==================== design 1
**Design 1: placement by cell class**

Scale bar: 50 um. Fill, decap, tap and diode cells in gray.
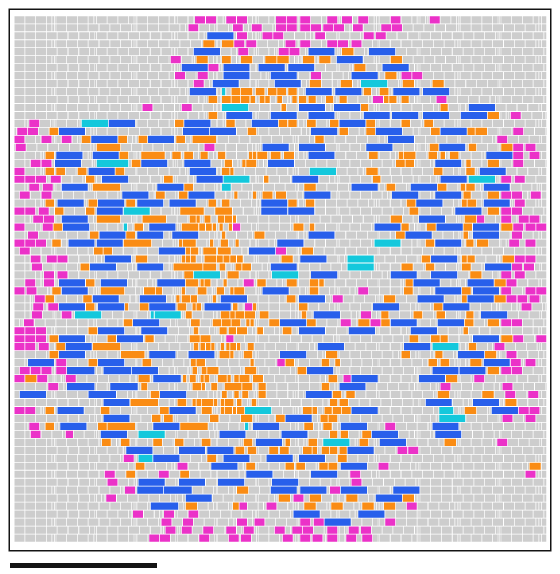

==> config.mk <==
export PLATFORM = sky130hd
export DESIGN_NAME = cipher_entry_fsm_flat
export DESIGN_NICKNAME = d
export VERILOG_FILES = /design/src/rtl/cipher_entry_pkg.sv /design/src/rtl/cipher_entry_if.sv /design/src/rtl/btn_event.sv /design/src/rtl/cipher_entry_fsm.sv /design/src/flat_wrapper.sv
export SDC_FILE = /design/constraint.sdc
export NUM_CORES = 1
export LEC_CHECK = 0
export CORE_UTILIZATION = 30
export CTS_CLUSTER_DIAMETER = 80
export CTS_CLUSTER_SIZE = 16
export DETAILED_ROUTE_END_ITERATION = 10
export PLACE_DENSITY = 0.56
export SETUP_SLACK_MARGIN = 0.5
export SYNTH_ARGS = -nofsm -noshare
export SYNTH_HDL_FRONTEND = slang
export SYNTH_SLANG_ARGS = --single-unit
==> constraint.sdc <==
create_clock -name clk -period 7.7 [get_ports clk]
set_input_delay 0.77 -clock clk [delete_from_list [all_inputs] [get_ports clk]]
set_output_delay 0.77 -clock clk [all_outputs]
set_load 0.01 [all_outputs]
==> src/rtl/cipher_entry_pkg.sv <==
// rtl/cipher_entry_pkg.sv - shared state encoding, lamp indices and width helper for the cipher entry panel
package cipher_entry_pkg;

    localparam int STATE_W = 4;

    typedef enum logic [STATE_W-1:0] {
        IDLE     = 4'd0,
        KEY_IN   = 4'd1,
        KEY_SHOW = 4'd2,
        VAL_IN   = 4'd3,
        VAL_SHOW = 4'd4,
        READY    = 4'd5,
        RUN      = 4'd6,
        RESULT   = 4'd7
    } state_t;

    localparam int LED_KEY  = 0;
    localparam int LED_VAL  = 1;
    localparam int LED_BUSY = 2;
    localparam int LED_DONE = 3;
    localparam int NUM_LEDS = 4;

    function automatic int sel_width(input int nchunk);
        return (nchunk <= 1) ? 1 : $clog2(nchunk);
    endfunction

endpackage

==> src/rtl/cipher_entry_if.sv <==
// rtl/cipher_entry_if.sv - panel buttons, cipher core handshake and display signals
interface cipher_entry_if #(
    parameter int DATA_W  = 64,
    parameter int CHUNK_W = 16
);
    import cipher_entry_pkg::*;

    localparam int NCHUNK = DATA_W / CHUNK_W;
    localparam int SEL_W  = sel_width(NCHUNK);

    logic               send_n;
    logic               next_n;
    logic               go_n;
    logic               mode;
    logic [CHUNK_W-1:0] user_in;
    logic [SEL_W-1:0]   sel;
    logic               core_start;
    logic               core_mode;
    logic [DATA_W-1:0]  core_key;
    logic [DATA_W-1:0]  core_din;
    logic               core_done;
    logic [DATA_W-1:0]  core_dout;
    logic [CHUNK_W-1:0] disp;
    logic               key_led;
    logic               val_led;
    logic               busy_led;
    logic               done_led;

    // Panel and cipher core side
    modport master (
        output send_n, next_n, go_n, mode, user_in, sel, core_done, core_dout,
        input  core_start, core_mode, core_key, core_din, disp,
               key_led, val_led, busy_led, done_led
    );

    // Entry controller side
    modport slave (
        input  send_n, next_n, go_n, mode, user_in, sel, core_done, core_dout,
        output core_start, core_mode, core_key, core_din, disp,
               key_led, val_led, busy_led, done_led
    );

endinterface

==> src/rtl/btn_event.sv <==
// rtl/btn_event.sv - two-flop synchronizer plus history flop giving one event per button press
module btn_event (
    input  logic clk,
    input  logic rst,
    input  logic i_btn_n,
    output logic o_event
);

    logic r_sync1;
    logic r_sync2;
    logic r_hist;

    // Idle level of an active-low button is 1, so reset parks every flop high
    always_ff @(posedge clk or posedge rst) begin
        if (rst) begin
            r_sync1 <= 1'b1;
            r_sync2 <= 1'b1;
            r_hist  <= 1'b1;
        end else begin
            r_sync1 <= i_btn_n;
            r_sync2 <= r_sync1;
            r_hist  <= r_sync2;
        end
    end

    // Falling edge of the synchronized level; a held button fires once
    assign o_event = r_hist & ~r_sync2;

endmodule

==> src/rtl/cipher_entry_fsm.sv <==
// rtl/cipher_entry_fsm.sv - key/value entry, launch and result display controller (optional CIPHER_ENTRY_EDIT_EN)
module cipher_entry_fsm
    import cipher_entry_pkg::*;
#(
    parameter int DATA_W  = 64,
    parameter int CHUNK_W = 16
) (
    input logic           clk,
    input logic           rst,
    cipher_entry_if.slave bus
);

    localparam int NCHUNK = DATA_W / CHUNK_W;
    localparam int SEL_W  = sel_width(NCHUNK);
    localparam logic [SEL_W-1:0] LAST_IDX = SEL_W'(NCHUNK - 1);

`ifdef CIPHER_ENTRY_EDIT_EN
    localparam bit EDIT_EN = 1'b1;
`else
    localparam bit EDIT_EN = 1'b0;
`endif

    generate
        if ((DATA_W % CHUNK_W) != 0 || NCHUNK < 1) begin : g_bad_width
            $error("cipher_entry_fsm: DATA_W must be a non-zero multiple of CHUNK_W");
        end
    endgenerate

    function automatic logic [CHUNK_W-1:0] get_chunk(input logic [DATA_W-1:0] v,
                                                      input logic [SEL_W-1:0]  pos);
        return CHUNK_W'(v >> (CHUNK_W * int'(pos)));
    endfunction

    function automatic logic [DATA_W-1:0] put_chunk(input logic [DATA_W-1:0]  v,
                                                     input logic [SEL_W-1:0]   pos,
                                                     input logic [CHUNK_W-1:0] word);
        logic [DATA_W-1:0] mask;
        logic [DATA_W-1:0] ins;
        mask = DATA_W'({CHUNK_W{1'b1}}) << (CHUNK_W * int'(pos));
        ins  = DATA_W'(word) << (CHUNK_W * int'(pos));
        return (v & ~mask) | ins;
    endfunction

    state_t               r_state;
    state_t               w_next;
    logic [SEL_W-1:0]     r_idx;
    logic [DATA_W-1:0]    r_key;
    logic [DATA_W-1:0]    r_val;
    logic [DATA_W-1:0]    r_res;
    logic                 r_core_start;
    logic                 r_core_mode;
    logic [CHUNK_W-1:0]   r_disp;
    logic [CHUNK_W-1:0]   w_disp;
    logic [NUM_LEDS-1:0]  w_leds;

    logic w_send_ev, w_next_ev, w_go_ev;
    logic w_key_wr, w_val_wr, w_key_edit, w_val_edit;
    logic w_idx_inc, w_idx_clr, w_launch, w_res_wr;

    btn_event u_send (.clk(clk), .rst(rst), .i_btn_n(bus.send_n), .o_event(w_send_ev));
    btn_event u_next (.clk(clk), .rst(rst), .i_btn_n(bus.next_n), .o_event(w_next_ev));
    btn_event u_go   (.clk(clk), .rst(rst), .i_btn_n(bus.go_n),   .o_event(w_go_ev));

    // State register
    always_ff @(posedge clk or posedge rst) begin
        if (rst) r_state <= IDLE;
        else     r_state <= w_next;
    end

    // Next state and datapath strobes; each state listens to its own button only
    always_comb begin
        w_next     = r_state;
        w_key_wr   = 1'b0;
        w_val_wr   = 1'b0;
        w_key_edit = 1'b0;
        w_val_edit = 1'b0;
        w_idx_inc  = 1'b0;
        w_idx_clr  = 1'b0;
        w_launch   = 1'b0;
        w_res_wr   = 1'b0;
        case (r_state)
            IDLE: w_next = KEY_IN;
            KEY_IN: if (w_send_ev) begin
                w_key_wr = 1'b1;
                if (r_idx == LAST_IDX) begin
                    w_idx_clr = 1'b1;
                    w_next    = KEY_SHOW;
                end else begin
                    w_idx_inc = 1'b1;
                end
            end
            KEY_SHOW: if (w_next_ev) begin
                w_idx_clr = 1'b1;
                w_next    = VAL_IN;
            end else if (w_send_ev) begin
                w_key_edit = EDIT_EN;
            end
            VAL_IN: if (w_send_ev) begin
                w_val_wr = 1'b1;
                if (r_idx == LAST_IDX) begin
                    w_idx_clr = 1'b1;
                    w_next    = VAL_SHOW;
                end else begin
                    w_idx_inc = 1'b1;
                end
            end
            VAL_SHOW: if (w_next_ev) begin
                w_idx_clr = 1'b1;
                w_next    = READY;
            end else if (w_send_ev) begin
                w_val_edit = EDIT_EN;
            end
            READY: if (w_go_ev) begin
                w_launch = 1'b1;
                w_next   = RUN;
            end
            RUN: if (bus.core_done) begin
                w_res_wr = 1'b1;
                w_next   = RESULT;
            end
            RESULT: if (w_next_ev) begin
                w_idx_clr = 1'b1;
                w_next    = VAL_IN;
            end
            default: begin
                w_idx_clr = 1'b1;
                w_next    = IDLE;
            end
        endcase
    end

    // Chunk index: entry order is most significant chunk first
    always_ff @(posedge clk or posedge rst) begin
        if (rst)            r_idx <= '0;
        else if (w_idx_clr) r_idx <= '0;
        else if (w_idx_inc) r_idx <= r_idx + SEL_W'(1);
    end

    // Key, value and result registers
    always_ff @(posedge clk or posedge rst) begin
        if (rst) begin
            r_key <= '0;
            r_val <= '0;
            r_res <= '0;
        end else begin
            if (w_key_wr)        r_key <= put_chunk(r_key, LAST_IDX - r_idx, bus.user_in);
            else if (w_key_edit) r_key <= put_chunk(r_key, bus.sel, bus.user_in);
            if (w_val_wr)        r_val <= put_chunk(r_val, LAST_IDX - r_idx, bus.user_in);
            else if (w_val_edit) r_val <= put_chunk(r_val, bus.sel, bus.user_in);
            if (w_res_wr)        r_res <= bus.core_dout;
        end
    end

    // Launch pulse lasts exactly the first RUN cycle; mode is frozen at launch
    always_ff @(posedge clk or posedge rst) begin
        if (rst) begin
            r_core_start <= 1'b0;
            r_core_mode  <= 1'b0;
        end else begin
            r_core_start <= w_launch;
            if (w_launch) r_core_mode <= bus.mode;
        end
    end

    // Display source selected by the current state
    always_comb begin
        w_disp = '0;
        case (r_state)
            KEY_IN, VAL_IN: w_disp = bus.user_in;
            KEY_SHOW:       w_disp = get_chunk(r_key, bus.sel);
            VAL_SHOW:       w_disp = get_chunk(r_val, bus.sel);
            RESULT:         w_disp = get_chunk(r_res, bus.sel);
            default:        w_disp = '0;
        endcase
    end

    // Registered display word
    always_ff @(posedge clk or posedge rst) begin
        if (rst) r_disp <= '0;
        else     r_disp <= w_disp;
    end

    // Status lamps decoded from the state register
    always_comb begin
        w_leds           = '0;
        w_leds[LED_KEY]  = (r_state == KEY_SHOW);
        w_leds[LED_VAL]  = (r_state == VAL_SHOW);
        w_leds[LED_BUSY] = (r_state == RUN);
        w_leds[LED_DONE] = (r_state == RESULT);
    end

    assign bus.core_start = r_core_start;
    assign bus.core_mode  = r_core_mode;
    assign bus.core_key   = r_key;
    assign bus.core_din   = r_val;
    assign bus.disp       = r_disp;
    assign bus.key_led    = w_leds[LED_KEY];
    assign bus.val_led    = w_leds[LED_VAL];
    assign bus.busy_led   = w_leds[LED_BUSY];
    assign bus.done_led   = w_leds[LED_DONE];

endmodule

==> src/flat_wrapper.sv <==
// flat-port wrapper written by rule: the top's interface ports become plain ports
module cipher_entry_fsm_flat import cipher_entry_pkg::*;
#(
    parameter int DATA_W  = 64,
    parameter int CHUNK_W = 16
)
  (clk, rst, bus_send_n, bus_next_n, bus_go_n, bus_mode, bus_user_in, bus_sel, bus_core_done, bus_core_dout, bus_core_start, bus_core_mode, bus_core_key, bus_core_din, bus_disp, bus_key_led, bus_val_led, bus_busy_led, bus_done_led);
  cipher_entry_if #(.DATA_W(DATA_W), .CHUNK_W(CHUNK_W)) bus_i ();
  input logic clk;
  input logic rst;
  input wire logic [$bits(bus_i.send_n)-1:0] bus_send_n;
  input wire logic [$bits(bus_i.next_n)-1:0] bus_next_n;
  input wire logic [$bits(bus_i.go_n)-1:0] bus_go_n;
  input wire logic [$bits(bus_i.mode)-1:0] bus_mode;
  input wire logic [$bits(bus_i.user_in)-1:0] bus_user_in;
  input wire logic [$bits(bus_i.sel)-1:0] bus_sel;
  input wire logic [$bits(bus_i.core_done)-1:0] bus_core_done;
  input wire logic [$bits(bus_i.core_dout)-1:0] bus_core_dout;
  output wire logic [$bits(bus_i.core_start)-1:0] bus_core_start;
  output wire logic [$bits(bus_i.core_mode)-1:0] bus_core_mode;
  output wire logic [$bits(bus_i.core_key)-1:0] bus_core_key;
  output wire logic [$bits(bus_i.core_din)-1:0] bus_core_din;
  output wire logic [$bits(bus_i.disp)-1:0] bus_disp;
  output wire logic [$bits(bus_i.key_led)-1:0] bus_key_led;
  output wire logic [$bits(bus_i.val_led)-1:0] bus_val_led;
  output wire logic [$bits(bus_i.busy_led)-1:0] bus_busy_led;
  output wire logic [$bits(bus_i.done_led)-1:0] bus_done_led;
  assign bus_i.send_n = bus_send_n;
  assign bus_i.next_n = bus_next_n;
  assign bus_i.go_n = bus_go_n;
  assign bus_i.mode = bus_mode;
  assign bus_i.user_in = bus_user_in;
  assign bus_i.sel = bus_sel;
  assign bus_i.core_done = bus_core_done;
  assign bus_i.core_dout = bus_core_dout;
  assign bus_core_start = bus_i.core_start;
  assign bus_core_mode = bus_i.core_mode;
  assign bus_core_key = bus_i.core_key;
  assign bus_core_din = bus_i.core_din;
  assign bus_disp = bus_i.disp;
  assign bus_key_led = bus_i.key_led;
  assign bus_val_led = bus_i.val_led;
  assign bus_busy_led = bus_i.busy_led;
  assign bus_done_led = bus_i.done_led;
  cipher_entry_fsm #(.DATA_W(DATA_W), .CHUNK_W(CHUNK_W)) u_core (.clk(clk), .rst(rst), .bus(bus_i));
endmodule
==================== design 2
===== src/rtl/protocol_pkg.sv =====
// rtl/protocol_pkg.sv - shared protocol widths, packet type and FIFO threshold helpers
// Contents:
//   DATA_LINE_WIDTH / CONTROL_LINE_WIDTH / PACKET_WIDTH  packet field widths
//   FIFO_DEPTH / LOG2_FIFO_DEPTH                         default FIFO geometry
//   packet_t                                             {control,data} packet
//   af_threshold / ae_threshold                          clamped flag thresholds
package protocol_pkg;

    localparam int DATA_LINE_WIDTH    = 64;
    localparam int CONTROL_LINE_WIDTH = 6;
    localparam int PACKET_WIDTH       = DATA_LINE_WIDTH + CONTROL_LINE_WIDTH;
    localparam int FIFO_DEPTH         = 32;
    localparam int LOG2_FIFO_DEPTH    = 5;

    typedef logic [PACKET_WIDTH-1:0] packet_t;

    // Count at or above which almost-full is raised. A margin covering the
    // whole depth pins the flag high, so the threshold clamps to zero.
    function automatic int af_threshold(input int depth, input int margin);
        return (margin >= depth) ? 0 : depth - margin;
    endfunction

    // Count at or below which almost-empty is raised, clamped to the depth
    // so it always fits in the occupancy counter.
    function automatic int ae_threshold(input int depth, input int margin);
        return (margin >= depth) ? depth : margin;
    endfunction

endpackage


===== src/rtl/packet_fifo_mem.sv =====
// rtl/packet_fifo_mem.sv - FIFO storage array, one sync write port and one async read port
// Ports:
//   clk        in   clock, rising edge
//   i_wr_en    in   write strobe
//   i_wr_addr  in   write index
//   i_wr_data  in   write packet
//   i_rd_addr  in   read index
//   o_rd_data  out  combinational read of the indexed entry
module packet_fifo_mem #(
    parameter int W     = 70,
    parameter int DEPTH = 32,
    parameter int AW    = 5
) (
    input  logic          clk,
    input  logic          i_wr_en,
    input  logic [AW-1:0] i_wr_addr,
    input  logic [W-1:0]  i_wr_data,
    input  logic [AW-1:0] i_rd_addr,
    output logic [W-1:0]  o_rd_data
);

    logic [W-1:0] mem_q [DEPTH];
    logic [W-1:0] mem_d [DEPTH];

    always_comb begin
        mem_d = mem_q;
        if (i_wr_en) begin
            mem_d[i_wr_addr] = i_wr_data;
        end
    end

    // Storage is deliberately not reset: reset and flush only move pointers.
    always_ff @(posedge clk) begin
        mem_q <= mem_d;
    end

    assign o_rd_data = mem_q[i_rd_addr];

endmodule


===== src/rtl/packet_fifo_v2.sv =====
// rtl/packet_fifo_v2.sv - parametrised synchronous packet FIFO with flags, errors, flush and FWFT
// Ports:
//   clk, rst_n                        clock (rising) and asynchronous active-low reset
//   i_write_packet_en/i_write_packet  write request and packet
//   i_read_packet_en/o_read_packet    pop request and read data
//   o_empty_flag/o_full_flag          occupancy 0 / FIFO_DEPTH
//   o_almost_empty/o_almost_full      count <= AE_MARGIN / count >= FIFO_DEPTH-AF_MARGIN
//   o_count                           occupancy 0..FIFO_DEPTH
//   i_flush                           synchronous empty, storage untouched
//   i_clear_err                       clears sticky errors (a same-cycle new error wins)
//   o_overflow/o_underflow            sticky write-while-full / read-while-empty
module packet_fifo_v2 #(
    parameter int DATA_LINE_WIDTH    = protocol_pkg::DATA_LINE_WIDTH,
    parameter int CONTROL_LINE_WIDTH = protocol_pkg::CONTROL_LINE_WIDTH,
    parameter int FIFO_DEPTH         = protocol_pkg::FIFO_DEPTH,
    parameter int LOG2_FIFO_DEPTH    = protocol_pkg::LOG2_FIFO_DEPTH,
    parameter int AF_MARGIN          = 4,
    parameter int AE_MARGIN          = 4,
    parameter int FWFT               = 0
) (
    input  logic                                         clk,
    input  logic                                         rst_n,
    input  logic                                         i_write_packet_en,
    input  logic [DATA_LINE_WIDTH+CONTROL_LINE_WIDTH-1:0] i_write_packet,
    input  logic                                         i_read_packet_en,
    output logic [DATA_LINE_WIDTH+CONTROL_LINE_WIDTH-1:0] o_read_packet,
    output logic                                         o_empty_flag,
    output logic                                         o_full_flag,
    output logic                                         o_almost_empty,
    output logic                                         o_almost_full,
    output logic [LOG2_FIFO_DEPTH:0]                     o_count,
    input  logic                                         i_flush,
    input  logic                                         i_clear_err,
    output logic                                         o_overflow,
    output logic                                         o_underflow
);

    import protocol_pkg::*;

    localparam int W = DATA_LINE_WIDTH + CONTROL_LINE_WIDTH;
    localparam int L = LOG2_FIFO_DEPTH;

    localparam logic [L:0] ONE_C   = (L+1)'(1);
    localparam logic [L:0] DEPTH_C = (L+1)'(FIFO_DEPTH);
    localparam logic [L:0] AF_TH_C = (L+1)'(af_threshold(FIFO_DEPTH, AF_MARGIN));
    localparam logic [L:0] AE_TH_C = (L+1)'(ae_threshold(FIFO_DEPTH, AE_MARGIN));

    logic [L:0]   wr_ptr_q, wr_ptr_d;
    logic [L:0]   rd_ptr_q, rd_ptr_d;
    logic [L:0]   count_q, count_d;
    logic         empty_q, empty_d;
    logic         full_q, full_d;
    logic         ae_q, ae_d;
    logic         af_q, af_d;
    logic         ovf_q, ovf_d;
    logic         udf_q, udf_d;
    logic [W-1:0] rdata_q, rdata_d;

    logic         rd_acc;
    logic         wr_acc;
    logic         wr_err;
    logic         rd_err;
    logic         mem_we;
    logic [W-1:0] mem_rdata;

    packet_fifo_mem #(
        .W     (W),
        .DEPTH (FIFO_DEPTH),
        .AW    (L)
    ) u_mem (
        .clk       (clk),
        .i_wr_en   (mem_we),
        .i_wr_addr (wr_ptr_q[L-1:0]),
        .i_wr_data (i_write_packet),
        .i_rd_addr (rd_ptr_q[L-1:0]),
        .o_rd_data (mem_rdata)
    );

    always_comb begin
        // A pop frees a slot in the same cycle, so a write into a full FIFO
        // alongside a valid read is accepted.
        rd_acc = i_read_packet_en & ~empty_q;
        wr_acc = i_write_packet_en & (~full_q | rd_acc);
        wr_err = i_write_packet_en & full_q & ~rd_acc;
        rd_err = i_read_packet_en & empty_q;

        wr_ptr_d = wr_ptr_q;
        rd_ptr_d = rd_ptr_q;
        count_d  = count_q;
        mem_we   = 1'b0;
        rdata_d  = rdata_q;
        ovf_d    = ovf_q & ~i_clear_err;
        udf_d    = udf_q & ~i_clear_err;

        if (i_flush) begin
            // Flush overrides any concurrent traffic and raises no errors.
            wr_ptr_d = '0;
            rd_ptr_d = '0;
            count_d  = '0;
        end else begin
            mem_we = wr_acc;
            if (wr_acc) begin
                wr_ptr_d = wr_ptr_q + ONE_C;
            end
            if (rd_acc) begin
                rd_ptr_d = rd_ptr_q + ONE_C;
            end
            count_d = count_q + (wr_acc ? ONE_C : '0) - (rd_acc ? ONE_C : '0);
            ovf_d   = ovf_d | wr_err;
            udf_d   = udf_d | rd_err;
            if (FWFT == 0 && rd_acc) begin
                rdata_d = mem_rdata;
            end
        end

        // In FWFT mode the register tracks whatever is on display so the
        // last shown packet is held once the FIFO runs empty.
        if (FWFT != 0 && !empty_q) begin
            rdata_d = mem_rdata;
        end

        // Flags come from the next count so they always agree with o_count.
        empty_d = (count_d == '0);
        full_d  = (count_d == DEPTH_C);
        af_d    = (count_d >= AF_TH_C);
        ae_d    = (count_d <= AE_TH_C);
    end

    always_ff @(posedge clk or negedge rst_n) begin
        if (!rst_n) begin
            wr_ptr_q <= '0;
            rd_ptr_q <= '0;
            count_q  <= '0;
            empty_q  <= 1'b1;
            full_q   <= 1'b0;
            ae_q     <= 1'b1;
            af_q     <= (AF_TH_C == '0);
            ovf_q    <= 1'b0;
            udf_q    <= 1'b0;
            rdata_q  <= '0;
        end else begin
            wr_ptr_q <= wr_ptr_d;
            rd_ptr_q <= rd_ptr_d;
            count_q  <= count_d;
            empty_q  <= empty_d;
            full_q   <= full_d;
            ae_q     <= ae_d;
            af_q     <= af_d;
            ovf_q    <= ovf_d;
            udf_q    <= udf_d;
            rdata_q  <= rdata_d;
        end
    end

    assign o_read_packet  = (FWFT != 0 && !empty_q) ? mem_rdata : rdata_q;
    assign o_empty_flag   = empty_q;
    assign o_full_flag    = full_q;
    assign o_almost_empty = ae_q;
    assign o_almost_full  = af_q;
    assign o_count        = count_q;
    assign o_overflow     = ovf_q;
    assign o_underflow    = udf_q;

endmodule


===== config.mk =====
export PLATFORM = sky130hd
export DESIGN_NAME = packet_fifo_v2
export DESIGN_NICKNAME = d
export VERILOG_FILES = /design/src/rtl/protocol_pkg.sv /design/src/rtl/packet_fifo_mem.sv /design/src/rtl/packet_fifo_v2.sv
export SDC_FILE = /design/constraint.sdc
export NUM_CORES = 2
export LEC_CHECK = 0
export ABC_AREA = 1
export CAP_MARGIN = 20
export CORE_UTILIZATION = 45
export DETAILED_ROUTE_END_ITERATION = 16
export SLEW_MARGIN = 20
export SYNTH_ARGS = -nofsm -noshare
export SYNTH_HDL_FRONTEND = slang
export SYNTH_SLANG_ARGS = --single-unit

===== constraint.sdc =====
create_clock -name clk -period 5.5 [get_ports clk]
set_input_delay 0.55 -clock clk [delete_from_list [all_inputs] [get_ports clk]]
set_output_delay 0.55 -clock clk [all_outputs]
set_load 0.05 [all_outputs]

==================== design 3
--- src/rtl/alu_pkg.sv ---
// Shared definitions for the ALU command issuer: opcodes, one-hot ALU operators,
// FSM encoding, response payload and default ALU latency.
package alu_pkg;

    localparam int unsigned NUM_W    = 5;
    localparam int unsigned OUT_W    = 32;
    localparam int unsigned OP_W     = 3;
    localparam int unsigned OPER_W   = 6;
    localparam int unsigned CNT_W    = 4;
    localparam int unsigned TXN_W    = 8;
    localparam int unsigned DEFAULT_ALU_LATENCY = 2;

    typedef enum logic [OP_W-1:0] {
        OP_ADD = 3'd0,
        OP_SUB = 3'd1,
        OP_MUL = 3'd2,
        OP_CNT = 3'd3,
        OP_XOR = 3'd4,
        OP_MAX = 3'd5
    } op_e;

    // One-hot operator codes, identical to the ALU's decode
    localparam logic [OPER_W-1:0] OPER_ADD  = 6'b000001;
    localparam logic [OPER_W-1:0] OPER_SUB  = 6'b000010;
    localparam logic [OPER_W-1:0] OPER_MUL  = 6'b000100;
    localparam logic [OPER_W-1:0] OPER_CNT  = 6'b001000;
    localparam logic [OPER_W-1:0] OPER_XOR  = 6'b010000;
    localparam logic [OPER_W-1:0] OPER_MAX  = 6'b100000;
    localparam logic [OPER_W-1:0] OPER_NONE = 6'b000000;

    typedef enum logic [1:0] {
        ST_IDLE = 2'd0,
        ST_WAIT = 2'd1,
        ST_RESP = 2'd2
    } state_e;

    typedef struct packed {
        logic [OUT_W-1:0] result;
        logic             odd;
        logic             equal;
        logic             err;
        logic [OP_W-1:0]  op;
    } rsp_t;

endpackage

--- src/rtl/alu_op_encoder.sv ---
// Maps the 3-bit request opcode onto the ALU's one-hot operator; flags opcodes 6/7.
module alu_op_encoder
    import alu_pkg::*;
(
    input  logic [OP_W-1:0]   op,
    output logic [OPER_W-1:0] operator_c,
    output logic              illegal_c
);

    always_comb begin
        operator_c = OPER_NONE;
        illegal_c  = 1'b0;
        case (op)
            OP_ADD:  operator_c = OPER_ADD;
            OP_SUB:  operator_c = OPER_SUB;
            OP_MUL:  operator_c = OPER_MUL;
            OP_CNT:  operator_c = OPER_CNT;
            OP_XOR:  operator_c = OPER_XOR;
            OP_MAX:  operator_c = OPER_MAX;
            default: illegal_c  = 1'b1;
        endcase
    end

endmodule

--- src/rtl/alu_cmd_issuer.sv ---
// Issues one command at a time to a fixed-latency ALU, waits out the latency,
// captures the result and presents it on a valid/ready response port.
module alu_cmd_issuer
    import alu_pkg::*;
#(
    parameter int unsigned ALU_LATENCY = DEFAULT_ALU_LATENCY
) (
    input  logic              clk,
    input  logic              rst,

    input  logic              req_valid,
    output logic              req_ready,
    input  logic [2:0]        req_op,
    input  logic [4:0]        req_num1,
    input  logic [4:0]        req_num2,

    output logic [4:0]        alu_num1,
    output logic [4:0]        alu_num2,
    output logic [5:0]        alu_operator,
    input  logic [31:0]       alu_out,
    input  logic              alu_odd_balance,
    input  logic              alu_equality,

    output logic              rsp_valid,
    input  logic              rsp_ready,
    output logic [31:0]       rsp_result,
    output logic              rsp_odd,
    output logic              rsp_equal,
    output logic              rsp_err,
    output logic [2:0]        rsp_op,

    output logic [7:0]        txn_count
);

    state_e             state;
    logic [CNT_W-1:0]   wait_cnt;
    logic               pend_err;
    rsp_t               rsp_q;
    logic [OPER_W-1:0]  enc_operator_c;
    logic               enc_illegal_c;

    alu_op_encoder u_enc (
        .op         (req_op),
        .operator_c (enc_operator_c),
        .illegal_c  (enc_illegal_c)
    );

    // Illegal opcodes still pass through WAIT for one edge (counter 0) so the
    // error response appears one edge after acceptance, without touching the ALU.
    always_ff @(posedge clk or posedge rst) begin
        if (rst) begin
            state        <= ST_IDLE;
            wait_cnt     <= '0;
            pend_err     <= 1'b0;
            alu_num1     <= '0;
            alu_num2     <= '0;
            alu_operator <= OPER_NONE;
            rsp_q        <= '0;
            rsp_valid    <= 1'b0;
            req_ready    <= 1'b1;
            txn_count    <= '0;
        end else begin
            case (state)
                ST_IDLE: begin
                    if (req_valid) begin
                        state     <= ST_WAIT;
                        req_ready <= 1'b0;
                        rsp_q.op  <= req_op;
                        pend_err  <= enc_illegal_c;
                        if (enc_illegal_c) begin
                            wait_cnt <= '0;
                        end else begin
                            wait_cnt     <= CNT_W'(ALU_LATENCY);
                            alu_num1     <= req_num1;
                            alu_num2     <= req_num2;
                            alu_operator <= enc_operator_c;
                        end
                    end
                end
                ST_WAIT: begin
                    if (wait_cnt == '0) begin
                        state     <= ST_RESP;
                        rsp_valid <= 1'b1;
                        rsp_q.err <= pend_err;
                        if (pend_err) begin
                            rsp_q.result <= '0;
                            rsp_q.odd    <= 1'b0;
                            rsp_q.equal  <= 1'b0;
                        end else begin
                            rsp_q.result <= alu_out;
                            rsp_q.odd    <= alu_odd_balance;
                            rsp_q.equal  <= alu_equality;
                        end
                    end else begin
                        wait_cnt <= wait_cnt - CNT_W'(1);
                    end
                end
                ST_RESP: begin
                    if (rsp_ready) begin
                        state     <= ST_IDLE;
                        rsp_valid <= 1'b0;
                        req_ready <= 1'b1;
                        txn_count <= txn_count + TXN_W'(1);
                    end
                end
                default: begin
                    state     <= ST_IDLE;
                    rsp_valid <= 1'b0;
                    req_ready <= 1'b1;
                end
            endcase
        end
    end

    assign rsp_result = rsp_q.result;
    assign rsp_odd    = rsp_q.odd;
    assign rsp_equal  = rsp_q.equal;
    assign rsp_err    = rsp_q.err;
    assign rsp_op     = rsp_q.op;

endmodule

--- config.mk ---
export PLATFORM = sky130hd
export DESIGN_NAME = alu_cmd_issuer
export DESIGN_NICKNAME = d
export VERILOG_FILES = /design/src/rtl/alu_pkg.sv /design/src/rtl/alu_op_encoder.sv /design/src/rtl/alu_cmd_issuer.sv
export SDC_FILE = /design/constraint.sdc
export NUM_CORES = 1
export LEC_CHECK = 0
export CAP_MARGIN = 15
export CORE_UTILIZATION = 39
export DETAILED_ROUTE_END_ITERATION = 10
export PLACE_DENSITY = 0.71
export SKIP_CTS_REPAIR_TIMING = 1
export SLEW_MARGIN = 20
export SYNTH_ARGS = -nofsm -noshare
export SYNTH_HDL_FRONTEND = slang
export SYNTH_SLANG_ARGS = --single-unit
--- constraint.sdc ---
create_clock -name clk -period 2.53 [get_ports clk]
set_input_delay 0.253 -clock clk [delete_from_list [all_inputs] [get_ports clk]]
set_output_delay 0.253 -clock clk [all_outputs]
set_load 0.05 [all_outputs]
**Design 3: routed metal, one color a layer**

Scale bar: 20 um. Two of the layers only.
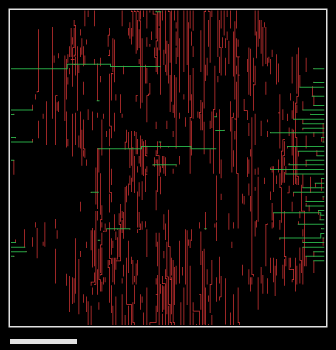
M3: shown in green, wire length 354 um. M2: shown in red, wire length 3,460 um.
detailed-route wire length per cell: 14.8 um
all-layer global routing usage: 0.167

==> qor.log, design 3 <==
INFO  clock_tree     cts_made_buffers=9
INFO  setup_path     cp.required=2.28ns
INFO  detailed_routing ant_nets=0
INFO  pwr            power.combinational.total=4.12mW
INFO  pwr            seq-power=1.97mW
INFO  grt            grt_util_met1=0.215
INFO  detailed_routing top_signal_layer_used=met4
INFO  setup_path     cp_cell_sequence=clkdlybuf4s50_1
INFO  detailed_routing wl_met1=3170um
INFO  pwr            p_sw_frac=0.439
INFO  logic_synthesis synth_adder_area_share=0.0114
INFO  final_timing   finalSetupViolCount=0
INFO  pwr            power_clock=1.13mW
INFO  logic_synthesis syn_inst=249
INFO  cells_and_area fin_util=0.586
INFO  die            placement_rows=33
INFO  pwr            worst_ir_drop_vdd=707uV
INFO  die            initial_core_util=0.402
INFO  setup_path     path_delay_family=buffers and inverters
INFO  grt            grt_pass1_vias=2,320
INFO  setup_path     max_stage_delay=0.80ns
INFO  outcome        outcome=finished clean
INFO  grt            maximum_number_of_pins_on_one_net_before_global_route_repair=49
INFO  die            die_width=94.0um
INFO  logic_synthesis top_logic_kind=multiplexers
INFO  cells_and_area mostFrequentLayoutCells=114 x clkdlybuf4s50_1, 70 x dfrtp_1, 36 x nor2b_1
INFO  setup_path     internal_reg_to_reg_setup_slack=0.68ns
==> design 3: layout make-up <==
type                            instances  area share
Tap cell                              105      0.0273
Sequential cell                        71       0.369
Inverter                                7     0.00546
Clock inverter                          5      0.0216
Multi-Input combinational cell        160       0.293
Clock buffer                           11      0.0314
Timing Repair Buffer                  120       0.252
==> design 3: synthesized netlist by cell type, drive strengths merged (2+ instances only) <==
| cell | instances | area share |
|---|---|---|
| dfrtp | 70 | 0.53 |
| nor3b | 3 | 0.010 |
| buf | 7 | 0.022 |
| nor3 | 2 | 0.0030 |
| xor2 | 4 | 0.011 |
| inv | 7 | 0.0080 |
| nand3 | 4 | 0.0061 |
| nor4 | 2 | 0.0057 |
| mux2i | 3 | 0.0091 |
| nand2 | 21 | 0.025 |
| o22a | 2 | 0.0053 |
| mux2 | 47 | 0.20 |
| nor2 | 5 | 0.0057 |
| nand3b | 2 | 0.0083 |
| clkbuf | 4 | 0.0045 |
| nor2b | 36 | 0.068 |
| nand4b | 3 | 0.0080 |
| o21ai | 6 | 0.0091 |
| ha | 3 | 0.011 |
| xnor2 | 3 | 0.0080 |
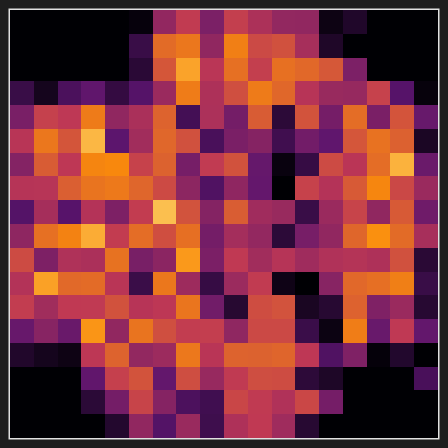
**Above:** design 1 (placement density heat map).
The die is cut into 18 by 18 equal tiles; black is low, pale yellow is high, 0 to 100% covered.
The emptiest ninth of the die: lower right. 16% of the tiles are nearly empty. 2.8% of the tiles are over 75% full.
Finished Core Util: 0.401
core utilization before placement: 0.305
standard cell core area: 32,600 sq um

About 'placement by cell class' of design 1:
clock drivers and dummy loads: shown in cyan, cells 27. remaining buffers and delay cells: shown in magenta, cells 245. registers: shown in blue, cells 224. remaining logic cells: shown in orange, cells 451.
number of placement rows: 66
Non-Filler Cell Area, Final: 13,100 sq um
register share of the cell area: 0.429

==> qor.log, design 1 <==
INFO  final_timing   final_hold_viol_count=0
INFO  cells_and_area mostFrequentLayoutCells=237 x clkdlybuf4s50_1, 215 x dfrtp_1, 132 x a22o_1
INFO  detailed_routing detailedRoute.firstIterationViolations=680
INFO  setup_path     worst-setup-path-type=reg -> out
INFO  detailed_routing post-route-drc-count=0
INFO  detailed_routing num_vias=7,518
INFO  min_path       min_path_cells=0
INFO  logic_synthesis synth_cell_type_count=60
INFO  logic_synthesis yosys.area_share.xor_xnor=0.000879
INFO  detailed_routing viasPerCell=5.41
INFO  outcome        outcome=finished clean
INFO  grt            gr-usage-all-layers=0.202
INFO  grt            grt_util_met1=0.316
INFO  logic_synthesis netlist.top_cell.by_area=dfrtp_1
INFO  final_timing   clock-skew-final=0.0151ns
INFO  final_timing   fin_setup_tns=0ns
INFO  setup_path     startpoint=u_core.r_state[2]
INFO  setup_path     max_stage_delay=0.66ns
INFO  min_path       holdCritStartpoint=u_core.u_go.r_sync1
INFO  final_timing   finalSetupViolCount=0
INFO  cells_and_area seqCellArea=5620squm
INFO  detailed_routing routed-wl-met3=2290um
INFO  grt            maximum_number_of_pins_on_one_net_before_global_route_repair=147
INFO  logic_synthesis synthesized_area_per_cell=13.3squm
INFO  clock_tree     cts_made_buffers=18
==> design 1: layout make-up <==
class / count / area share
Sequential cell: 224 / 0.429
Timing Repair Buffer: 245 / 0.186
Clock inverter: 2 / 0.00296
Clock buffer: 25 / 0.0396
Multi-Input combinational cell: 441 / 0.297
Inverter: 10 / 0.00344
Tap cell: 442 / 0.0422
==> design 1: state kept, by name, summed over array words and instances (netlist names) <==
register,count
u_core.bus.core_din,64
u_core.u_send.r_sync1,1
u_core.bus.core_start,1
u_core.u_go.r_sync1,1
u_core.bus.core_key,64
u_core.r_idx,2
u_core.u_next.r_sync1,1
u_core.bus.core_mode,1
u_core.u_go.r_hist,1
u_core.u_next.r_sync2,1
u_core.r_state,3
u_core.u_send.r_hist,1
u_core.u_send.r_sync2,1
u_core.u_go.r_sync2,1
u_core.u_next.r_hist,1
u_core.r_res,64
u_core.bus.disp,16
==> design 1: report_power, final <==
part           internal [mW]  switching [mW]  total, mW
clock                  0.503           0.432      0.935
combinational           1.11           0.823       1.93
sequential              1.62           0.490       2.11
total                   3.24            1.74       4.98
**Design 2: placement density heat map**

The die is cut into 23 by 23 equal tiles; black is low, pale yellow is high, 0 to 100% covered.
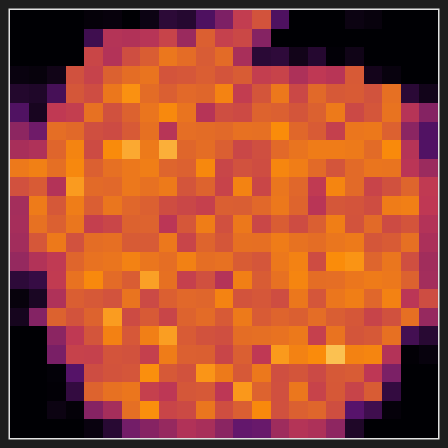
The fullest tile reaches 86%. 2.8% of the tiles are over 75% full. The mean over all tiles is 49%. The emptiest ninth of the die: upper right. 13% of the tiles are nearly empty.

==> qor.log, design 2 <==
INFO  final_timing   clock-skew-final=0.0578ns
INFO  final_timing   post-route-worst-setup-slack=1.79ns
INFO  grt            gr-usage-all-layers=0.239
INFO  setup_path     worst_r2r_path_depth=8
INFO  outcome        outcome=finished clean
INFO  pwr            design_power_total=42.2mW
INFO  cells_and_area area_share_clock_buf_inv=0.0737
INFO  detailed_routing num_vias=59,400
INFO  cells_and_area dominant_cells=flip-flops and latches
INFO  min_path       holdCritStartpoint=i_write_packet[34]
INFO  logic_synthesis ys_top_cells_by_count=2,564 x nand2_1, 2,240 x edfxtp_1, 2,101 x nand3_1
INFO  clock_tree     cts_made_buffers=231
INFO  setup_path     cp.arrival=4.27ns
INFO  min_path       hold_class=in -> reg
INFO  logic_synthesis yosys_warnings=0
INFO  logic_synthesis synth_cell_type_count=30
INFO  setup_path     path_delay_family=simple AND/OR/NAND/NOR gates
INFO  setup_path     critical_path.slowest_cell=nor2_4
INFO  final_timing   final_max_slew_viol_count=0
INFO  logic_synthesis flop_cell=edfxtp_1
INFO  setup_path     cp_cell_sequence=nor2_2, inv_1, nand2_1, nand3_1, inv_1, nand2_1, nor2_4, buf_12
INFO  setup_path     cp.required=6.06ns
INFO  job            max-cap-violations=0
INFO  grt            grt_remaining_overflow=0
==> design 2: cells by family (layout without fill, tap and decap cells) <==
family                     Yosys count  after routing
other                                0              2
DFF                               2332           2332
and+or+nand+nor                   4724           4724
xor gates and xnor gates             4              4
adders and majority gates           12             12
AOI/OAI and AO/OA                   20             20
buffers and inverters              531            794
==> design 2: sequential cells by signal, summed over array words and instances (netlist names) <==
name            flops
o_read_packet      70
u_mem.mem_q      2240
rd_ptr_q            5
o_empty_flag        1
o_almost_empty      1
wr_ptr_q            5
o_underflow         1
o_count             6
o_full_flag         1
o_almost_full       1
o_overflow          1
==> design 2: routing by layer <==
layer  vias to the layer above  GRT usage  routed length (um)
met5                         -          0                   0
met4                         0     0.0705                6550
met3                       348     0.0345               17700
met2                      2238      0.394              122000
met1                     29600      0.329              106000
li1                      27200          -                   -
==> design 2: power by group <==
group	total, mW	switching [mW]	internal [mW]
Combinational	6.24	4.50	1.74
Clock	15.9	6.85	9.08
Sequential	20.1	0.223	19.8
==> design 2: what timing repair did <==
action,4_1_cts,5_1_grt
hold buffers,1,0
hold endpoints to repair,61,0
gates resized,0,0
buffers inserted,0,0

==> layout pictures side by side <==
Track usage over the die.
panel A
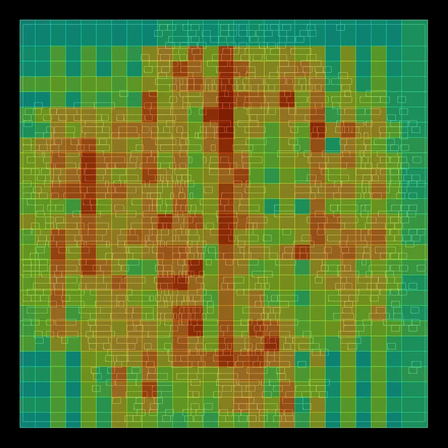
panel B
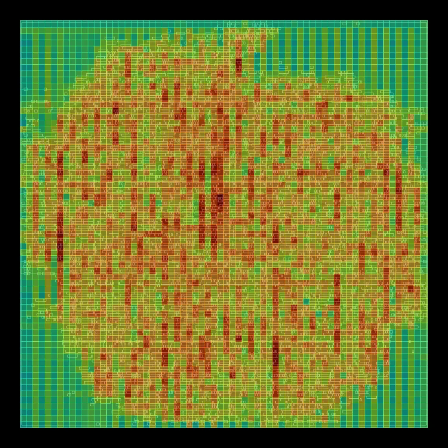
panel C
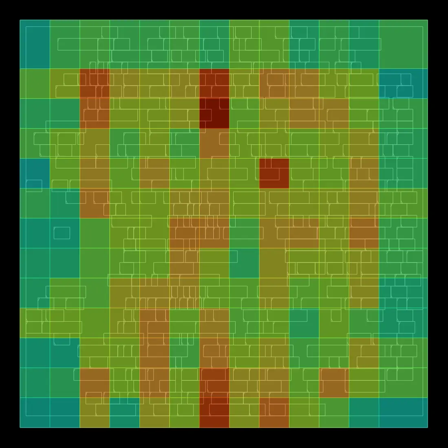
For design 1, see panel A.
For design 2, see panel B.
For design 3, see panel C.


==================== design 4
**Design 4: track usage over the die**

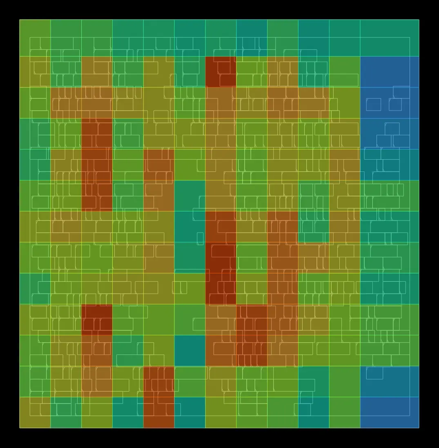

===== config.mk =====
export PLATFORM = sky130hd
export DESIGN_NAME = encrypt_sched
export DESIGN_NICKNAME = d
export VERILOG_FILES = /design/src/rtl/encrypt_sched_pkg.sv /design/src/rtl/encrypt_sched_arb.sv /design/src/rtl/encrypt_sched.sv
export SDC_FILE = /design/constraint.sdc
export NUM_CORES = 1
export LEC_CHECK = 0
export ABC_AREA = 1
export CORE_AREA = 2 2 87 89
export DETAILED_ROUTE_END_ITERATION = 10
export DIE_AREA = 0 0 89 91
export GPL_TIMING_DRIVEN = 0
export PLACE_DENSITY = 0.75
export SLEW_MARGIN = 20
export SYNTH_ARGS = -nofsm -noshare
export SYNTH_HDL_FRONTEND = slang
export SYNTH_SLANG_ARGS = --single-unit

===== constraint.sdc =====
create_clock -name clk -period 1.5 [get_ports clk]
set_input_delay 0.3 -clock clk [delete_from_list [all_inputs] [get_ports clk]]
set_output_delay 0.3 -clock clk [all_outputs]
set_load 0.02 [all_outputs]

===== src/rtl/encrypt_sched_pkg.sv =====
// Shared types for the encrypt_unit session scheduler: per-requester
// configuration word, scheduler FSM states and the default burst limit.
package encrypt_config;

  localparam int SCHED_MAX_BURST = 16;

  typedef struct packed {
    logic [7:0] k1;
    logic [7:0] k2;
    logic [7:0] k3;
    logic [2:0] rot_freq;
    logic       shift_en;
    logic [2:0] shift_amt;
    logic       mode;
  } enc_cfg_t;

  typedef enum logic [1:0] {
    IDLE  = 2'd0,
    LOAD  = 2'd1,
    BURST = 2'd2,
    DRAIN = 2'd3
  } sched_state_t;

endpackage


===== src/rtl/encrypt_sched_arb.sv =====
// Round-robin pick: first requester at or after ptr_i, wrapping; purely combinational.
module rr_arbiter #(
  parameter int NREQ = 2,
  parameter int IDW  = 1
) (
  input  logic [NREQ-1:0] req_i,
  input  logic [IDW-1:0]  ptr_i,
  output logic [NREQ-1:0] gnt_o,
  output logic [IDW-1:0]  gnt_id_o,
  output logic            any_o
);

  logic [IDW-1:0] idx;

  always_comb begin
    gnt_o    = '0;
    gnt_id_o = '0;
    any_o    = 1'b0;
    idx      = '0;
    for (int off = 0; off < NREQ; off++) begin
      idx = IDW'((int'(ptr_i) + off) % NREQ);
      if (!any_o && req_i[idx]) begin
        any_o      = 1'b1;
        gnt_id_o   = idx;
        gnt_o[idx] = 1'b1;
      end
    end
  end

endmodule


===== src/rtl/encrypt_sched.sv =====
// Shares one encrypt_unit between NREQ byte streams, one session (burst) at a time,
// resetting the unit before each session and draining it before changing owner.
module encrypt_sched
  import encrypt_config::*;
#(
  parameter  int NREQ      = 2,
  parameter  int PIPE_LAT  = 2,
  parameter  int MAX_BURST = SCHED_MAX_BURST,
  localparam int IDW       = $clog2(NREQ),
  localparam int BW        = $clog2(MAX_BURST),
  localparam int OW        = $clog2(PIPE_LAT + 2)
) (
  input  logic                 clk,
  input  logic                 rst,
  input  logic [NREQ-1:0]      req_valid,
  input  logic [NREQ-1:0][7:0] req_din,
  input  logic [NREQ-1:0]      req_last,
  input  enc_cfg_t [NREQ-1:0]  req_cfg,
  output logic [NREQ-1:0]      req_ready,
  output logic                 eu_rst,
  output logic                 eu_en,
  output logic [7:0]           eu_din,
  output logic [7:0]           eu_k1,
  output logic [7:0]           eu_k2,
  output logic [7:0]           eu_k3,
  output logic [2:0]           eu_rot_freq,
  output logic [2:0]           eu_shift_amt,
  output logic                 eu_shift_en,
  output logic                 eu_mode,
  input  logic                 eu_v,
  input  logic [7:0]           eu_dout,
  output logic                 out_valid,
  output logic [7:0]           out_data,
  output logic [IDW-1:0]       out_id,
  output logic                 out_last,
  output logic                 err
);

  localparam logic [BW-1:0] BEAT_LAST = BW'(MAX_BURST - 1);
  localparam logic [OW-1:0] OUT_MAX   = '1;

  sched_state_t   state_q, state_d;
  logic [IDW-1:0] rr_ptr_q, rr_ptr_d;
  logic [IDW-1:0] gnt_id_q, gnt_id_d;
  enc_cfg_t       cfg_q, cfg_d, cfg_sel;
  logic [BW-1:0]  beat_cnt_q, beat_cnt_d;
  logic [OW-1:0]  outst_q, outst_d;
  logic           err_q, err_d;

  logic [NREQ-1:0] arb_gnt;
  logic [IDW-1:0]  arb_id;
  logic            arb_any;
  logic            hs;

  rr_arbiter #(.NREQ(NREQ), .IDW(IDW)) u_arb (
    .req_i    (req_valid),
    .ptr_i    (rr_ptr_q),
    .gnt_o    (arb_gnt),
    .gnt_id_o (arb_id),
    .any_o    (arb_any)
  );

  always_comb begin
    cfg_sel = '0;
    for (int i = 0; i < NREQ; i++) begin
      if (arb_gnt[i]) cfg_sel = req_cfg[i];
    end
  end

  // Datapath outputs are gated by rst so an abandoned session cannot leak a beat.
  always_comb begin
    hs        = 1'b0;
    req_ready = '0;
    eu_en     = 1'b0;
    eu_din    = '0;
    if (!rst && state_q == BURST) begin
      req_ready[gnt_id_q] = 1'b1;
      hs                  = req_valid[gnt_id_q];
    end
    if (hs) begin
      eu_en  = 1'b1;
      eu_din = req_din[gnt_id_q];
    end
  end

  assign out_valid = !rst && eu_v && (outst_q != '0);
  assign out_data  = eu_dout;
  assign out_id    = gnt_id_q;
  assign out_last  = out_valid && (state_q == DRAIN) && (outst_q == OW'(1));
  assign err       = err_q;

  assign eu_rst       = ~(rst | (state_q == LOAD));
  assign eu_k1        = cfg_q.k1;
  assign eu_k2        = cfg_q.k2;
  assign eu_k3        = cfg_q.k3;
  assign eu_rot_freq  = cfg_q.rot_freq;
  assign eu_shift_amt = cfg_q.shift_amt;
  assign eu_shift_en  = cfg_q.shift_en;
  assign eu_mode      = cfg_q.mode;

  always_comb begin
    state_d    = state_q;
    rr_ptr_d   = rr_ptr_q;
    gnt_id_d   = gnt_id_q;
    cfg_d      = cfg_q;
    beat_cnt_d = beat_cnt_q;
    outst_d    = outst_q;
    err_d      = err_q | (eu_v && (outst_q == '0));

    if (hs && !out_valid && outst_q != OUT_MAX) outst_d = outst_q + OW'(1);
    else if (!hs && out_valid)                  outst_d = outst_q - OW'(1);
    if (hs) beat_cnt_d = beat_cnt_q + BW'(1);

    case (state_q)
      IDLE: begin
        if (arb_any) begin
          gnt_id_d = arb_id;
          cfg_d    = cfg_sel;
          state_d  = LOAD;
        end
      end
      LOAD: begin
        beat_cnt_d = '0;
        state_d    = BURST;
      end
      BURST: begin
        if (hs && (req_last[gnt_id_q] || beat_cnt_q == BEAT_LAST)) state_d = DRAIN;
      end
      DRAIN: begin
        if (outst_d == '0) begin
          state_d  = IDLE;
          rr_ptr_d = (gnt_id_q == IDW'(NREQ - 1)) ? '0 : gnt_id_q + IDW'(1);
        end
      end
      default: state_d = IDLE;
    endcase
  end

  always_ff @(posedge clk) begin
    if (rst) begin
      state_q    <= IDLE;
      rr_ptr_q   <= '0;
      gnt_id_q   <= '0;
      cfg_q      <= '0;
      beat_cnt_q <= '0;
      outst_q    <= '0;
      err_q      <= 1'b0;
    end else begin
      state_q    <= state_d;
      rr_ptr_q   <= rr_ptr_d;
      gnt_id_q   <= gnt_id_d;
      cfg_q      <= cfg_d;
      beat_cnt_q <= beat_cnt_d;
      outst_q    <= outst_d;
      err_q      <= err_d;
    end
  end

endmodule


==================== design 5
[src/rtl/uart_pkg.sv]
// Shared UART constants used by the receive path.
package uart_pkg;

  // Oversample ticks per bit used by the receiver unless overridden.
  localparam int UART_OVS_DEFAULT = 16;

  // Level of an idle serial line; also the value SAMPLE_BIT holds after reset.
  localparam logic UART_IDLE_LVL = 1'b1;

endpackage

[src/rtl/rx_sample_timer_if.sv]
// Bundle between the RX framing FSM (master) and the sample timer (slave).
// The FSM drives the tick, gate, realign and line inputs; the timer returns
// the strobes, the sampled bit and the current phase.
interface rx_sample_timer_if import uart_pkg::*; #(
  parameter int OVS   = UART_OVS_DEFAULT,
  parameter int CNT_W = $clog2(OVS)
);
  logic             RX_tick;
  logic             ENABLE;
  logic             START;
  logic             RX_in;
  logic             TICK_EN;
  logic             BIT_DONE;
  logic             SAMPLE_BIT;
  logic [CNT_W-1:0] PHASE;

  modport master (
    output RX_tick, ENABLE, START, RX_in,
    input  TICK_EN, BIT_DONE, SAMPLE_BIT, PHASE
  );

  modport slave (
    input  RX_tick, ENABLE, START, RX_in,
    output TICK_EN, BIT_DONE, SAMPLE_BIT, PHASE
  );
endinterface

[src/rtl/maj3_vote.sv]
// Combinational 2-of-3 majority voter for the oversampled line captures.
module maj3_vote (
  input  logic a,
  input  logic b,
  input  logic c,
  output logic y
);

  // Output follows whichever value at least two inputs agree on.
  assign y = (a & b) | (a & c) | (b & c);

endmodule

[src/rtl/rx_sample_timer.sv]
// Oversampling bit timer for the UART receiver. Counts oversample ticks
// within a bit, pulses TICK_EN at the sample point and BIT_DONE at the last
// tick of the bit, and captures the line into SAMPLE_BIT.
// Optional build macro: RX_MAJORITY_VOTE_EN -- captures the line at three
// consecutive phases around the sample point and reports the 2-of-3 vote,
// with TICK_EN moved to the last of the three ticks.
module rx_sample_timer import uart_pkg::*; #(
  parameter int OVS       = UART_OVS_DEFAULT,
  parameter int SAMPLE_PT = OVS / 2 - 1,
  parameter int CNT_W     = $clog2(OVS)
) (
  input  logic               CLK,
  input  logic               RST,
  rx_sample_timer_if.slave   bus
);

  // Wrap is an explicit compare so non-power-of-2 OVS counts exactly.
  localparam logic [CNT_W-1:0] LAST_PHASE   = CNT_W'(OVS - 1);
`ifdef RX_MAJORITY_VOTE_EN
  localparam logic [CNT_W-1:0] VOTE_A_PHASE = CNT_W'(SAMPLE_PT - 1);
  localparam logic [CNT_W-1:0] VOTE_B_PHASE = CNT_W'(SAMPLE_PT);
  localparam logic [CNT_W-1:0] STROBE_PHASE = CNT_W'(SAMPLE_PT + 1);
`else
  localparam logic [CNT_W-1:0] STROBE_PHASE = CNT_W'(SAMPLE_PT);
`endif

  logic [CNT_W-1:0] phase_reg;
  logic             tick_en_reg;
  logic             bit_done_reg;
  logic             sample_bit_reg;

`ifdef RX_MAJORITY_VOTE_EN
  // The first two captures are held; the third is the live line value on
  // the strobe tick, so the vote lands in the same cycle as TICK_EN.
  logic vote_a_reg;
  logic vote_b_reg;
  logic vote_bit;

  maj3_vote u_vote (
    .a (vote_a_reg),
    .b (vote_b_reg),
    .c (bus.RX_in),
    .y (vote_bit)
  );
`endif

  // Phase counter, strobes and line capture; reset > ENABLE > START > tick.
  always_ff @(posedge CLK) begin
    if (!RST) begin
      phase_reg      <= '0;
      tick_en_reg    <= 1'b0;
      bit_done_reg   <= 1'b0;
      sample_bit_reg <= UART_IDLE_LVL;
`ifdef RX_MAJORITY_VOTE_EN
      vote_a_reg     <= UART_IDLE_LVL;
      vote_b_reg     <= UART_IDLE_LVL;
`endif
    end else if (!bus.ENABLE) begin
      // Held cleared; the last sampled bit is kept for the FSM.
      phase_reg      <= '0;
      tick_en_reg    <= 1'b0;
      bit_done_reg   <= 1'b0;
`ifdef RX_MAJORITY_VOTE_EN
      vote_a_reg     <= UART_IDLE_LVL;
      vote_b_reg     <= UART_IDLE_LVL;
`endif
    end else if (bus.START) begin
      // Realign: a coincident tick is dropped entirely.
      phase_reg      <= '0;
      tick_en_reg    <= 1'b0;
      bit_done_reg   <= 1'b0;
    end else if (bus.RX_tick) begin
      phase_reg      <= (phase_reg == LAST_PHASE) ? '0 : phase_reg + CNT_W'(1);
      tick_en_reg    <= (phase_reg == STROBE_PHASE);
      bit_done_reg   <= (phase_reg == LAST_PHASE);
`ifdef RX_MAJORITY_VOTE_EN
      if (phase_reg == VOTE_A_PHASE) vote_a_reg <= bus.RX_in;
      if (phase_reg == VOTE_B_PHASE) vote_b_reg <= bus.RX_in;
      if (phase_reg == STROBE_PHASE) sample_bit_reg <= vote_bit;
`else
      if (phase_reg == STROBE_PHASE) sample_bit_reg <= bus.RX_in;
`endif
    end else begin
      tick_en_reg    <= 1'b0;
      bit_done_reg   <= 1'b0;
    end
  end

  assign bus.PHASE      = phase_reg;
  assign bus.TICK_EN    = tick_en_reg;
  assign bus.BIT_DONE   = bit_done_reg;
  assign bus.SAMPLE_BIT = sample_bit_reg;

endmodule

[src/flat_wrapper.sv]
// flat-port wrapper written by rule: the top's interface ports become plain ports
module rx_sample_timer_flat import uart_pkg::*;
#(
  parameter int OVS       = UART_OVS_DEFAULT,
  parameter int SAMPLE_PT = OVS / 2 - 1,
  parameter int CNT_W     = $clog2(OVS)
)
  (CLK, RST, bus_RX_tick, bus_ENABLE, bus_START, bus_RX_in, bus_TICK_EN, bus_BIT_DONE, bus_SAMPLE_BIT, bus_PHASE);
  rx_sample_timer_if #(.OVS(OVS), .CNT_W(CNT_W)) bus_i ();
  input  logic CLK;
  input  logic RST;
  input wire logic [$bits(bus_i.RX_tick)-1:0] bus_RX_tick;
  input wire logic [$bits(bus_i.ENABLE)-1:0] bus_ENABLE;
  input wire logic [$bits(bus_i.START)-1:0] bus_START;
  input wire logic [$bits(bus_i.RX_in)-1:0] bus_RX_in;
  output wire logic [$bits(bus_i.TICK_EN)-1:0] bus_TICK_EN;
  output wire logic [$bits(bus_i.BIT_DONE)-1:0] bus_BIT_DONE;
  output wire logic [$bits(bus_i.SAMPLE_BIT)-1:0] bus_SAMPLE_BIT;
  output wire logic [$bits(bus_i.PHASE)-1:0] bus_PHASE;
  assign bus_i.RX_tick = bus_RX_tick;
  assign bus_i.ENABLE = bus_ENABLE;
  assign bus_i.START = bus_START;
  assign bus_i.RX_in = bus_RX_in;
  assign bus_TICK_EN = bus_i.TICK_EN;
  assign bus_BIT_DONE = bus_i.BIT_DONE;
  assign bus_SAMPLE_BIT = bus_i.SAMPLE_BIT;
  assign bus_PHASE = bus_i.PHASE;
  rx_sample_timer #(.OVS(OVS), .SAMPLE_PT(SAMPLE_PT), .CNT_W(CNT_W)) u_core (.CLK(CLK), .RST(RST), .bus(bus_i));
endmodule
[config.mk]
export PLATFORM = sky130hd
export DESIGN_NAME = rx_sample_timer_flat
export DESIGN_NICKNAME = d
export VERILOG_FILES = /design/src/rtl/uart_pkg.sv /design/src/rtl/rx_sample_timer_if.sv /design/src/rtl/maj3_vote.sv /design/src/rtl/rx_sample_timer.sv /design/src/flat_wrapper.sv
export SDC_FILE = /design/constraint.sdc
export NUM_CORES = 1
export LEC_CHECK = 0
export ABC_AREA = 0
export CAP_MARGIN = 30
export CELL_PAD_IN_SITES_DETAIL_PLACEMENT = 0
export CELL_PAD_IN_SITES_GLOBAL_PLACEMENT = 1
export CORE_AREA = 2 2 39 41
export DETAILED_ROUTE_END_ITERATION = 6
export DIE_AREA = 0 0 41 43
export PLACE_DENSITY = 0.6
export SETUP_SLACK_MARGIN = 0.1
export SLEW_MARGIN = 20
export SYNTH_ARGS = -nofsm -noshare
export SYNTH_HDL_FRONTEND = slang
export SYNTH_SLANG_ARGS = --single-unit
[constraint.sdc]
create_clock -name CLK -period 3.2 [get_ports CLK]
set_clock_uncertainty 0.1 [all_clocks]
set_input_delay 0.8 -clock CLK [delete_from_list [all_inputs] [get_ports CLK]]
set_output_delay 0.8 -clock CLK [all_outputs]
set_load 0.005 [all_outputs]
==================== design 6
### src/rtl/base_rrmux_pkg.sv
// Shared types for the packet-aware round-robin stream arbiter.
package base_rrmux_pkg;

    typedef enum logic {
        LOCK_IDLE,
        LOCK_HELD
    } lock_state_e;

endpackage

### src/rtl/base_mux.sv
// One-hot AND-OR data mux: q is the slice of d picked by the single set bit of sel.
module base_mux #(
    parameter int width = 1,
    parameter int ways  = 2
) (
    input  logic [ways-1:0]       sel,
    input  logic [width*ways-1:0] d,
    output logic [width-1:0]      q
);

    always_comb begin
        // NOTE: every always_comb output gets a default first so no path can infer a latch.
        q = '0;
        for (int j = 0; j < ways; j++) begin
            if (sel[j]) begin
                q = q | d[j*width +: width];
            end
        end
    end

endmodule

### src/rtl/base_rrarb.sv
// Rotate-priority encoder: one-hot grant to the first requester at or after ptr, wrapping.
module base_rrarb #(
    parameter int ways = 2,
    parameter int pw   = (ways > 1) ? $clog2(ways) : 1
) (
    input  logic [ways-1:0] req,
    input  logic [pw-1:0]   ptr,
    output logic [ways-1:0] grant
);

    logic [pw:0] idx;
    logic        found;

    always_comb begin
        grant = '0;
        found = 1'b0;
        idx   = '0;
        for (int i = 0; i < ways; i++) begin
            // One extra bit so ptr+i cannot overflow before the wrap for non-power-of-two ways.
            idx = {1'b0, ptr} + (pw+1)'(i);
            if (idx >= (pw+1)'(ways)) begin
                idx = idx - (pw+1)'(ways);
            end
            if (!found && req[idx[pw-1:0]]) begin
                grant[idx[pw-1:0]] = 1'b1;
                found              = 1'b1;
            end
        end
    end

endmodule

### src/rtl/base_rrmux.sv
// Packet-aware round-robin N-to-1 stream arbiter with a one-deep registered output stage.
module base_rrmux
    import base_rrmux_pkg::*;
#(
    parameter int width = 1,
    parameter int ways  = 2
) (
    input  logic                  clk,
    input  logic                  reset,
    input  logic [ways-1:0]       i_v,
    output logic [ways-1:0]       i_r,
    input  logic [ways-1:0]       i_e,
    input  logic [width*ways-1:0] i_d,
    output logic                  o_v,
    input  logic                  o_r,
    output logic                  o_e,
    output logic [width-1:0]      o_d,
    output logic [ways-1:0]       o_sel
);

    localparam int pw = (ways > 1) ? $clog2(ways) : 1;

    lock_state_e     state_q, state_d;
    logic [pw-1:0]   lock_way_q, lock_way_d;
    logic [pw-1:0]   ptr_q;
    logic [pw-1:0]   g_idx;
    logic [ways-1:0] arb_grant, lock_mask, grant;
    logic [width-1:0] sel_d;
    logic            en, accept, sel_e;

    // Reset also blocks acceptance so no beat is consumed upstream while it is discarded here.
    assign en = (~o_v | o_r) & ~reset;

    base_rrarb #(.ways(ways), .pw(pw)) u_arb (
        .req   (i_v),
        .ptr   (ptr_q),
        .grant (arb_grant)
    );

    always_comb begin
        lock_mask             = '0;
        lock_mask[lock_way_q] = 1'b1;
    end

    always_comb begin
        if (ways == 1) begin
            grant = i_v;
        end else if (state_q == LOCK_HELD) begin
            grant = i_v & lock_mask;
        end else begin
            grant = arb_grant;
        end
    end

    assign i_r    = grant & {ways{en}};
    assign accept = |i_r;
    assign sel_e  = |(grant & i_e);

    always_comb begin
        g_idx = '0;
        for (int j = 0; j < ways; j++) begin
            if (grant[j]) begin
                g_idx = pw'(j);
            end
        end
    end

    base_mux #(.width(width), .ways(ways)) u_mux (
        .sel (grant),
        .d   (i_d),
        .q   (sel_d)
    );

    always_comb begin
        state_d    = state_q;
        lock_way_d = lock_way_q;
        if (accept) begin
            case (state_q)
                LOCK_IDLE: begin
                    if (!sel_e) begin
                        state_d    = LOCK_HELD;
                        lock_way_d = g_idx;
                    end
                end
                LOCK_HELD: begin
                    if (sel_e) begin
                        state_d = LOCK_IDLE;
                    end
                end
                default: state_d = LOCK_IDLE;
            endcase
        end
    end

    always_ff @(posedge clk) begin
        // NOTE: sequential state uses non-blocking assignments so all registers update together.
        if (reset) begin
            state_q    <= LOCK_IDLE;
            lock_way_q <= '0;
            ptr_q      <= '0;
        end else begin
            state_q    <= state_d;
            lock_way_q <= lock_way_d;
            if (accept && sel_e) begin
                ptr_q <= (g_idx == pw'(ways - 1)) ? '0 : g_idx + 1'b1;
            end
        end
    end

    always_ff @(posedge clk) begin
        if (reset) begin
            o_v   <= 1'b0;
            o_e   <= 1'b0;
            o_d   <= '0;
            o_sel <= '0;
        end else if (en) begin
            if (accept) begin
                o_v   <= 1'b1;
                o_e   <= sel_e;
                o_d   <= sel_d;
                o_sel <= grant;
            end else begin
                o_v <= 1'b0;
            end
        end
    end

endmodule

### config.mk
export PLATFORM = sky130hd
export DESIGN_NAME = base_rrmux
export DESIGN_NICKNAME = d
export VERILOG_FILES = /design/src/rtl/base_rrmux_pkg.sv /design/src/rtl/base_mux.sv /design/src/rtl/base_rrarb.sv /design/src/rtl/base_rrmux.sv
export SDC_FILE = /design/constraint.sdc
export NUM_CORES = 1
export LEC_CHECK = 0
export ABC_AREA = 1
export CORE_MARGIN = 2
export CORE_UTILIZATION = 30
export DETAILED_ROUTE_END_ITERATION = 8
export GPL_TIMING_DRIVEN = 0
export PLACE_DENSITY = 0.6
export SKIP_LAST_GASP = 1
export SYNTH_ARGS = -nofsm -noshare
export SYNTH_HDL_FRONTEND = slang
export SYNTH_SLANG_ARGS = --single-unit
export TNS_END_PERCENT = 50
### constraint.sdc
create_clock -name clk -period 2.9 [get_ports clk]
set_clock_uncertainty 0.05 [all_clocks]
set_input_delay 0.29 -clock clk [delete_from_list [all_inputs] [get_ports clk]]
set_output_delay 0.29 -clock clk [all_outputs]
set_load 0.03 [all_outputs]
==================== design 7
<file path="src/rtl/gnn_sched_pkg.sv">
// Shared types, default sizes and index helpers for the GNN MAC sequencer.
package gnn_sched_pkg;

    typedef enum logic [1:0] {
        ST_IDLE = 2'd0,
        ST_MAC  = 2'd1,
        ST_WB   = 2'd2,
        ST_DONE = 2'd3
    } state_e;

    localparam int N_NODES_DEF = 4;
    localparam int N_IN_DEF    = 4;
    localparam int N_HID_DEF   = 4;
    localparam int N_OUT_DEF   = 2;

    function automatic int max2(input int a, input int b);
        return (a > b) ? a : b;
    endfunction

    localparam int NODE_W_DEF = $clog2(N_NODES_DEF);
    localparam int ROW_W_DEF  = $clog2(max2(N_IN_DEF, N_HID_DEF));
    localparam int COL_W_DEF  = $clog2(max2(N_HID_DEF, N_OUT_DEF));

    // One MAC cycle per term plus one write-back cycle per neuron.
    localparam int CYC_PER_NODE = N_HID_DEF * (N_IN_DEF + 1) + N_OUT_DEF * (N_HID_DEF + 1);
    localparam int TOTAL_CYC    = N_NODES_DEF * CYC_PER_NODE;

    function automatic int ready_idx(input int n, input int k, input int n_out);
        return n * n_out + k;
    endfunction

endpackage

</file>
<file path="src/rtl/gnn_idx_counter.sv">
// Nested row/col/layer/node index counter; term and column limits depend on the layer.
module gnn_idx_counter
    import gnn_sched_pkg::*;
#(
    parameter int N_NODES = N_NODES_DEF,
    parameter int N_IN    = N_IN_DEF,
    parameter int N_HID   = N_HID_DEF,
    parameter int N_OUT   = N_OUT_DEF,
    localparam int NODE_W = $clog2(N_NODES),
    localparam int ROW_W  = $clog2(max2(N_IN, N_HID)),
    localparam int COL_W  = $clog2(max2(N_HID, N_OUT))
) (
    input  logic              clk,
    input  logic              rst,
    input  logic              clr_i,
    input  logic              step_row_i,
    input  logic              step_col_i,
    output logic [ROW_W-1:0]  row_o,
    output logic [COL_W-1:0]  col_o,
    output logic              layer_o,
    output logic [NODE_W-1:0] node_o,
    output logic              row_last_o,
    output logic              run_last_o
);

    logic [ROW_W-1:0]  row_q, row_d;
    logic [COL_W-1:0]  col_q, col_d;
    logic              layer_q, layer_d;
    logic [NODE_W-1:0] node_q, node_d;

    logic [ROW_W-1:0]  row_lim;
    logic [COL_W-1:0]  col_lim;
    logic              col_last;
    logic              node_last;

    assign row_lim   = layer_q ? ROW_W'(N_HID - 1) : ROW_W'(N_IN - 1);
    assign col_lim   = layer_q ? COL_W'(N_OUT - 1) : COL_W'(N_HID - 1);
    assign col_last  = (col_q == col_lim);
    assign node_last = (node_q == NODE_W'(N_NODES - 1));

    // Row wraps on its own so the write-back cycle always presents row 0.
    always_comb begin
        row_d   = row_q;
        col_d   = col_q;
        layer_d = layer_q;
        node_d  = node_q;
        if (step_row_i) begin
            row_d = row_last_o ? '0 : row_q + 1'b1;
        end
        if (step_col_i) begin
            if (col_last) begin
                col_d = '0;
                if (layer_q) begin
                    layer_d = 1'b0;
                    node_d  = node_last ? '0 : node_q + 1'b1;
                end else begin
                    layer_d = 1'b1;
                end
            end else begin
                col_d = col_q + 1'b1;
            end
        end
    end

    always_ff @(posedge clk) begin
        if (rst || clr_i) begin
            row_q   <= '0;
            col_q   <= '0;
            layer_q <= 1'b0;
            node_q  <= '0;
        end else begin
            row_q   <= row_d;
            col_q   <= col_d;
            layer_q <= layer_d;
            node_q  <= node_d;
        end
    end

    assign row_o      = row_q;
    assign col_o      = col_q;
    assign layer_o    = layer_q;
    assign node_o     = node_q;
    assign row_last_o = (row_q == row_lim);
    assign run_last_o = col_last && layer_q && node_last;

endmodule

</file>
<file path="src/rtl/gnn_mac_sched.sv">
// Sequencer for a shared-MAC GNN datapath: FSM, strobe decode and sticky output-ready flags.
// Optional macro GNN_HIDDEN_RELU_EN drives hid_relu alongside hid_we.
module gnn_mac_sched
    import gnn_sched_pkg::*;
#(
    parameter int N_NODES = N_NODES_DEF,
    parameter int N_IN    = N_IN_DEF,
    parameter int N_HID   = N_HID_DEF,
    parameter int N_OUT   = N_OUT_DEF,
    localparam int NODE_W = $clog2(N_NODES),
    localparam int ROW_W  = $clog2(max2(N_IN, N_HID)),
    localparam int COL_W  = $clog2(max2(N_HID, N_OUT)),
    localparam int VEC_W  = N_NODES * N_OUT
) (
    input  logic              clk,
    input  logic              rst,
    input  logic              in_ready,
    output logic              busy,
    output logic              sel_layer,
    output logic [NODE_W-1:0] sel_node,
    output logic [ROW_W-1:0]  sel_row,
    output logic [COL_W-1:0]  sel_col,
    output logic              mac_clr,
    output logic              mac_en,
    output logic              hid_we,
    output logic              hid_relu,
    output logic              out_we,
    output logic [VEC_W-1:0]  out_ready_vec,
    output logic              done
);

    state_e            state_q, state_d;
    logic              done_seen_q;
    logic [VEC_W-1:0]  vec_q, vec_d;
    logic [VEC_W-1:0]  set_mask;

    logic              cnt_clr, step_row, step_col;
    logic [ROW_W-1:0]  row;
    logic [COL_W-1:0]  col;
    logic              layer;
    logic [NODE_W-1:0] node;
    logic              row_last, run_last;

    gnn_idx_counter #(
        .N_NODES (N_NODES),
        .N_IN    (N_IN),
        .N_HID   (N_HID),
        .N_OUT   (N_OUT)
    ) u_idx (
        .clk        (clk),
        .rst        (rst),
        .clr_i      (cnt_clr),
        .step_row_i (step_row),
        .step_col_i (step_col),
        .row_o      (row),
        .col_o      (col),
        .layer_o    (layer),
        .node_o     (node),
        .row_last_o (row_last),
        .run_last_o (run_last)
    );

    assign set_mask = VEC_W'(1) << ready_idx(int'(node), int'(col), N_OUT);

    // Dropping in_ready in MAC/WB aborts: the WB cycle that sees it does not mark a ready bit.
    always_comb begin
        state_d  = state_q;
        vec_d    = vec_q;
        cnt_clr  = 1'b0;
        step_row = 1'b0;
        step_col = 1'b0;
        case (state_q)
            ST_IDLE: begin
                if (in_ready) state_d = ST_MAC;
            end
            ST_MAC: begin
                if (!in_ready) begin
                    state_d = ST_IDLE;
                end else begin
                    step_row = 1'b1;
                    if (row_last) state_d = ST_WB;
                end
            end
            ST_WB: begin
                if (!in_ready) begin
                    state_d = ST_IDLE;
                end else begin
                    step_col = 1'b1;
                    if (layer) vec_d = vec_q | set_mask;
                    state_d = run_last ? ST_DONE : ST_MAC;
                end
            end
            ST_DONE: begin
                if (!in_ready) state_d = ST_IDLE;
            end
            default: state_d = ST_IDLE;
        endcase
        if (state_d == ST_IDLE) begin
            cnt_clr = 1'b1;
            vec_d   = '0;
        end
    end

    always_ff @(posedge clk) begin
        if (rst) begin
            state_q     <= ST_IDLE;
            done_seen_q <= 1'b0;
            vec_q       <= '0;
        end else begin
            state_q     <= state_d;
            done_seen_q <= (state_q == ST_DONE);
            vec_q       <= vec_d;
        end
    end

    // Every output is a decode of registered state; in_ready never reaches them combinationally.
    assign busy          = (state_q == ST_MAC) || (state_q == ST_WB);
    assign sel_layer     = layer;
    assign sel_node      = node;
    assign sel_row       = row;
    assign sel_col       = col;
    assign mac_en        = (state_q == ST_MAC);
    assign mac_clr       = (state_q == ST_MAC) && (row == '0);
    assign hid_we        = (state_q == ST_WB) && !layer;
    assign out_we        = (state_q == ST_WB) && layer;
    assign out_ready_vec = vec_q;
    assign done          = (state_q == ST_DONE) && !done_seen_q;

`ifdef GNN_HIDDEN_RELU_EN
    assign hid_relu = hid_we;
`else
    assign hid_relu = 1'b0;
`endif

endmodule

</file>
<file path="config.mk">
export PLATFORM = sky130hd
export DESIGN_NAME = gnn_mac_sched
export DESIGN_NICKNAME = d
export VERILOG_FILES = /design/src/rtl/gnn_sched_pkg.sv /design/src/rtl/gnn_idx_counter.sv /design/src/rtl/gnn_mac_sched.sv
export SDC_FILE = /design/constraint.sdc
export NUM_CORES = 1
export LEC_CHECK = 0
export CAP_MARGIN = 20
export CORE_MARGIN = 8
export CORE_UTILIZATION = 47
export DETAILED_ROUTE_END_ITERATION = 8
export GPL_ROUTABILITY_DRIVEN = 1
export PLACE_DENSITY = 0.87
export SYNTH_ARGS = -nofsm -noshare
export SYNTH_HDL_FRONTEND = slang
export SYNTH_SLANG_ARGS = --single-unit
export TNS_END_PERCENT = 1
</file>
<file path="constraint.sdc">
create_clock -name clk -period 2.3 [get_ports clk]
set_input_delay 0.23 -clock clk [delete_from_list [all_inputs] [get_ports clk]]
set_output_delay 0.23 -clock clk [all_outputs]
set_load 0.02 [all_outputs]
</file>
**Design 5: pin map**

Scale bar: 10 um. Pins as bars across the die edge, other pins in gray.
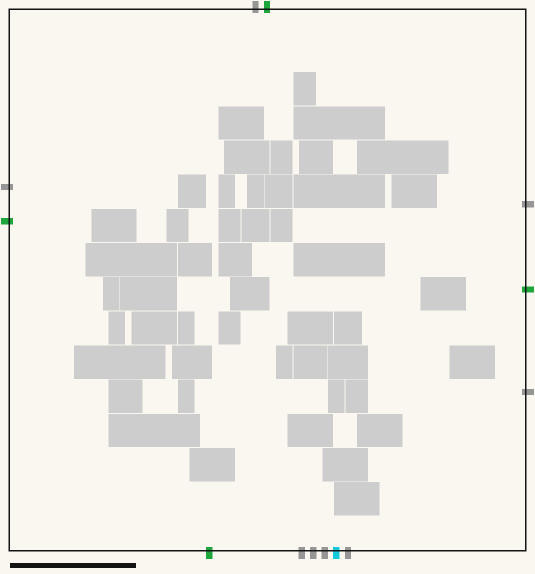
`bus_PHASE`: shown in green, pins 4, direction output, edge 1 top, 1 left, 1 bottom, 1 right. `RST`: shown in cyan, pins 1, direction input, edge bottom.
All pins by edge: 6 bottom, 3 right, 2 left, 2 top.
Die Wd: 41 um
Vert. Die Dim: 43 um
count of input and output buffers: 12

==> qor.log, design 5 <==
INFO  clock_tree     clkLatencyLatePin=0.24ns
INFO  setup_path     crit_cells=1
INFO  detailed_routing detailedRoute.firstIterationViolations=7
INFO  pwr            p_per_area=389nW/um^2
INFO  min_path       holdCritStartpoint=u_core.bus.PHASE[3]
INFO  die            placement_rows=14
INFO  clock_tree     ctsRootBufferMaster=clkbuf_4
INFO  cells_and_area sequential_cell_total=7
INFO  detailed_routing met2_length=397um
INFO  logic_synthesis netlist_area_before_placement=290squm
INFO  cells_and_area area.share.sequential=0.307
INFO  pwr            worst_ir_drop_vdd=164uV
INFO  placement      dpl.hpwl=533um
INFO  setup_path     critical_path.slowest_cell=clkdlybuf4s50_1
INFO  grt            grt_first_pass_wirelength=1180um
INFO  setup_path     cp_max_fo=6
INFO  cells_and_area clockBufferCount=4
INFO  setup_path     end_kind=primary output
INFO  outcome        outcome=finished clean
-- design 5: layout by cell type, fill, tap and decap left out, drive strengths merged --
| cell type | netlist | final |
|---|---|---|
| a21oi | 3 | 3 |
| nand3b | 2 | 2 |
| nand4b | 1 | 1 |
| xor2 | 1 | 1 |
| ha | 1 | 1 |
| dfxtp | 7 | 7 |
| nand2b | 2 | 2 |
| or3 | 1 | 1 |
| nor3 | 1 | 1 |
| mux2i | 1 | 1 |
| nand2 | 4 | 4 |
| clkdlybuf4s50 | 0 | 12 |
| clkbuf | 0 | 4 |
| o311ai | 1 | 1 |
| nand3 | 1 | 1 |
| nor2 | 3 | 3 |
| inv | 1 | 1 |
| o21ai | 2 | 2 |
-- design 5: sequential cells by signal, indices dropped and copies added, names as in the netlist --
name                   count
u_core.bus.BIT_DONE        1
u_core.bus.PHASE           4
u_core.bus.SAMPLE_BIT      1
u_core.bus.TICK_EN         1
-- design 5: per-stage QoR --
stage | hold WS (ns) | cells | worst slack, ns
finish | 0.409 | 64 | 1.11
global route | 0.456 | 64 | 1.02
CTS | 0.408 | 64 | 1.08
detailed placement | 0.402 | 60 | 1.06
global placement | 0.382 | 60 | 1.08
floorplan | 0.368 | 32 | 1.73
**Design 4: placement by cell class**

Scale bar: 20 um. Fill, decap, tap and diode cells in gray.
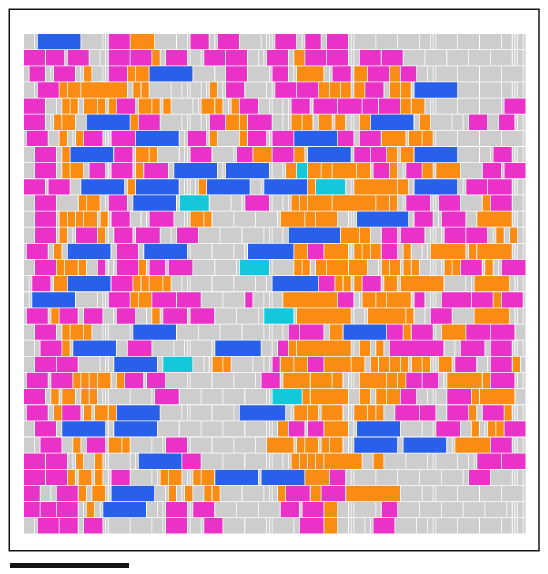
remaining logic cells: shown in orange, cells 254. remaining buffers and delay cells: shown in magenta, cells 201. clock drivers and dummy loads: shown in cyan, cells 7. registers: shown in blue, cells 43.

**Design 4: routed metal, one color a layer**

Scale bar: 20 um. Two of the layers only.
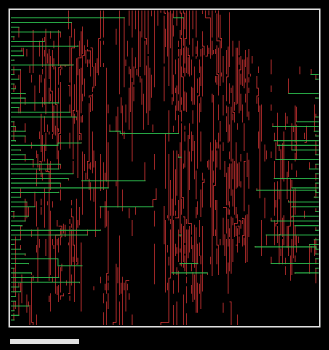
M3: shown in green, wire length 813 um. M2: shown in red, wire length 4,140 um.
total via count after detailed routing: 2,865
detailed-route wire length per cell: 13.5 um

Notes on 'track usage over the die' of design 4 above:
met3 Usage GRT: 0.0800
Finished Core Util: 0.641
global routing met2 resource utilization: 0.348

==> qor.log, design 4 <==
INFO  placement      dpl.hpwl=5900um
INFO  cells_and_area area.share.sequential=0.191
INFO  outcome        outcome=complete, but fails checks
INFO  detailed_routing post-route-drc-count=0
INFO  final_timing   post-route-worst-setup-slack=-0.334ns
INFO  job            max-cap-violations=0
INFO  grt            grt_pass1_vias=2,808
INFO  final_timing   worst_pin_slew=0.540ns
INFO  logic_synthesis synth_cell_type_count=24
INFO  logic_synthesis flop_cell=dfxtp_1
INFO  cells_and_area antenna-diode-count=0
INFO  pwr            p_per_area=1280nW/um^2
INFO  cells_and_area sequential_cell_total=43
INFO  final_timing   setup_repair_after_global_routing_missed_its_margin=true
INFO  cells_and_area final_nets=608
INFO  cells_and_area combinational_cell_area_excluding_buffers_and_inverters=1470squm
INFO  detailed_routing met2_length=4140um
INFO  job            warnings=34
INFO  logic_synthesis ys_top_cells_by_count=109 x nand2_1, 43 x dfxtp_1, 32 x a31oi_1
INFO  cells_and_area area_share_clock_buf_inv=0.0191
INFO  detailed_routing viasPerCell=4.74
INFO  clock_tree     cts_sinks=43
INFO  grt            grt_remaining_overflow=0
INFO  placement      place_worst_setup_slack=-0.963ns
INFO  final_timing   finalSetupViolCount=20
INFO  final_timing   hold_ws=0.383ns
INFO  logic_synthesis post_synthesis_async_set_or_reset_flop_share=0
INFO  final_timing   final_hold_viol_count=0
INFO  grt            maximum_number_of_pins_on_one_net_before_global_route_repair=13
INFO  outcome        violations=setup timing
==> design 4: critical path, cell delays in order, from the launching register on <==
cell	delay, ns
dfxtp_2	0.33
inv_2	0.06
ha_4	0.14
inv_4	0.04
nor2_4	0.13
buf_6	0.13
inv_8	0.04
nor2_8	0.14
nand2_4	0.08
nand3_1	0.09
nand2_2	0.09
nand3_4	0.09
nand2_4	0.07
a21oi_1	0.18
nor2_1	0.09
==> design 4: routing by layer <==
| layer | vias to the layer above | track usage |
|---|---|---|
| li1 | 1419 | - |
| met1 | 1326 | 0.208 |
| met2 | 116 | 0.348 |
| met3 | 4 | 0.0800 |
| met4 | 0 | 0.0361 |
| met5 | - | 0 |
==> design 4: path summary, 6_finish.rpt <==
| kind | start | cells past startpoint | to | slack, ns |
|---|---|---|---|---|
| hold / removal | req_valid[1] | 3 | eu_k1[7] | 0.38 |
| hold reg to reg | eu_k2[6] | 2 | eu_k2[6] | 0.48 |
| setup reg to reg | state_q[0] | 14 | state_q[1] | -0.33 |
| setup / recovery | state_q[0] | 14 | state_q[1] | -0.33 |
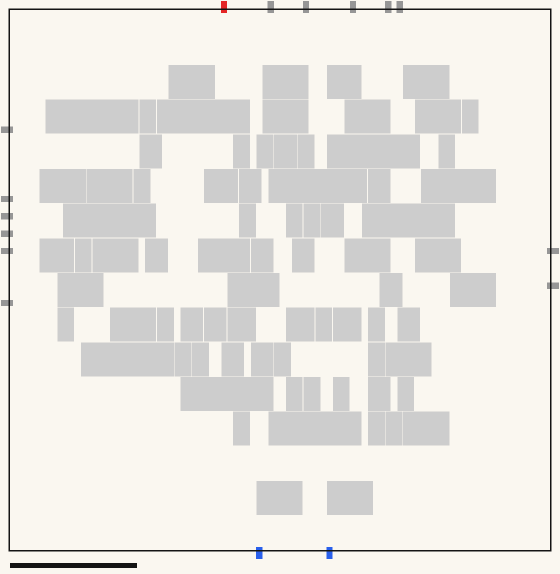
**Above:** design 6 (pin map).
Scale bar: 10 um. Pins as bars across the die edge, other pins in gray.
`i_v`: shown in blue, pins 2, direction input, edge bottom. `o_e`: shown in red, pins 1, direction output, edge top.

==> qor.log, design 6 <==
INFO  grt            grt_remaining_overflow=0
INFO  clock_tree     tritoncts=yes
INFO  cells_and_area dominant_cells=multi-input combinational cells
INFO  cells_and_area mostFrequentLayoutCells=15 x clkdlybuf4s50_1, 12 x nand2_1, 8 x dfxtp_1
INFO  die            placement_rows=13
INFO  detailed_routing wl=937um
INFO  logic_synthesis syn_inst=59
INFO  cells_and_area drive_above_1_share=0.208
INFO  final_timing   finalSetupViolCount=0
INFO  outcome        outcome=finished clean
INFO  cells_and_area combinational_cell_area_excluding_buffers_and_inverters=239squm
INFO  cells_and_area n_multi_input_combinational_cell=40
INFO  detailed_routing post-route-drc-count=0
INFO  clock_tree     cts.repair_timing.setup_buffer_count=0
INFO  grt            grt.met2_usage=0.169
INFO  pwr            leakage=0.291nW
INFO  pwr            p_per_area=611nW/um^2
INFO  final_timing   post-route-worst-setup-slack=0.616ns
INFO  cells_and_area n_fill_cell=147
INFO  logic_synthesis count_of_instantiated_cells_in_the_yosys_netlist=59
INFO  setup_path     worst_r2r_path_depth=7
design 6: kinds of logic after synthesis:
group,Yosys count,synth area share
simple gates,32,0.425
buf+inv,11,0.0963
flops,8,0.363
compound gates,8,0.116
design 6: power breakdown:
part / switching (mW) / internal (mW)
combinational: 0.0942 / 0.0635
clock: 0.0401 / 0.0475
sequential: 0.0131 / 0.128
design 6: synth_stat cells (all sizes together):
library cell / number / area share
clkinv: 1 / 0.011
nand4: 2 / 0.062
inv: 10 / 0.085
o21ai: 3 / 0.034
dfxtp: 8 / 0.36
nand3: 10 / 0.15
nand2: 15 / 0.17
a21oi: 5 / 0.082
nor2: 5 / 0.048
design 6: per-stage QoR:
stage,instances,power (mW),area [sq um]
finish,92,0.387,633
global route,92,0.414,633
CTS,92,0.395,633
detailed placement,89,0.302,611
global placement,89,0.302,611
floorplan,59,0.248,442
design 6: registers in the layout (all words and copies together), names as in the netlist:
name / cells
o_sel: 2
lock_way_q: 1
o_d: 1
o_e: 1
o_v: 1
ptr_q: 1
state_q: 1
design 6: worst min-delay path, cell delays in order (launching register included):
cell     delay, ns
dfxtp_1       0.30
nand3_1       0.07
nand2_1       0.05
**Design 7: placement by cell class**

Scale bar: 20 um. Fill, decap, tap and diode cells in gray.
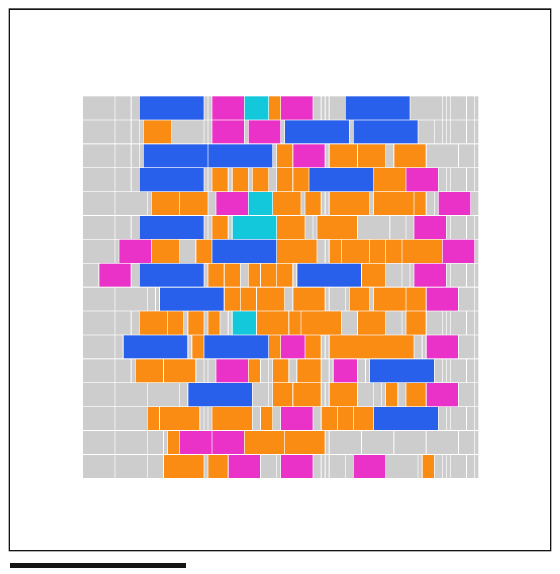
registers: shown in blue, cells 18. remaining buffers and delay cells: shown in magenta, cells 25. clock drivers and dummy loads: shown in cyan, cells 4. remaining logic cells: shown in orange, cells 79.
number of placement rows: 16
Non-Filler Cell Area, Final: 1260 sq um
register share of the cell area: 0.287
Finished Core Util: 0.641

**Design 7: placement density heat map**

The die is cut into 6 by 6 equal tiles; black is low, pale yellow is high, 0 to 100% covered.
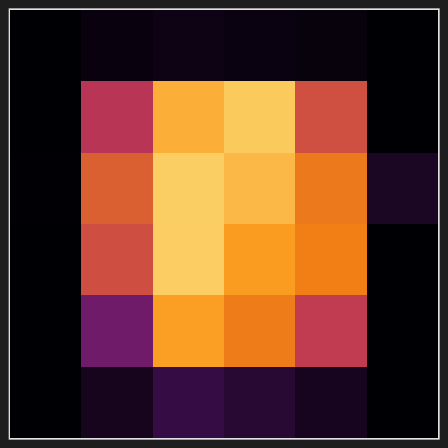
19% of the tiles are over 75% full. The emptiest ninth of the die: lower left. The mean over all tiles is 32%.

==> qor.log, design 7 <==
INFO  outcome        outcome=finished clean
INFO  placement      dpl.hpwl=1580um
INFO  detailed_routing post-route-drc-count=0
INFO  pwr            design_power_total=1.12mW
INFO  pwr            power_clock=197uW
INFO  clock_tree     cts.repair_timing.setup_buffer_count=0
INFO  setup_path     crit_cells=4
INFO  pwr            top_power_group=combinational cells
INFO  cells_and_area area_share_clock_buf_inv=0.0289
INFO  cells_and_area final.signal_buffer_count=25
INFO  job            warnings=30
INFO  grt            grt.met2_usage=0.196
INFO  detailed_routing detailed_route_wire_length_per_cell=13.2um
INFO  clock_tree     tritoncts=yes
INFO  detailed_routing met2_length=1040um
INFO  setup_path     cp.required=2.07ns
INFO  cells_and_area sequential_cell_total=18
INFO  final_timing   post-route-worst-setup-slack=0.233ns
INFO  setup_path     startpoint=state_q[0]
INFO  grt            grt_pass1_vias=711
INFO  logic_synthesis mux_share=0.0412
INFO  detailed_routing wl_met1=846um
INFO  pwr            power.sequential.fraction=0.329
INFO  grt            grt_first_pass_wirelength=3150um
INFO  final_timing   final_hold_viol_count=0
INFO  die            taps=27
design 7: cells in the mapped netlist:
| cell | instances |
|---|---|
| mux2i_1 | 4 |
| o21ai_0 | 2 |
| a21oi_2 | 10 |
| nor2b_1 | 4 |
| o21ai_2 | 1 |
| nand3_2 | 2 |
| conb_1 | 1 |
| buf_4 | 1 |
| buf_6 | 2 |
| nor3b_2 | 1 |
| nor2_1 | 2 |
| a21boi_1 | 1 |
| o311ai_4 | 1 |
| and2b_2 | 2 |
| nand2_1 | 3 |
| o31a_1 | 1 |
| nor2_2 | 1 |
| ha_1 | 9 |
| and2_1 | 2 |
| inv_2 | 2 |
| dfxtp_1 | 18 |
| o21ai_1 | 1 |
| a21oi_1 | 16 |
| nor3_1 | 4 |
| nand3b_1 | 1 |
| and4bb_2 | 1 |
| inv_1 | 6 |
| xor2_1 | 1 |
design 7: state kept, by name, summed over array words and instances, names as in the netlist:
| register | cells |
|---|---|
| u_idx.layer_o | 1 |
| u_idx.row_o | 2 |
| done_seen_q | 1 |
| u_idx.col_o | 2 |
| out_ready_vec | 8 |
| state_q | 2 |
| u_idx.node_o | 2 |

==> screenshots <==
Track usage over the die.
(a)
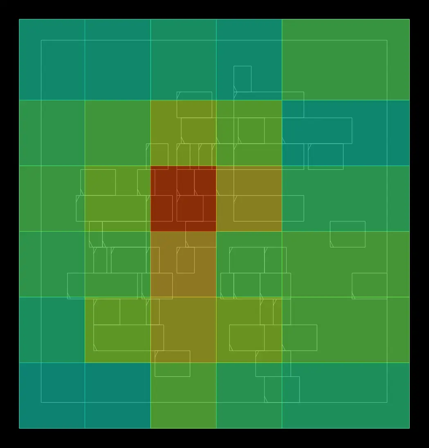
(b)
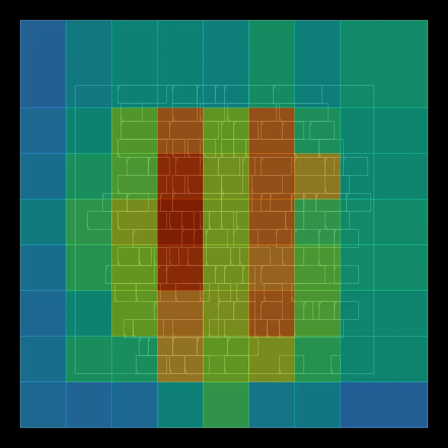
(c)
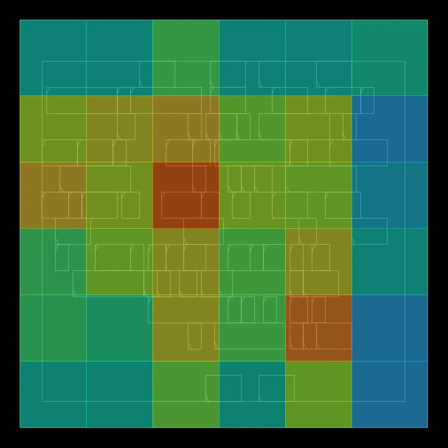
| from | picture |
|---|---|
| design 6 | (c) |
| design 5 | (a) |
| design 7 | (b) |


==================== design 8
**Design 8: sequential cells grouped by signal name**

Scale bar: 50 um.
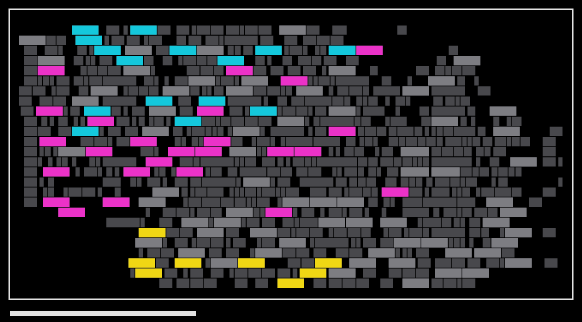

[src/rtl/dac_cfg_seq.sv]
// dac_cfg_seq: DAC configuration sequencer and SPI command arbiter.
//   On start, walks an external register table (tbl_idx -> tbl_*), issuing one
//   SPI write per entry through spi_cmd, with optional read-back verify and a
//   bounded number of write+read retries. While no sequence runs, single host
//   read/write requests are passed through to the same spi_cmd engine.
// Ports:
//   clk, rst                   clock, synchronous active-high reset
//   start / busy / done / error  sequence control and status
//   err_index, err_data        failing entry index and its last read-back value
//   tbl_idx -> tbl_addr, tbl_data, tbl_verify, tbl_last   table lookup
//   host_read/host_write/host_addr/host_wdata -> host_ack/host_rdata  host port
//   cmd_read/cmd_write/read_addr/write_addr/write_data,
//   cmd_read_ack/cmd_write_ack/read_data                  spi_cmd interface
module dac_cfg_seq #(
   parameter int TBL_DEPTH = 16,
   parameter int IDX_W     = 4,
   parameter int MAX_RETRY = 3
) (
   input  logic             clk,
   input  logic             rst,
   input  logic             start,
   output logic             busy,
   output logic             done,
   output logic             error,
   output logic [IDX_W-1:0] err_index,
   output logic [7:0]       err_data,
   output logic [IDX_W-1:0] tbl_idx,
   input  logic [15:0]      tbl_addr,
   input  logic [7:0]       tbl_data,
   input  logic             tbl_verify,
   input  logic             tbl_last,
   input  logic             host_read,
   input  logic             host_write,
   input  logic [15:0]      host_addr,
   input  logic [7:0]       host_wdata,
   output logic             host_ack,
   output logic [7:0]       host_rdata,
   output logic             cmd_read,
   output logic             cmd_write,
   input  logic             cmd_read_ack,
   input  logic             cmd_write_ack,
   output logic [15:0]      read_addr,
   output logic [15:0]      write_addr,
   output logic [7:0]       write_data,
   input  logic [7:0]       read_data
);

   localparam int RW = (MAX_RETRY < 1) ? 1 : $clog2(MAX_RETRY + 1);

   typedef enum logic [3:0] {
      S_IDLE, S_FETCH, S_LATCH, S_WR, S_RD, S_CMP, S_NEXT, S_HOST, S_DONE, S_ERR
   } state_t;

   typedef struct packed {
      logic [15:0] addr;
      logic [7:0]  data;
      logic        verify;
      logic        last;
   } entry_t;

   state_t           state, state_n, ret_state, ret_state_n;
   entry_t           ent, ent_n;
   logic [IDX_W-1:0] idx, idx_n;
   logic [RW-1:0]    retry, retry_n;
   logic [7:0]       rcap, rcap_n;

   logic             busy_n, done_n, error_n, host_ack_n, cmd_read_n, cmd_write_n;
   logic [IDX_W-1:0] err_index_n, tbl_idx_n;
   logic [7:0]       err_data_n, host_rdata_n, write_data_n;
   logic [15:0]      read_addr_n, write_addr_n;

   // Bit 15 is the R/W flag inside spi_cmd; it is never taken from an address.
   logic unused_addr_msb;
   assign unused_addr_msb = &{1'b0, host_addr[15], ent.addr[15]};

   always_ff @(posedge clk) begin
      if (rst) begin
         state      <= S_IDLE;
         ret_state  <= S_IDLE;
         ent        <= '0;
         idx        <= '0;
         retry      <= '0;
         rcap       <= '0;
         busy       <= 1'b0;
         done       <= 1'b0;
         error      <= 1'b0;
         err_index  <= '0;
         err_data   <= '0;
         tbl_idx    <= '0;
         host_ack   <= 1'b0;
         host_rdata <= '0;
         cmd_read   <= 1'b0;
         cmd_write  <= 1'b0;
         read_addr  <= '0;
         write_addr <= '0;
         write_data <= '0;
      end else begin
         state      <= state_n;
         ret_state  <= ret_state_n;
         ent        <= ent_n;
         idx        <= idx_n;
         retry      <= retry_n;
         rcap       <= rcap_n;
         busy       <= busy_n;
         done       <= done_n;
         error      <= error_n;
         err_index  <= err_index_n;
         err_data   <= err_data_n;
         tbl_idx    <= tbl_idx_n;
         host_ack   <= host_ack_n;
         host_rdata <= host_rdata_n;
         cmd_read   <= cmd_read_n;
         cmd_write  <= cmd_write_n;
         read_addr  <= read_addr_n;
         write_addr <= write_addr_n;
         write_data <= write_data_n;
      end
   end

   always_comb begin
      state_n      = state;
      ret_state_n  = ret_state;
      ent_n        = ent;
      idx_n        = idx;
      retry_n      = retry;
      rcap_n       = rcap;
      busy_n       = busy;
      done_n       = done;
      error_n      = error;
      err_index_n  = err_index;
      err_data_n   = err_data;
      tbl_idx_n    = tbl_idx;
      host_ack_n   = 1'b0;
      host_rdata_n = host_rdata;
      cmd_read_n   = cmd_read;
      cmd_write_n  = cmd_write;
      read_addr_n  = read_addr;
      write_addr_n = write_addr;
      write_data_n = write_data;

      case (state)
         S_IDLE, S_DONE, S_ERR: begin
            if (start) begin
               idx_n   = '0;
               retry_n = '0;
               done_n  = 1'b0;
               error_n = 1'b0;
               busy_n  = 1'b1;
               state_n = S_FETCH;
            end else if ((host_read || host_write) && !host_ack) begin
               // host_ack high means the requester has not yet seen its ack
               // and may still hold the level request; don't serve it twice.
               ret_state_n = state;
               busy_n      = 1'b1;
               state_n     = S_HOST;
               if (host_read) begin
                  cmd_read_n  = 1'b1;
                  read_addr_n = {1'b0, host_addr[14:0]};
               end else begin
                  cmd_write_n  = 1'b1;
                  write_addr_n = {1'b0, host_addr[14:0]};
                  write_data_n = host_wdata;
               end
            end
         end
         S_FETCH: begin
            tbl_idx_n = idx;
            state_n   = S_LATCH;
         end
         S_LATCH: begin
            ent_n   = '{addr: tbl_addr, data: tbl_data, verify: tbl_verify, last: tbl_last};
            state_n = S_WR;
         end
         S_WR: begin
            cmd_write_n  = 1'b1;
            write_addr_n = {1'b0, ent.addr[14:0]};
            write_data_n = ent.data;
            if (cmd_write && cmd_write_ack) begin
               cmd_write_n = 1'b0;
               if (ent.verify) begin
                  // read request rises on the same edge the write drops
                  cmd_read_n  = 1'b1;
                  read_addr_n = {1'b0, ent.addr[14:0]};
                  state_n     = S_RD;
               end else begin
                  state_n = S_NEXT;
               end
            end
         end
         S_RD: begin
            cmd_read_n = 1'b1;
            if (cmd_read && cmd_read_ack) begin
               cmd_read_n = 1'b0;
               rcap_n     = read_data;
               state_n    = S_CMP;
            end
         end
         S_CMP: begin
            if (rcap == ent.data) begin
               state_n = S_NEXT;
            end else if (int'(retry) < MAX_RETRY) begin
               retry_n = retry + RW'(1);
               state_n = S_WR;
            end else begin
               err_index_n = idx;
               err_data_n  = rcap;
               error_n     = 1'b1;
               busy_n      = 1'b0;
               state_n     = S_ERR;
            end
         end
         S_NEXT: begin
            if (ent.last || idx == IDX_W'(TBL_DEPTH - 1)) begin
               done_n  = 1'b1;
               busy_n  = 1'b0;
               state_n = S_DONE;
            end else begin
               idx_n   = idx + IDX_W'(1);
               retry_n = '0;
               state_n = S_FETCH;
            end
         end
         S_HOST: begin
            if (cmd_read && cmd_read_ack) begin
               cmd_read_n   = 1'b0;
               host_rdata_n = read_data;
               host_ack_n   = 1'b1;
               busy_n       = 1'b0;
               state_n      = ret_state;
            end else if (cmd_write && cmd_write_ack) begin
               cmd_write_n = 1'b0;
               host_ack_n  = 1'b1;
               busy_n      = 1'b0;
               state_n     = ret_state;
            end
         end
         default: state_n = S_IDLE;
      endcase
   end

endmodule

[config.mk]
export PLATFORM = sky130hd
export DESIGN_NAME = dac_cfg_seq
export DESIGN_NICKNAME = d
export VERILOG_FILES = /design/src/rtl/dac_cfg_seq.sv
export SDC_FILE = /design/constraint.sdc
export NUM_CORES = 1
export LEC_CHECK = 0
export ABC_CLOCK_PERIOD_IN_PS = 2200
export CAP_MARGIN = 30
export CORE_ASPECT_RATIO = 0.5
export CORE_MARGIN = 2
export CORE_UTILIZATION = 45
export DETAILED_ROUTE_END_ITERATION = 10
export HOLD_SLACK_MARGIN = 0.15
export PLACE_DENSITY = 0.84
export RECOVER_POWER = 25
export SLEW_MARGIN = 15
export SYNTH_ARGS = -nofsm -noshare
export SYNTH_HDL_FRONTEND = slang
export SYNTH_SLANG_ARGS = --single-unit
[constraint.sdc]
create_clock -name clk -period 2.2 [get_ports clk]
set_clock_uncertainty 0.1 [all_clocks]
set_input_delay 0.44 -clock clk [delete_from_list [all_inputs] [get_ports clk]]
set_output_delay 0.44 -clock clk [all_outputs]
set_load 0.01 [all_outputs]
==================== design 9
--- config.mk ---
export PLATFORM = sky130hd
export DESIGN_NAME = scan_display_ctrl
export DESIGN_NICKNAME = d
export VERILOG_FILES = /design/src/rtl/scan_display_ctrl_pkg.sv /design/src/rtl/scan_display_ctrl_bcd_to_ssd.sv /design/src/rtl/scan_display_ctrl.sv
export SDC_FILE = /design/constraint.sdc
export NUM_CORES = 1
export LEC_CHECK = 0
export CAP_MARGIN = 10
export CORE_MARGIN = 8
export CORE_UTILIZATION = 49
export DETAILED_ROUTE_END_ITERATION = 10
export PLACE_DENSITY = 0.86
export SYNTH_ARGS = -nofsm -noshare
export SYNTH_HDL_FRONTEND = slang
export SYNTH_HIERARCHICAL = 1
export SYNTH_SLANG_ARGS = --single-unit
export TNS_END_PERCENT = 30
--- constraint.sdc ---
create_clock -name clk -period 2.3 [get_ports clk]
set_clock_uncertainty 0.05 [all_clocks]
set_input_delay 0.46 -clock clk [delete_from_list [all_inputs] [get_ports clk]]
set_output_delay 0.46 -clock clk [all_outputs]
set_load 0.01 [all_outputs]
--- src/rtl/scan_display_ctrl_pkg.sv ---
// Widths and seven-segment codes shared by the display scanner and its decoder.
// Segment codes are active-low with the decimal point (bit 7) off.
package scan_display_ctrl_pkg;

  localparam int BCD_BIT_WIDTH = 4;
  localparam int SSD_BIT_WIDTH = 8;
  localparam int SSD_DIGIT_NUM = 4;

  localparam logic [SSD_BIT_WIDTH-1:0] SS_0     = 8'hC0;
  localparam logic [SSD_BIT_WIDTH-1:0] SS_1     = 8'hF9;
  localparam logic [SSD_BIT_WIDTH-1:0] SS_2     = 8'hA4;
  localparam logic [SSD_BIT_WIDTH-1:0] SS_3     = 8'hB0;
  localparam logic [SSD_BIT_WIDTH-1:0] SS_4     = 8'h99;
  localparam logic [SSD_BIT_WIDTH-1:0] SS_5     = 8'h92;
  localparam logic [SSD_BIT_WIDTH-1:0] SS_6     = 8'h82;
  localparam logic [SSD_BIT_WIDTH-1:0] SS_7     = 8'hF8;
  localparam logic [SSD_BIT_WIDTH-1:0] SS_8     = 8'h80;
  localparam logic [SSD_BIT_WIDTH-1:0] SS_9     = 8'h90;
  localparam logic [SSD_BIT_WIDTH-1:0] SS_DASH  = 8'hBF;
  localparam logic [SSD_BIT_WIDTH-1:0] SS_BLANK = 8'hFF;

  localparam logic [SSD_DIGIT_NUM-1:0] SSD_CTL_OFF = 4'b1111;

endpackage

--- src/rtl/scan_display_ctrl_bcd_to_ssd.sv ---
// Combinational BCD to active-low g..a segment decoder; codes 10..15 show a dash.
module bcd_to_ssd
  import scan_display_ctrl_pkg::*;
(
  input  logic [BCD_BIT_WIDTH-1:0] bcd,
  output logic [6:0]               seg
);

  always_comb begin
    seg = SS_DASH[6:0];
    case (bcd)
      4'd0: seg = SS_0[6:0];
      4'd1: seg = SS_1[6:0];
      4'd2: seg = SS_2[6:0];
      4'd3: seg = SS_3[6:0];
      4'd4: seg = SS_4[6:0];
      4'd5: seg = SS_5[6:0];
      4'd6: seg = SS_6[6:0];
      4'd7: seg = SS_7[6:0];
      4'd8: seg = SS_8[6:0];
      4'd9: seg = SS_9[6:0];
      default: seg = SS_DASH[6:0];
    endcase
  end

endmodule

--- src/rtl/scan_display_ctrl.sv ---
// Time-multiplexes four BCD digits onto a common-anode 4-digit display with
// leading-zero blanking, per-digit blinking and decimal points; outputs registered.
module scan_display_ctrl
  import scan_display_ctrl_pkg::*;
#(
  parameter int SCAN_DIV        = 100000,
  parameter int SCAN_CNT_WIDTH  = 17,
  parameter int BLINK_DIV       = 25000000,
  parameter int BLINK_CNT_WIDTH = 25
) (
  input  logic                     clk,
  input  logic                     rst_n,
  input  logic [BCD_BIT_WIDTH-1:0] digit3,
  input  logic [BCD_BIT_WIDTH-1:0] digit2,
  input  logic [BCD_BIT_WIDTH-1:0] digit1,
  input  logic [BCD_BIT_WIDTH-1:0] digit0,
  input  logic                     blank_lead,
  input  logic [SSD_DIGIT_NUM-1:0] blink_mask,
  input  logic [SSD_DIGIT_NUM-1:0] dot_mask,
  output logic [SSD_DIGIT_NUM-1:0] ssd_ctl,
  output logic [SSD_BIT_WIDTH-1:0] ssd_seg,
  output logic [1:0]               scan_idx
);

  logic [SCAN_CNT_WIDTH-1:0]  scan_cnt_q, scan_cnt_d;
  logic [1:0]                 scan_idx_q, scan_idx_d;
  logic [BLINK_CNT_WIDTH-1:0] blink_cnt_q, blink_cnt_d;
  logic                       blink_phase_q, blink_phase_d;
  logic [SSD_DIGIT_NUM-1:0]   ssd_ctl_q, ssd_ctl_d;
  logic [SSD_BIT_WIDTH-1:0]   ssd_seg_q, ssd_seg_d;

  logic [BCD_BIT_WIDTH-1:0] digit_sel;
  logic [SSD_DIGIT_NUM-1:0] lead_blank;
  logic                     blank_sel;
  logic [6:0]               seg_code;

  always_comb begin
    scan_cnt_d  = scan_cnt_q + 1'b1;
    scan_idx_d  = scan_idx_q;
    if (scan_cnt_q == SCAN_CNT_WIDTH'(SCAN_DIV - 1)) begin
      scan_cnt_d = '0;
      scan_idx_d = scan_idx_q + 2'd1;
    end
    blink_cnt_d   = blink_cnt_q + 1'b1;
    blink_phase_d = blink_phase_q;
    if (blink_cnt_q == BLINK_CNT_WIDTH'(BLINK_DIV - 1)) begin
      blink_cnt_d   = '0;
      blink_phase_d = ~blink_phase_q;
    end
  end

  // Only the two leftmost digits may be suppressed as leading zeros.
  assign lead_blank = {blank_lead && (digit3 == '0),
                       blank_lead && (digit3 == '0) && (digit2 == '0),
                       2'b00};

  always_comb begin
    digit_sel = digit0;
    case (scan_idx_q)
      2'd0: digit_sel = digit0;
      2'd1: digit_sel = digit1;
      2'd2: digit_sel = digit2;
      2'd3: digit_sel = digit3;
      default: digit_sel = digit0;
    endcase
  end

  assign blank_sel = (blink_mask[scan_idx_q] && !blink_phase_q) || lead_blank[scan_idx_q];

  bcd_to_ssd u_bcd_to_ssd (
    .bcd (digit_sel),
    .seg (seg_code)
  );

  // The enable stays low even for a blanked digit so duty cycle is constant.
  always_comb begin
    ssd_ctl_d = ~(SSD_DIGIT_NUM'(1) << scan_idx_q);
    ssd_seg_d = blank_sel ? SS_BLANK : {~dot_mask[scan_idx_q], seg_code};
  end

  always_ff @(posedge clk) begin
    if (!rst_n) begin
      scan_cnt_q    <= '0;
      scan_idx_q    <= '0;
      blink_cnt_q   <= '0;
      blink_phase_q <= 1'b1;
      ssd_ctl_q     <= SSD_CTL_OFF;
      ssd_seg_q     <= SS_BLANK;
    end else begin
      scan_cnt_q    <= scan_cnt_d;
      scan_idx_q    <= scan_idx_d;
      blink_cnt_q   <= blink_cnt_d;
      blink_phase_q <= blink_phase_d;
      ssd_ctl_q     <= ssd_ctl_d;
      ssd_seg_q     <= ssd_seg_d;
    end
  end

  assign ssd_ctl  = ssd_ctl_q;
  assign ssd_seg  = ssd_seg_q;
  assign scan_idx = scan_idx_q;

endmodule

**Design 8: placement by cell class**

Scale bar: 50 um. Fill, decap, tap and diode cells in gray.
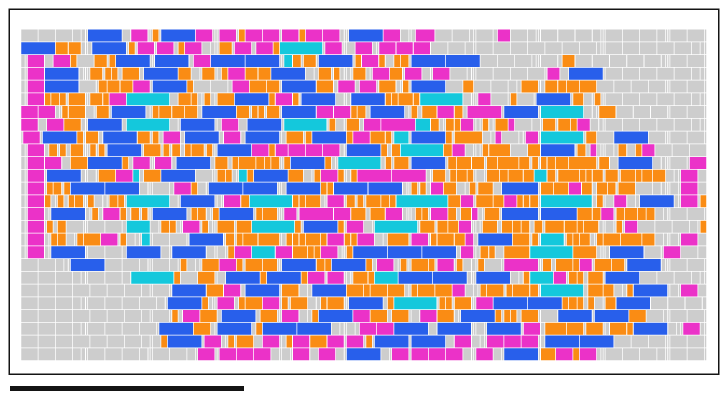
remaining buffers and delay cells: shown in magenta, cells 163. clock drivers and dummy loads: shown in cyan, cells 31. remaining logic cells: shown in orange, cells 390. registers: shown in blue, cells 115.

## Picture notes: 'sequential cells grouped by signal name' of design 8
`ent`: shown in magenta, flops 25. `write_addr`: shown in cyan, flops 15. `host_rdata`: shown in yellow, flops 8.

==> qor.log, design 8 <==
INFO  clock_tree     tritoncts=yes
INFO  logic_synthesis post_synth_ao_oa_area_fraction=0.156
INFO  min_path       hold_class=reg -> reg
INFO  logic_synthesis post_synthesis_async_set_or_reset_flop_share=0
INFO  placement      dpl.cell_count=807
INFO  min_path       hold_path_end=ent[14]
INFO  logic_synthesis yosys.area.top_type_share=0.473
INFO  setup_path     path_buffers=0
INFO  pwr            netSwitchingPower=2.70mW
INFO  final_timing   worst_pin_slew=0.568ns
INFO  outcome        outcome=finished clean
INFO  pwr            worst_ir_drop_vdd=743uV
INFO  die            placement_rows=26
INFO  final_timing   hold_ws=0.350ns
INFO  cells_and_area regMostFlops=ent
INFO  pwr            leakage=2.82nW
INFO  setup_path     path_delay_family=AND-OR/OR-AND gates
==> design 8: cell type report <==
class	instances	area, sq um
timing repair buffer	163	1610
clock inverter	8	100
sequential	115	2310
multi-input combinational	387	2370
clock buffer	23	498
tap	140	175
fill	769	3280
inverter	3	11.3
==> design 8: placed cells by master, fill, tap and decap left out, types with 3 or more instances in the layout <==
cell type / Yosys / routed
o21a_1: 4 / 4
clkdlybuf4s50_1: 0 / 112
xor2_1: 9 / 9
nand4_1: 3 / 3
dlygate4sd3_1: 0 / 17
nor3_1: 6 / 6
a21oi_1: 35 / 34
o21ai_0: 5 / 5
buf_4: 5 / 22
clkbuf_16: 0 / 17
nand3_1: 5 / 5
nand2b_1: 3 / 3
mux2i_1: 51 / 51
dfxtp_2: 0 / 3
nor2_1: 88 / 88
a211oi_1: 35 / 35
inv_1: 3 / 3
o21bai_1: 4 / 4
clkinv_2: 0 / 3
a311oi_1: 8 / 8
nor2b_1: 5 / 5
clkbuf_1: 27 / 5
dfxtp_1: 115 / 112
a21o_1: 3 / 3
nand2_1: 79 / 79
and3_1: 3 / 3
buf_12: 0 / 6
clkbuf_8: 0 / 5
**Design 9: placement density heat map**

The die is cut into 9 by 9 equal tiles; black is low, pale yellow is high, 0 to 100% covered.
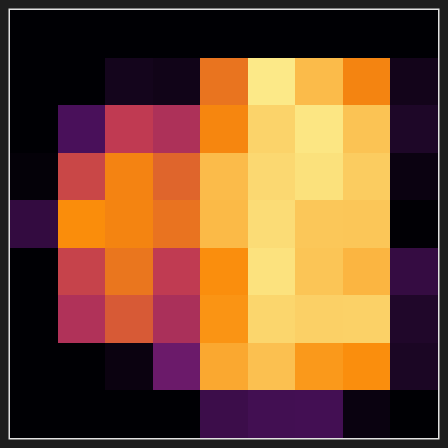
The fullest tile reaches 95%. 28% of the tiles are nearly empty. The emptiest ninth of the die: upper left.
Finished Core Util: 0.658
core utilization before placement: 0.512
standard cell core area: 5540 sq um

==> qor.log, design 9 <==
INFO  logic_synthesis syn_inst=315
INFO  cells_and_area layout-area-overhead-vs-synth=28.6%
INFO  grt            global_route.peak_usage_layer=met2
INFO  pwr            power.sequential.fraction=0.487
INFO  logic_synthesis flop_cell=dfxtp_1
INFO  setup_path     cp_cell_sequence=inv_1, ha_2, a222oi_1, mux2i_4, or2_1, a21o_1, or2_2
INFO  final_timing   final_max_slew_viol_count=0
INFO  die            floorplan.die_area=8480squm
INFO  clock_tree     post_cts_hold_buffer_count=0
INFO  final_timing   worst_pin_slew=0.540ns
INFO  cells_and_area drive_above_1_share=0.170
INFO  logic_synthesis synthesized_area_per_cell=9.00squm
INFO  clock_tree     cts.repair_timing.setup_buffer_count=0
INFO  grt            grt_pass1_vias=2,460
INFO  setup_path     worst_r2r_path_depth=7
INFO  grt            grt_remaining_overflow=0
INFO  detailed_routing detailed_route_wire_length_per_cell=16.2um
INFO  detailed_routing met2_length=3530um
INFO  logic_synthesis netlist_area_before_placement=2840squm
INFO  detailed_routing viasPerCell=5.68
INFO  setup_path     cp.required=2.47ns
INFO  pwr            seq-power=1.02mW
INFO  placement      routabilityCongestion=0.836
INFO  logic_synthesis top_cells_by_area=dfxtp_1 40%, ha_1 5.3%, xnor2_1 5.3%, nor2_1 4.6%, xor2_1 2.8%
INFO  cells_and_area antenna-diode-count=0
INFO  final_timing   hold_ws=0.419ns
INFO  die            floorplan.die.height=92.1um
INFO  cells_and_area finalInstanceArea=3640squm
INFO  outcome        outcome=finished clean
INFO  cells_and_area n_fill_cell=444
## design 9: cell families after synthesis
logic type	count (synthesis)	share of synthesized area
xor gates and xnor gates	26	0.0803
DFF	57	0.402
muxes	8	0.0371
adders and majority gates	12	0.0530
buffers and inverters	27	0.0468
and+or+nand+nor	144	0.291
AOI/OAI and AO/OA	41	0.0896
## design 9: final cells by class
class	instances	area [sq um]	share of cell area
timing repair buffer	55	513	0.141
tap	72	90.1	0.0247
clock inverter	7	61.3	0.0168
sequential	57	1150	0.315
multi-input combinational	231	1640	0.450
clock buffer	9	124	0.0340
inverter	17	66.3	0.0182
## design 9: registers in the layout, indices dropped and copies added, names as in the netlist
register	cells
scan_idx	2
blink_cnt_q	25
ssd_seg	8
scan_cnt_q	17
ssd_ctl	4
blink_phase_q	1
## design 9: placed cells by master (no fill, tap or decap), types with 7 or more instances in the layout
master,instances
nand2_1,20
nand4_1,10
dfxtp_1,55
or4_1,7
clkdlybuf4s50_1,40
or3_1,10
o21ai_0,10
nand3_1,15
inv_1,14
buf_4,15
xnor2_1,17
xor2_1,9
a21oi_1,15
clkbuf_8,9
nor2_1,34

==================== design 10
File: src/rtl/local_inj_ctrl_pkg.sv
// Shared widths, queue entry type and helpers for the local injection controller.
package local_inj_ctrl_pkg;

  localparam int FLIT_W   = 32;
  localparam int PV_W     = 4;
  localparam int NUM_CH   = 4;
  localparam int CH_IDX_W = 2;

  typedef struct packed {
    logic [FLIT_W-1:0] flit;
    logic [PV_W-1:0]   pv;
  } entry_t;

  // Index of the set bit of a one-hot channel vector; 0 for an all-zero vector.
  function automatic logic [CH_IDX_W-1:0] onehot_to_idx(input logic [3:0] onehot);
    logic [CH_IDX_W-1:0] idx;
    idx = '0;
    for (int i = 0; i < 4; i++) begin
      if (onehot[i]) idx = CH_IDX_W'(i);
    end
    return idx;
  endfunction

endpackage

File: src/rtl/local_inj_ctrl_rr_free_pick.sv
// Round-robin free-channel picker: first requesting channel at or above ptr,
// wrapping 3 -> 0, returned as a one-hot grant.
module rr_free_pick
  import local_inj_ctrl_pkg::*;
(
  input  logic [3:0]          req,
  input  logic [CH_IDX_W-1:0] ptr,
  output logic [3:0]          grant
);

  logic [CH_IDX_W-1:0] idx;
  logic                found;

  // NOTE: every always_comb output gets a default first so no latch is inferred.
  always_comb begin
    grant = '0;
    found = 1'b0;
    idx   = '0;
    for (int i = 0; i < 4; i++) begin
      idx = ptr + CH_IDX_W'(i);
      if (!found && req[idx]) begin
        grant[idx] = 1'b1;
        found      = 1'b1;
      end
    end
  end

endmodule

File: src/rtl/local_inj_ctrl.sv
// Local injection controller: circular queue of NI flits, injected into the
// first free N/E/S/W channel chosen round-robin, with a starvation flag.
module local_inj_ctrl
  import local_inj_ctrl_pkg::*;
#(
  parameter int DEPTH        = 4,
  parameter int STARVE_LIMIT = 8
) (
  input  logic                     clk,
  input  logic                     reset,
  input  logic [FLIT_W-1:0]        ni_flit,
  input  logic [PV_W-1:0]          ni_pv,
  input  logic                     ni_valid,
  output logic                     ni_ready,
  input  logic [3:0]               ch_valid,
  output logic [FLIT_W-1:0]        inj_flit,
  output logic [PV_W-1:0]          inj_pv,
  output logic [3:0]               inj_sel,
  output logic                     starve,
  output logic [$clog2(DEPTH):0]   occupancy
);

  localparam int PTR_W = (DEPTH > 1) ? $clog2(DEPTH) : 1;
  localparam int OCC_W = $clog2(DEPTH) + 1;

  entry_t              mem [DEPTH];
  logic [PTR_W-1:0]    wr_ptr;
  logic [PTR_W-1:0]    rd_ptr;
  logic [OCC_W-1:0]    occ;
  logic [CH_IDX_W-1:0] rr_ptr;
  logic [7:0]          blk_cnt;

  logic                empty;
  logic                full;
  logic                push;
  logic                pop;
  logic                inject;
  logic [3:0]          free;
  logic [3:0]          grant;
  entry_t              head;

  assign empty  = (occ == '0);
  assign full   = (occ == OCC_W'(DEPTH));
  assign free   = ~ch_valid;

  // Outputs show reset values while reset is held, not only after the edge.
  assign inject = !reset && !empty && (|free);
  assign push   = !reset && ni_valid && !full;
  assign pop    = inject;

  rr_free_pick u_pick (
    .req   (free),
    .ptr   (rr_ptr),
    .grant (grant)
  );

  assign head = mem[rd_ptr];

  always_comb begin
    ni_ready  = reset || !full;
    inj_sel   = inject ? grant : 4'b0000;
    inj_flit  = '0;
    inj_pv    = '0;
    if (!reset && !empty) begin
      inj_flit = head.flit;
      inj_pv   = head.pv;
    end
    starve    = !reset && (blk_cnt == 8'(STARVE_LIMIT));
    occupancy = occ;
  end

  // NOTE: queue storage has no reset; readers only see it through the empty mask.
  always_ff @(posedge clk) begin
    if (push) begin
      mem[wr_ptr] <= '{flit: ni_flit, pv: ni_pv};
    end
  end

  always_ff @(posedge clk) begin
    if (reset) begin
      wr_ptr  <= '0;
      rd_ptr  <= '0;
      occ     <= '0;
      rr_ptr  <= '0;
      blk_cnt <= '0;
    end else begin
      if (push) wr_ptr <= wr_ptr + PTR_W'(1);
      if (pop)  rd_ptr <= rd_ptr + PTR_W'(1);

      case ({push, pop})
        2'b10:   occ <= occ + OCC_W'(1);
        2'b01:   occ <= occ - OCC_W'(1);
        default: occ <= occ;
      endcase

      if (inject) rr_ptr <= onehot_to_idx(grant) + CH_IDX_W'(1);

      // Counts consecutive cycles in which a queued head could not leave.
      if (inject || empty) begin
        blk_cnt <= '0;
      end else if (blk_cnt != 8'(STARVE_LIMIT)) begin
        blk_cnt <= blk_cnt + 8'd1;
      end
    end
  end

endmodule

File: config.mk
export PLATFORM = sky130hd
export DESIGN_NAME = local_inj_ctrl
export DESIGN_NICKNAME = d
export VERILOG_FILES = /design/src/rtl/local_inj_ctrl_pkg.sv /design/src/rtl/local_inj_ctrl_rr_free_pick.sv /design/src/rtl/local_inj_ctrl.sv
export SDC_FILE = /design/constraint.sdc
export NUM_CORES = 1
export LEC_CHECK = 0
export ABC_AREA = 1
export CAP_MARGIN = 20
export CORE_MARGIN = 2
export CORE_UTILIZATION = 62
export CTS_BUF_LIST = sky130_fd_sc_hd__clkbuf_8
export DETAILED_ROUTE_END_ITERATION = 8
export PLACE_DENSITY = 0.86
export SETUP_SLACK_MARGIN = 0.4
export SYNTH_ARGS = -nofsm -noshare
export SYNTH_HDL_FRONTEND = slang
export SYNTH_SLANG_ARGS = --single-unit
File: constraint.sdc
create_clock -name clk -period 8.7 [get_ports clk]
set_input_delay 2.61 -clock clk [delete_from_list [all_inputs] [get_ports clk]]
set_output_delay 2.61 -clock clk [all_outputs]
set_load 0.02 [all_outputs]
**Design 10: placement density heat map**

The die is cut into 11 by 11 equal tiles; black is low, pale yellow is high, 0 to 100% covered.
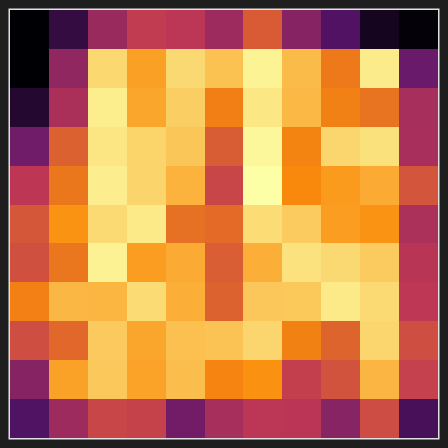
2.5% of the tiles are nearly empty. The mean over all tiles is 67%. The emptiest ninth of the die: upper left. 48% of the tiles are over 75% full. The fullest tile reaches 100%.
core utilization before placement: 0.640
standard cell core area: 10,900 sq um
Finished Core Util: 0.764

**Design 10: track usage over the die**

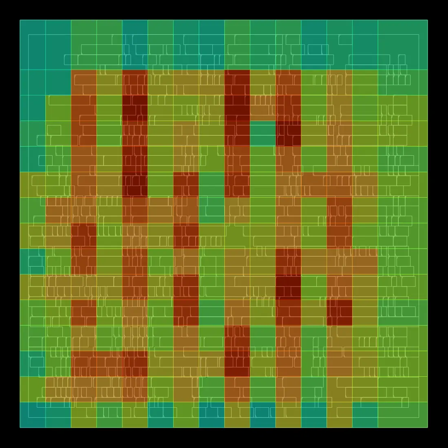
met3 Usage GRT: 0.0635
detailed-route wire length per cell: 15.9 um
global routing met2 resource utilization: 0.395
layer carrying the most global-route usage: met2
all-layer global routing usage: 0.238

**Design 10: placement by cell class**

Scale bar: 20 um. Fill, decap, tap and diode cells in gray.
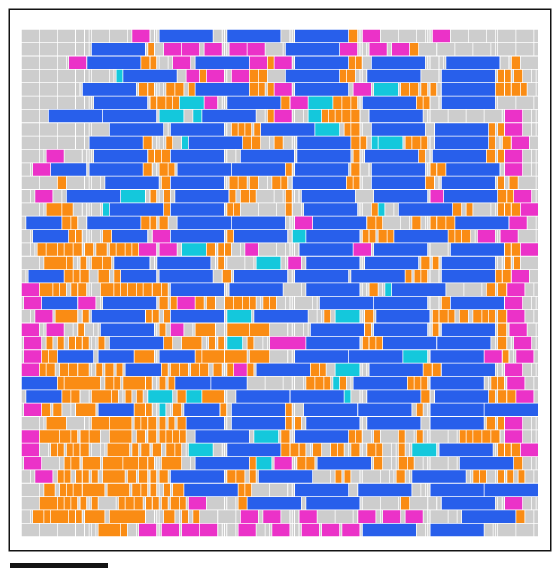
clock drivers and dummy loads: shown in cyan, cells 32. remaining buffers and delay cells: shown in magenta, cells 95. registers: shown in blue, cells 163. remaining logic cells: shown in orange, cells 443.
Non-Filler Cell Area, Final: 8320 sq um
number of placement rows: 38
register share of the cell area: 0.566

==> qor.log <==
INFO  detailed_routing drt_pre_antenna_iters=5
INFO  logic_synthesis top_cells_by_area=edfxtp_1 62%, nor2_1 8.5%, dfxtp_1 5.5%, o21ai_0 5.4%, a21oi_1 3.8%
INFO  pwr            p_per_area=223nW/um^2
INFO  placement      routabilityCongestion=0.787
INFO  logic_synthesis netlist_area_before_placement=6970squm
INFO  final_timing   final_hold_viol_count=0
INFO  setup_path     critical_path.slowest_cell=inv_1
INFO  placement      dpl.hpwl=8450um
INFO  final_timing   post-route-worst-setup-slack=1.11ns
INFO  final_timing   final_min_period_over_clock_period=0.872
INFO  cells_and_area fin_cells=873
INFO  setup_path     internal_reg_to_reg_setup_slack=5.97ns
INFO  placement      buffer_ports.inserted=87
INFO  outcome        outcome=finished clean
INFO  final_timing   clock-skew-final=0.0147ns
INFO  logic_synthesis yosys_warnings=0
[where the power goes]
| group | switching, mW | leakage [nW] | internal (mW) |
|---|---|---|---|
| logic | 0.326 | 1.30 | 0.185 |
| clock network | 0.253 | 0.172 | 0.189 |
| registers | 0.0198 | 1.46 | 0.883 |
| total | 0.599 | 2.93 | 1.26 |
[cell type report]
cell class | count | area (sq um)
sequential | 163 | 4710
fill | 716 | 2570
multi-input combinational | 398 | 2000
timing repair buffer | 95 | 943
clock buffer | 17 | 234
inverter | 45 | 176
tap | 140 | 175
clock inverter | 15 | 80.1
[per-layer routing]
metal | up-vias | track usage | wire [um]
met3 | 22 | 0.0635 | 954
li1 | 2358 | - | -
met4 | 0 | 0.0886 | 206
met5 | - | 0 | 0
met2 | 156 | 0.395 | 6980
met1 | 2310 | 0.302 | 5710
[logic make-up after synthesis]
family | Yosys count | synth area share
flops | 163 | 0.675
simple gates | 245 | 0.154
compound gates | 137 | 0.0998
xor+xnor | 1 | 0.00126
buf+inv | 72 | 0.0415
fa+ha+maj | 15 | 0.0280
[sequential cells by signal, summed over array words and instances (netlist names), named ones only]
register / flops
occupancy: 3
wr_ptr: 2
rd_ptr: 2
mem: 144
blk_cnt: 8
rr_ptr: 2


==> notes/layouts.md <==
Pictures saved along the way, in no particular order.

Sequential cells grouped by signal name.
Plate I
Scale bar: 20 um.
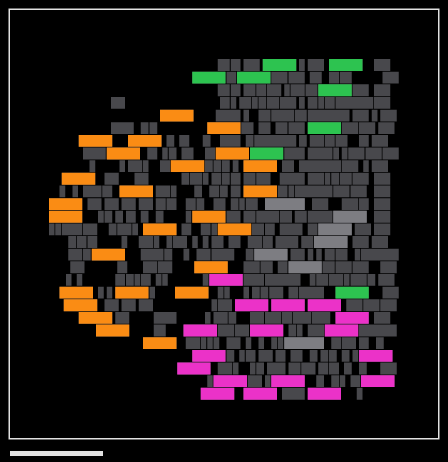
Plate II
Scale bar: 50 um.
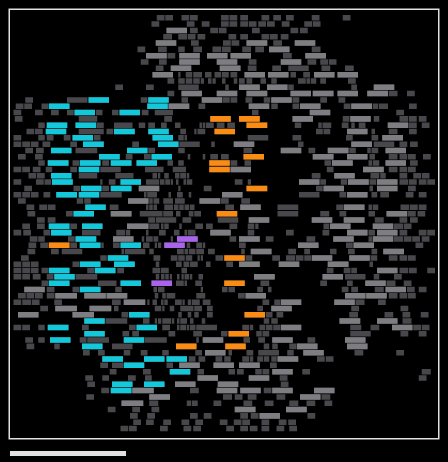
Plate III
Scale bar: 20 um.
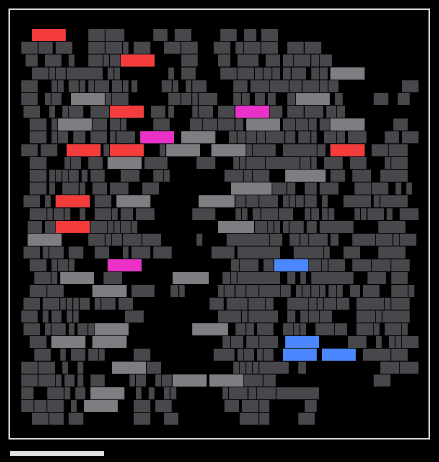
Plate IV
Scale bar: 100 um.
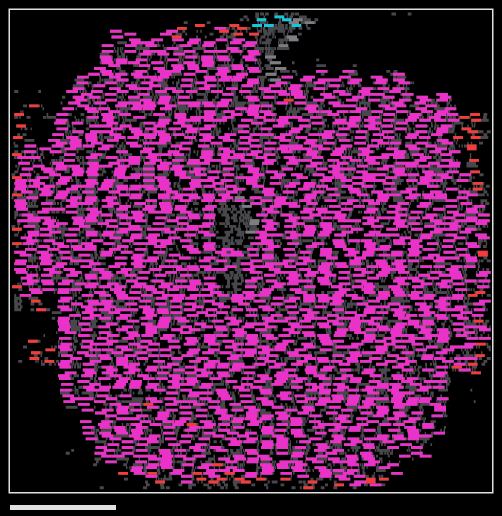
Plate V
Scale bar: 20 um.
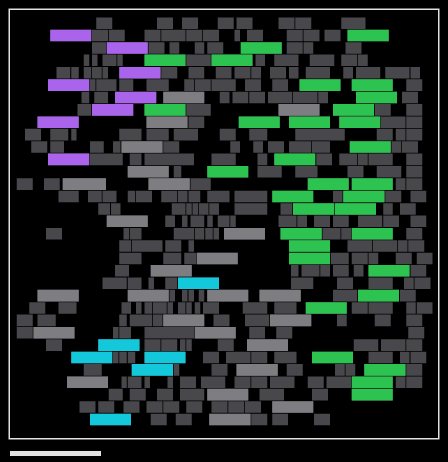
Plate VI
Scale bar: 20 um.
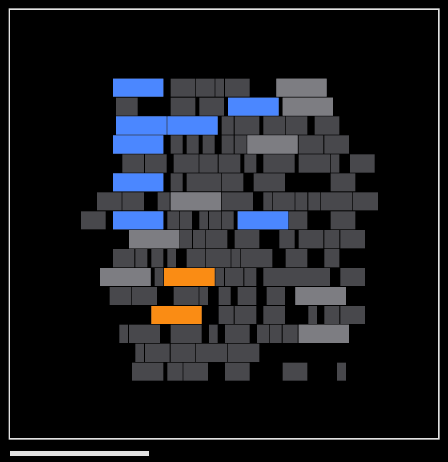
Plate III: design 4
Plate IV: design 2
Plate V: design 3
Plate VI: design 7
Plate II: design 1
Plate I: design 9
The one with the smallest die is Plate VI.

Key to Plate VI:
`state_q`: shown in orange, flops 2. `out_ready_vec`: shown in blue, flops 8.
Another 8 sequential cells are not colored.


==> layout pictures side by side <==
Placement by cell class.
picture 1
Scale bar: 100 um. Fill, decap, tap and diode cells in gray.
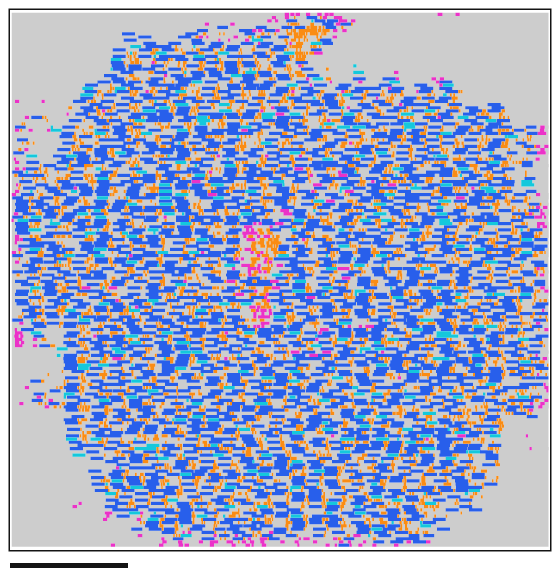
picture 2
Scale bar: 20 um. Fill, decap, tap and diode cells in gray.
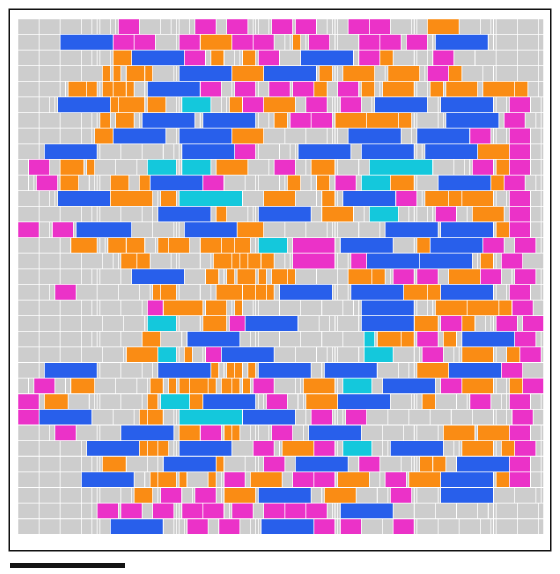
picture 3
Scale bar: 10 um. Fill, decap, tap and diode cells in gray.
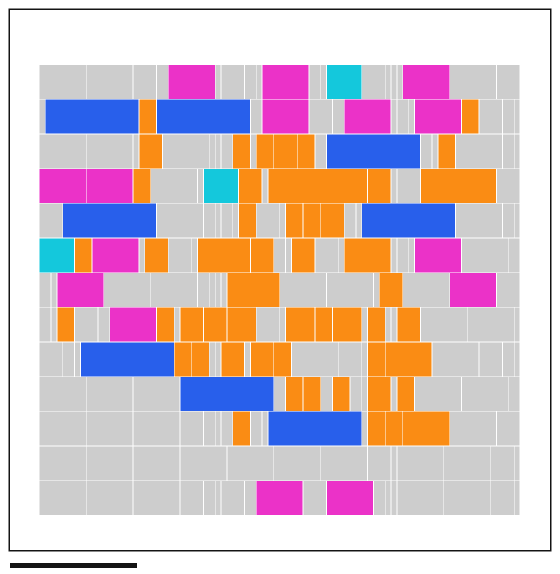
picture 4
Scale bar: 10 um. Fill, decap, tap and diode cells in gray.
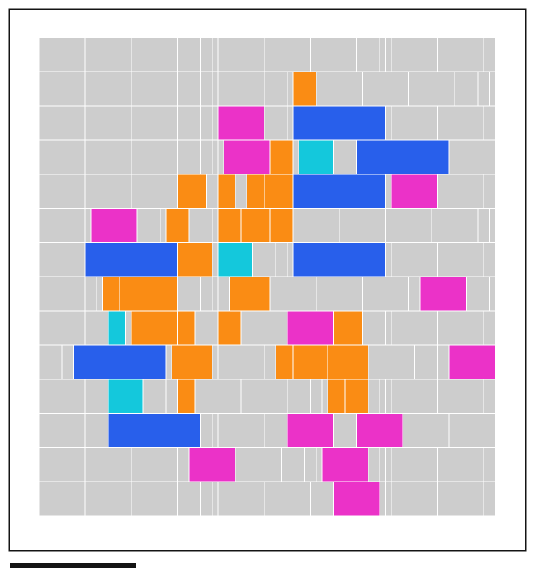
picture 5
Scale bar: 20 um. Fill, decap, tap and diode cells in gray.
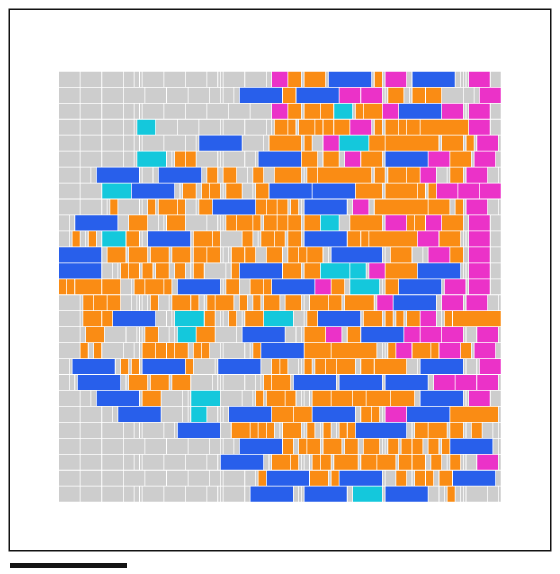
design 6: picture 3
design 2: picture 1
design 9: picture 5
design 3: picture 2
design 5: picture 4
- most cells: picture 1

Key to picture 3:
registers: shown in blue, cells 8. remaining logic cells: shown in orange, cells 51. clock-net drivers: shown in cyan, cells 3. remaining buffers and delay cells: shown in magenta, cells 15.

No activity file was given, so power comes from the tool's default toggle rates.
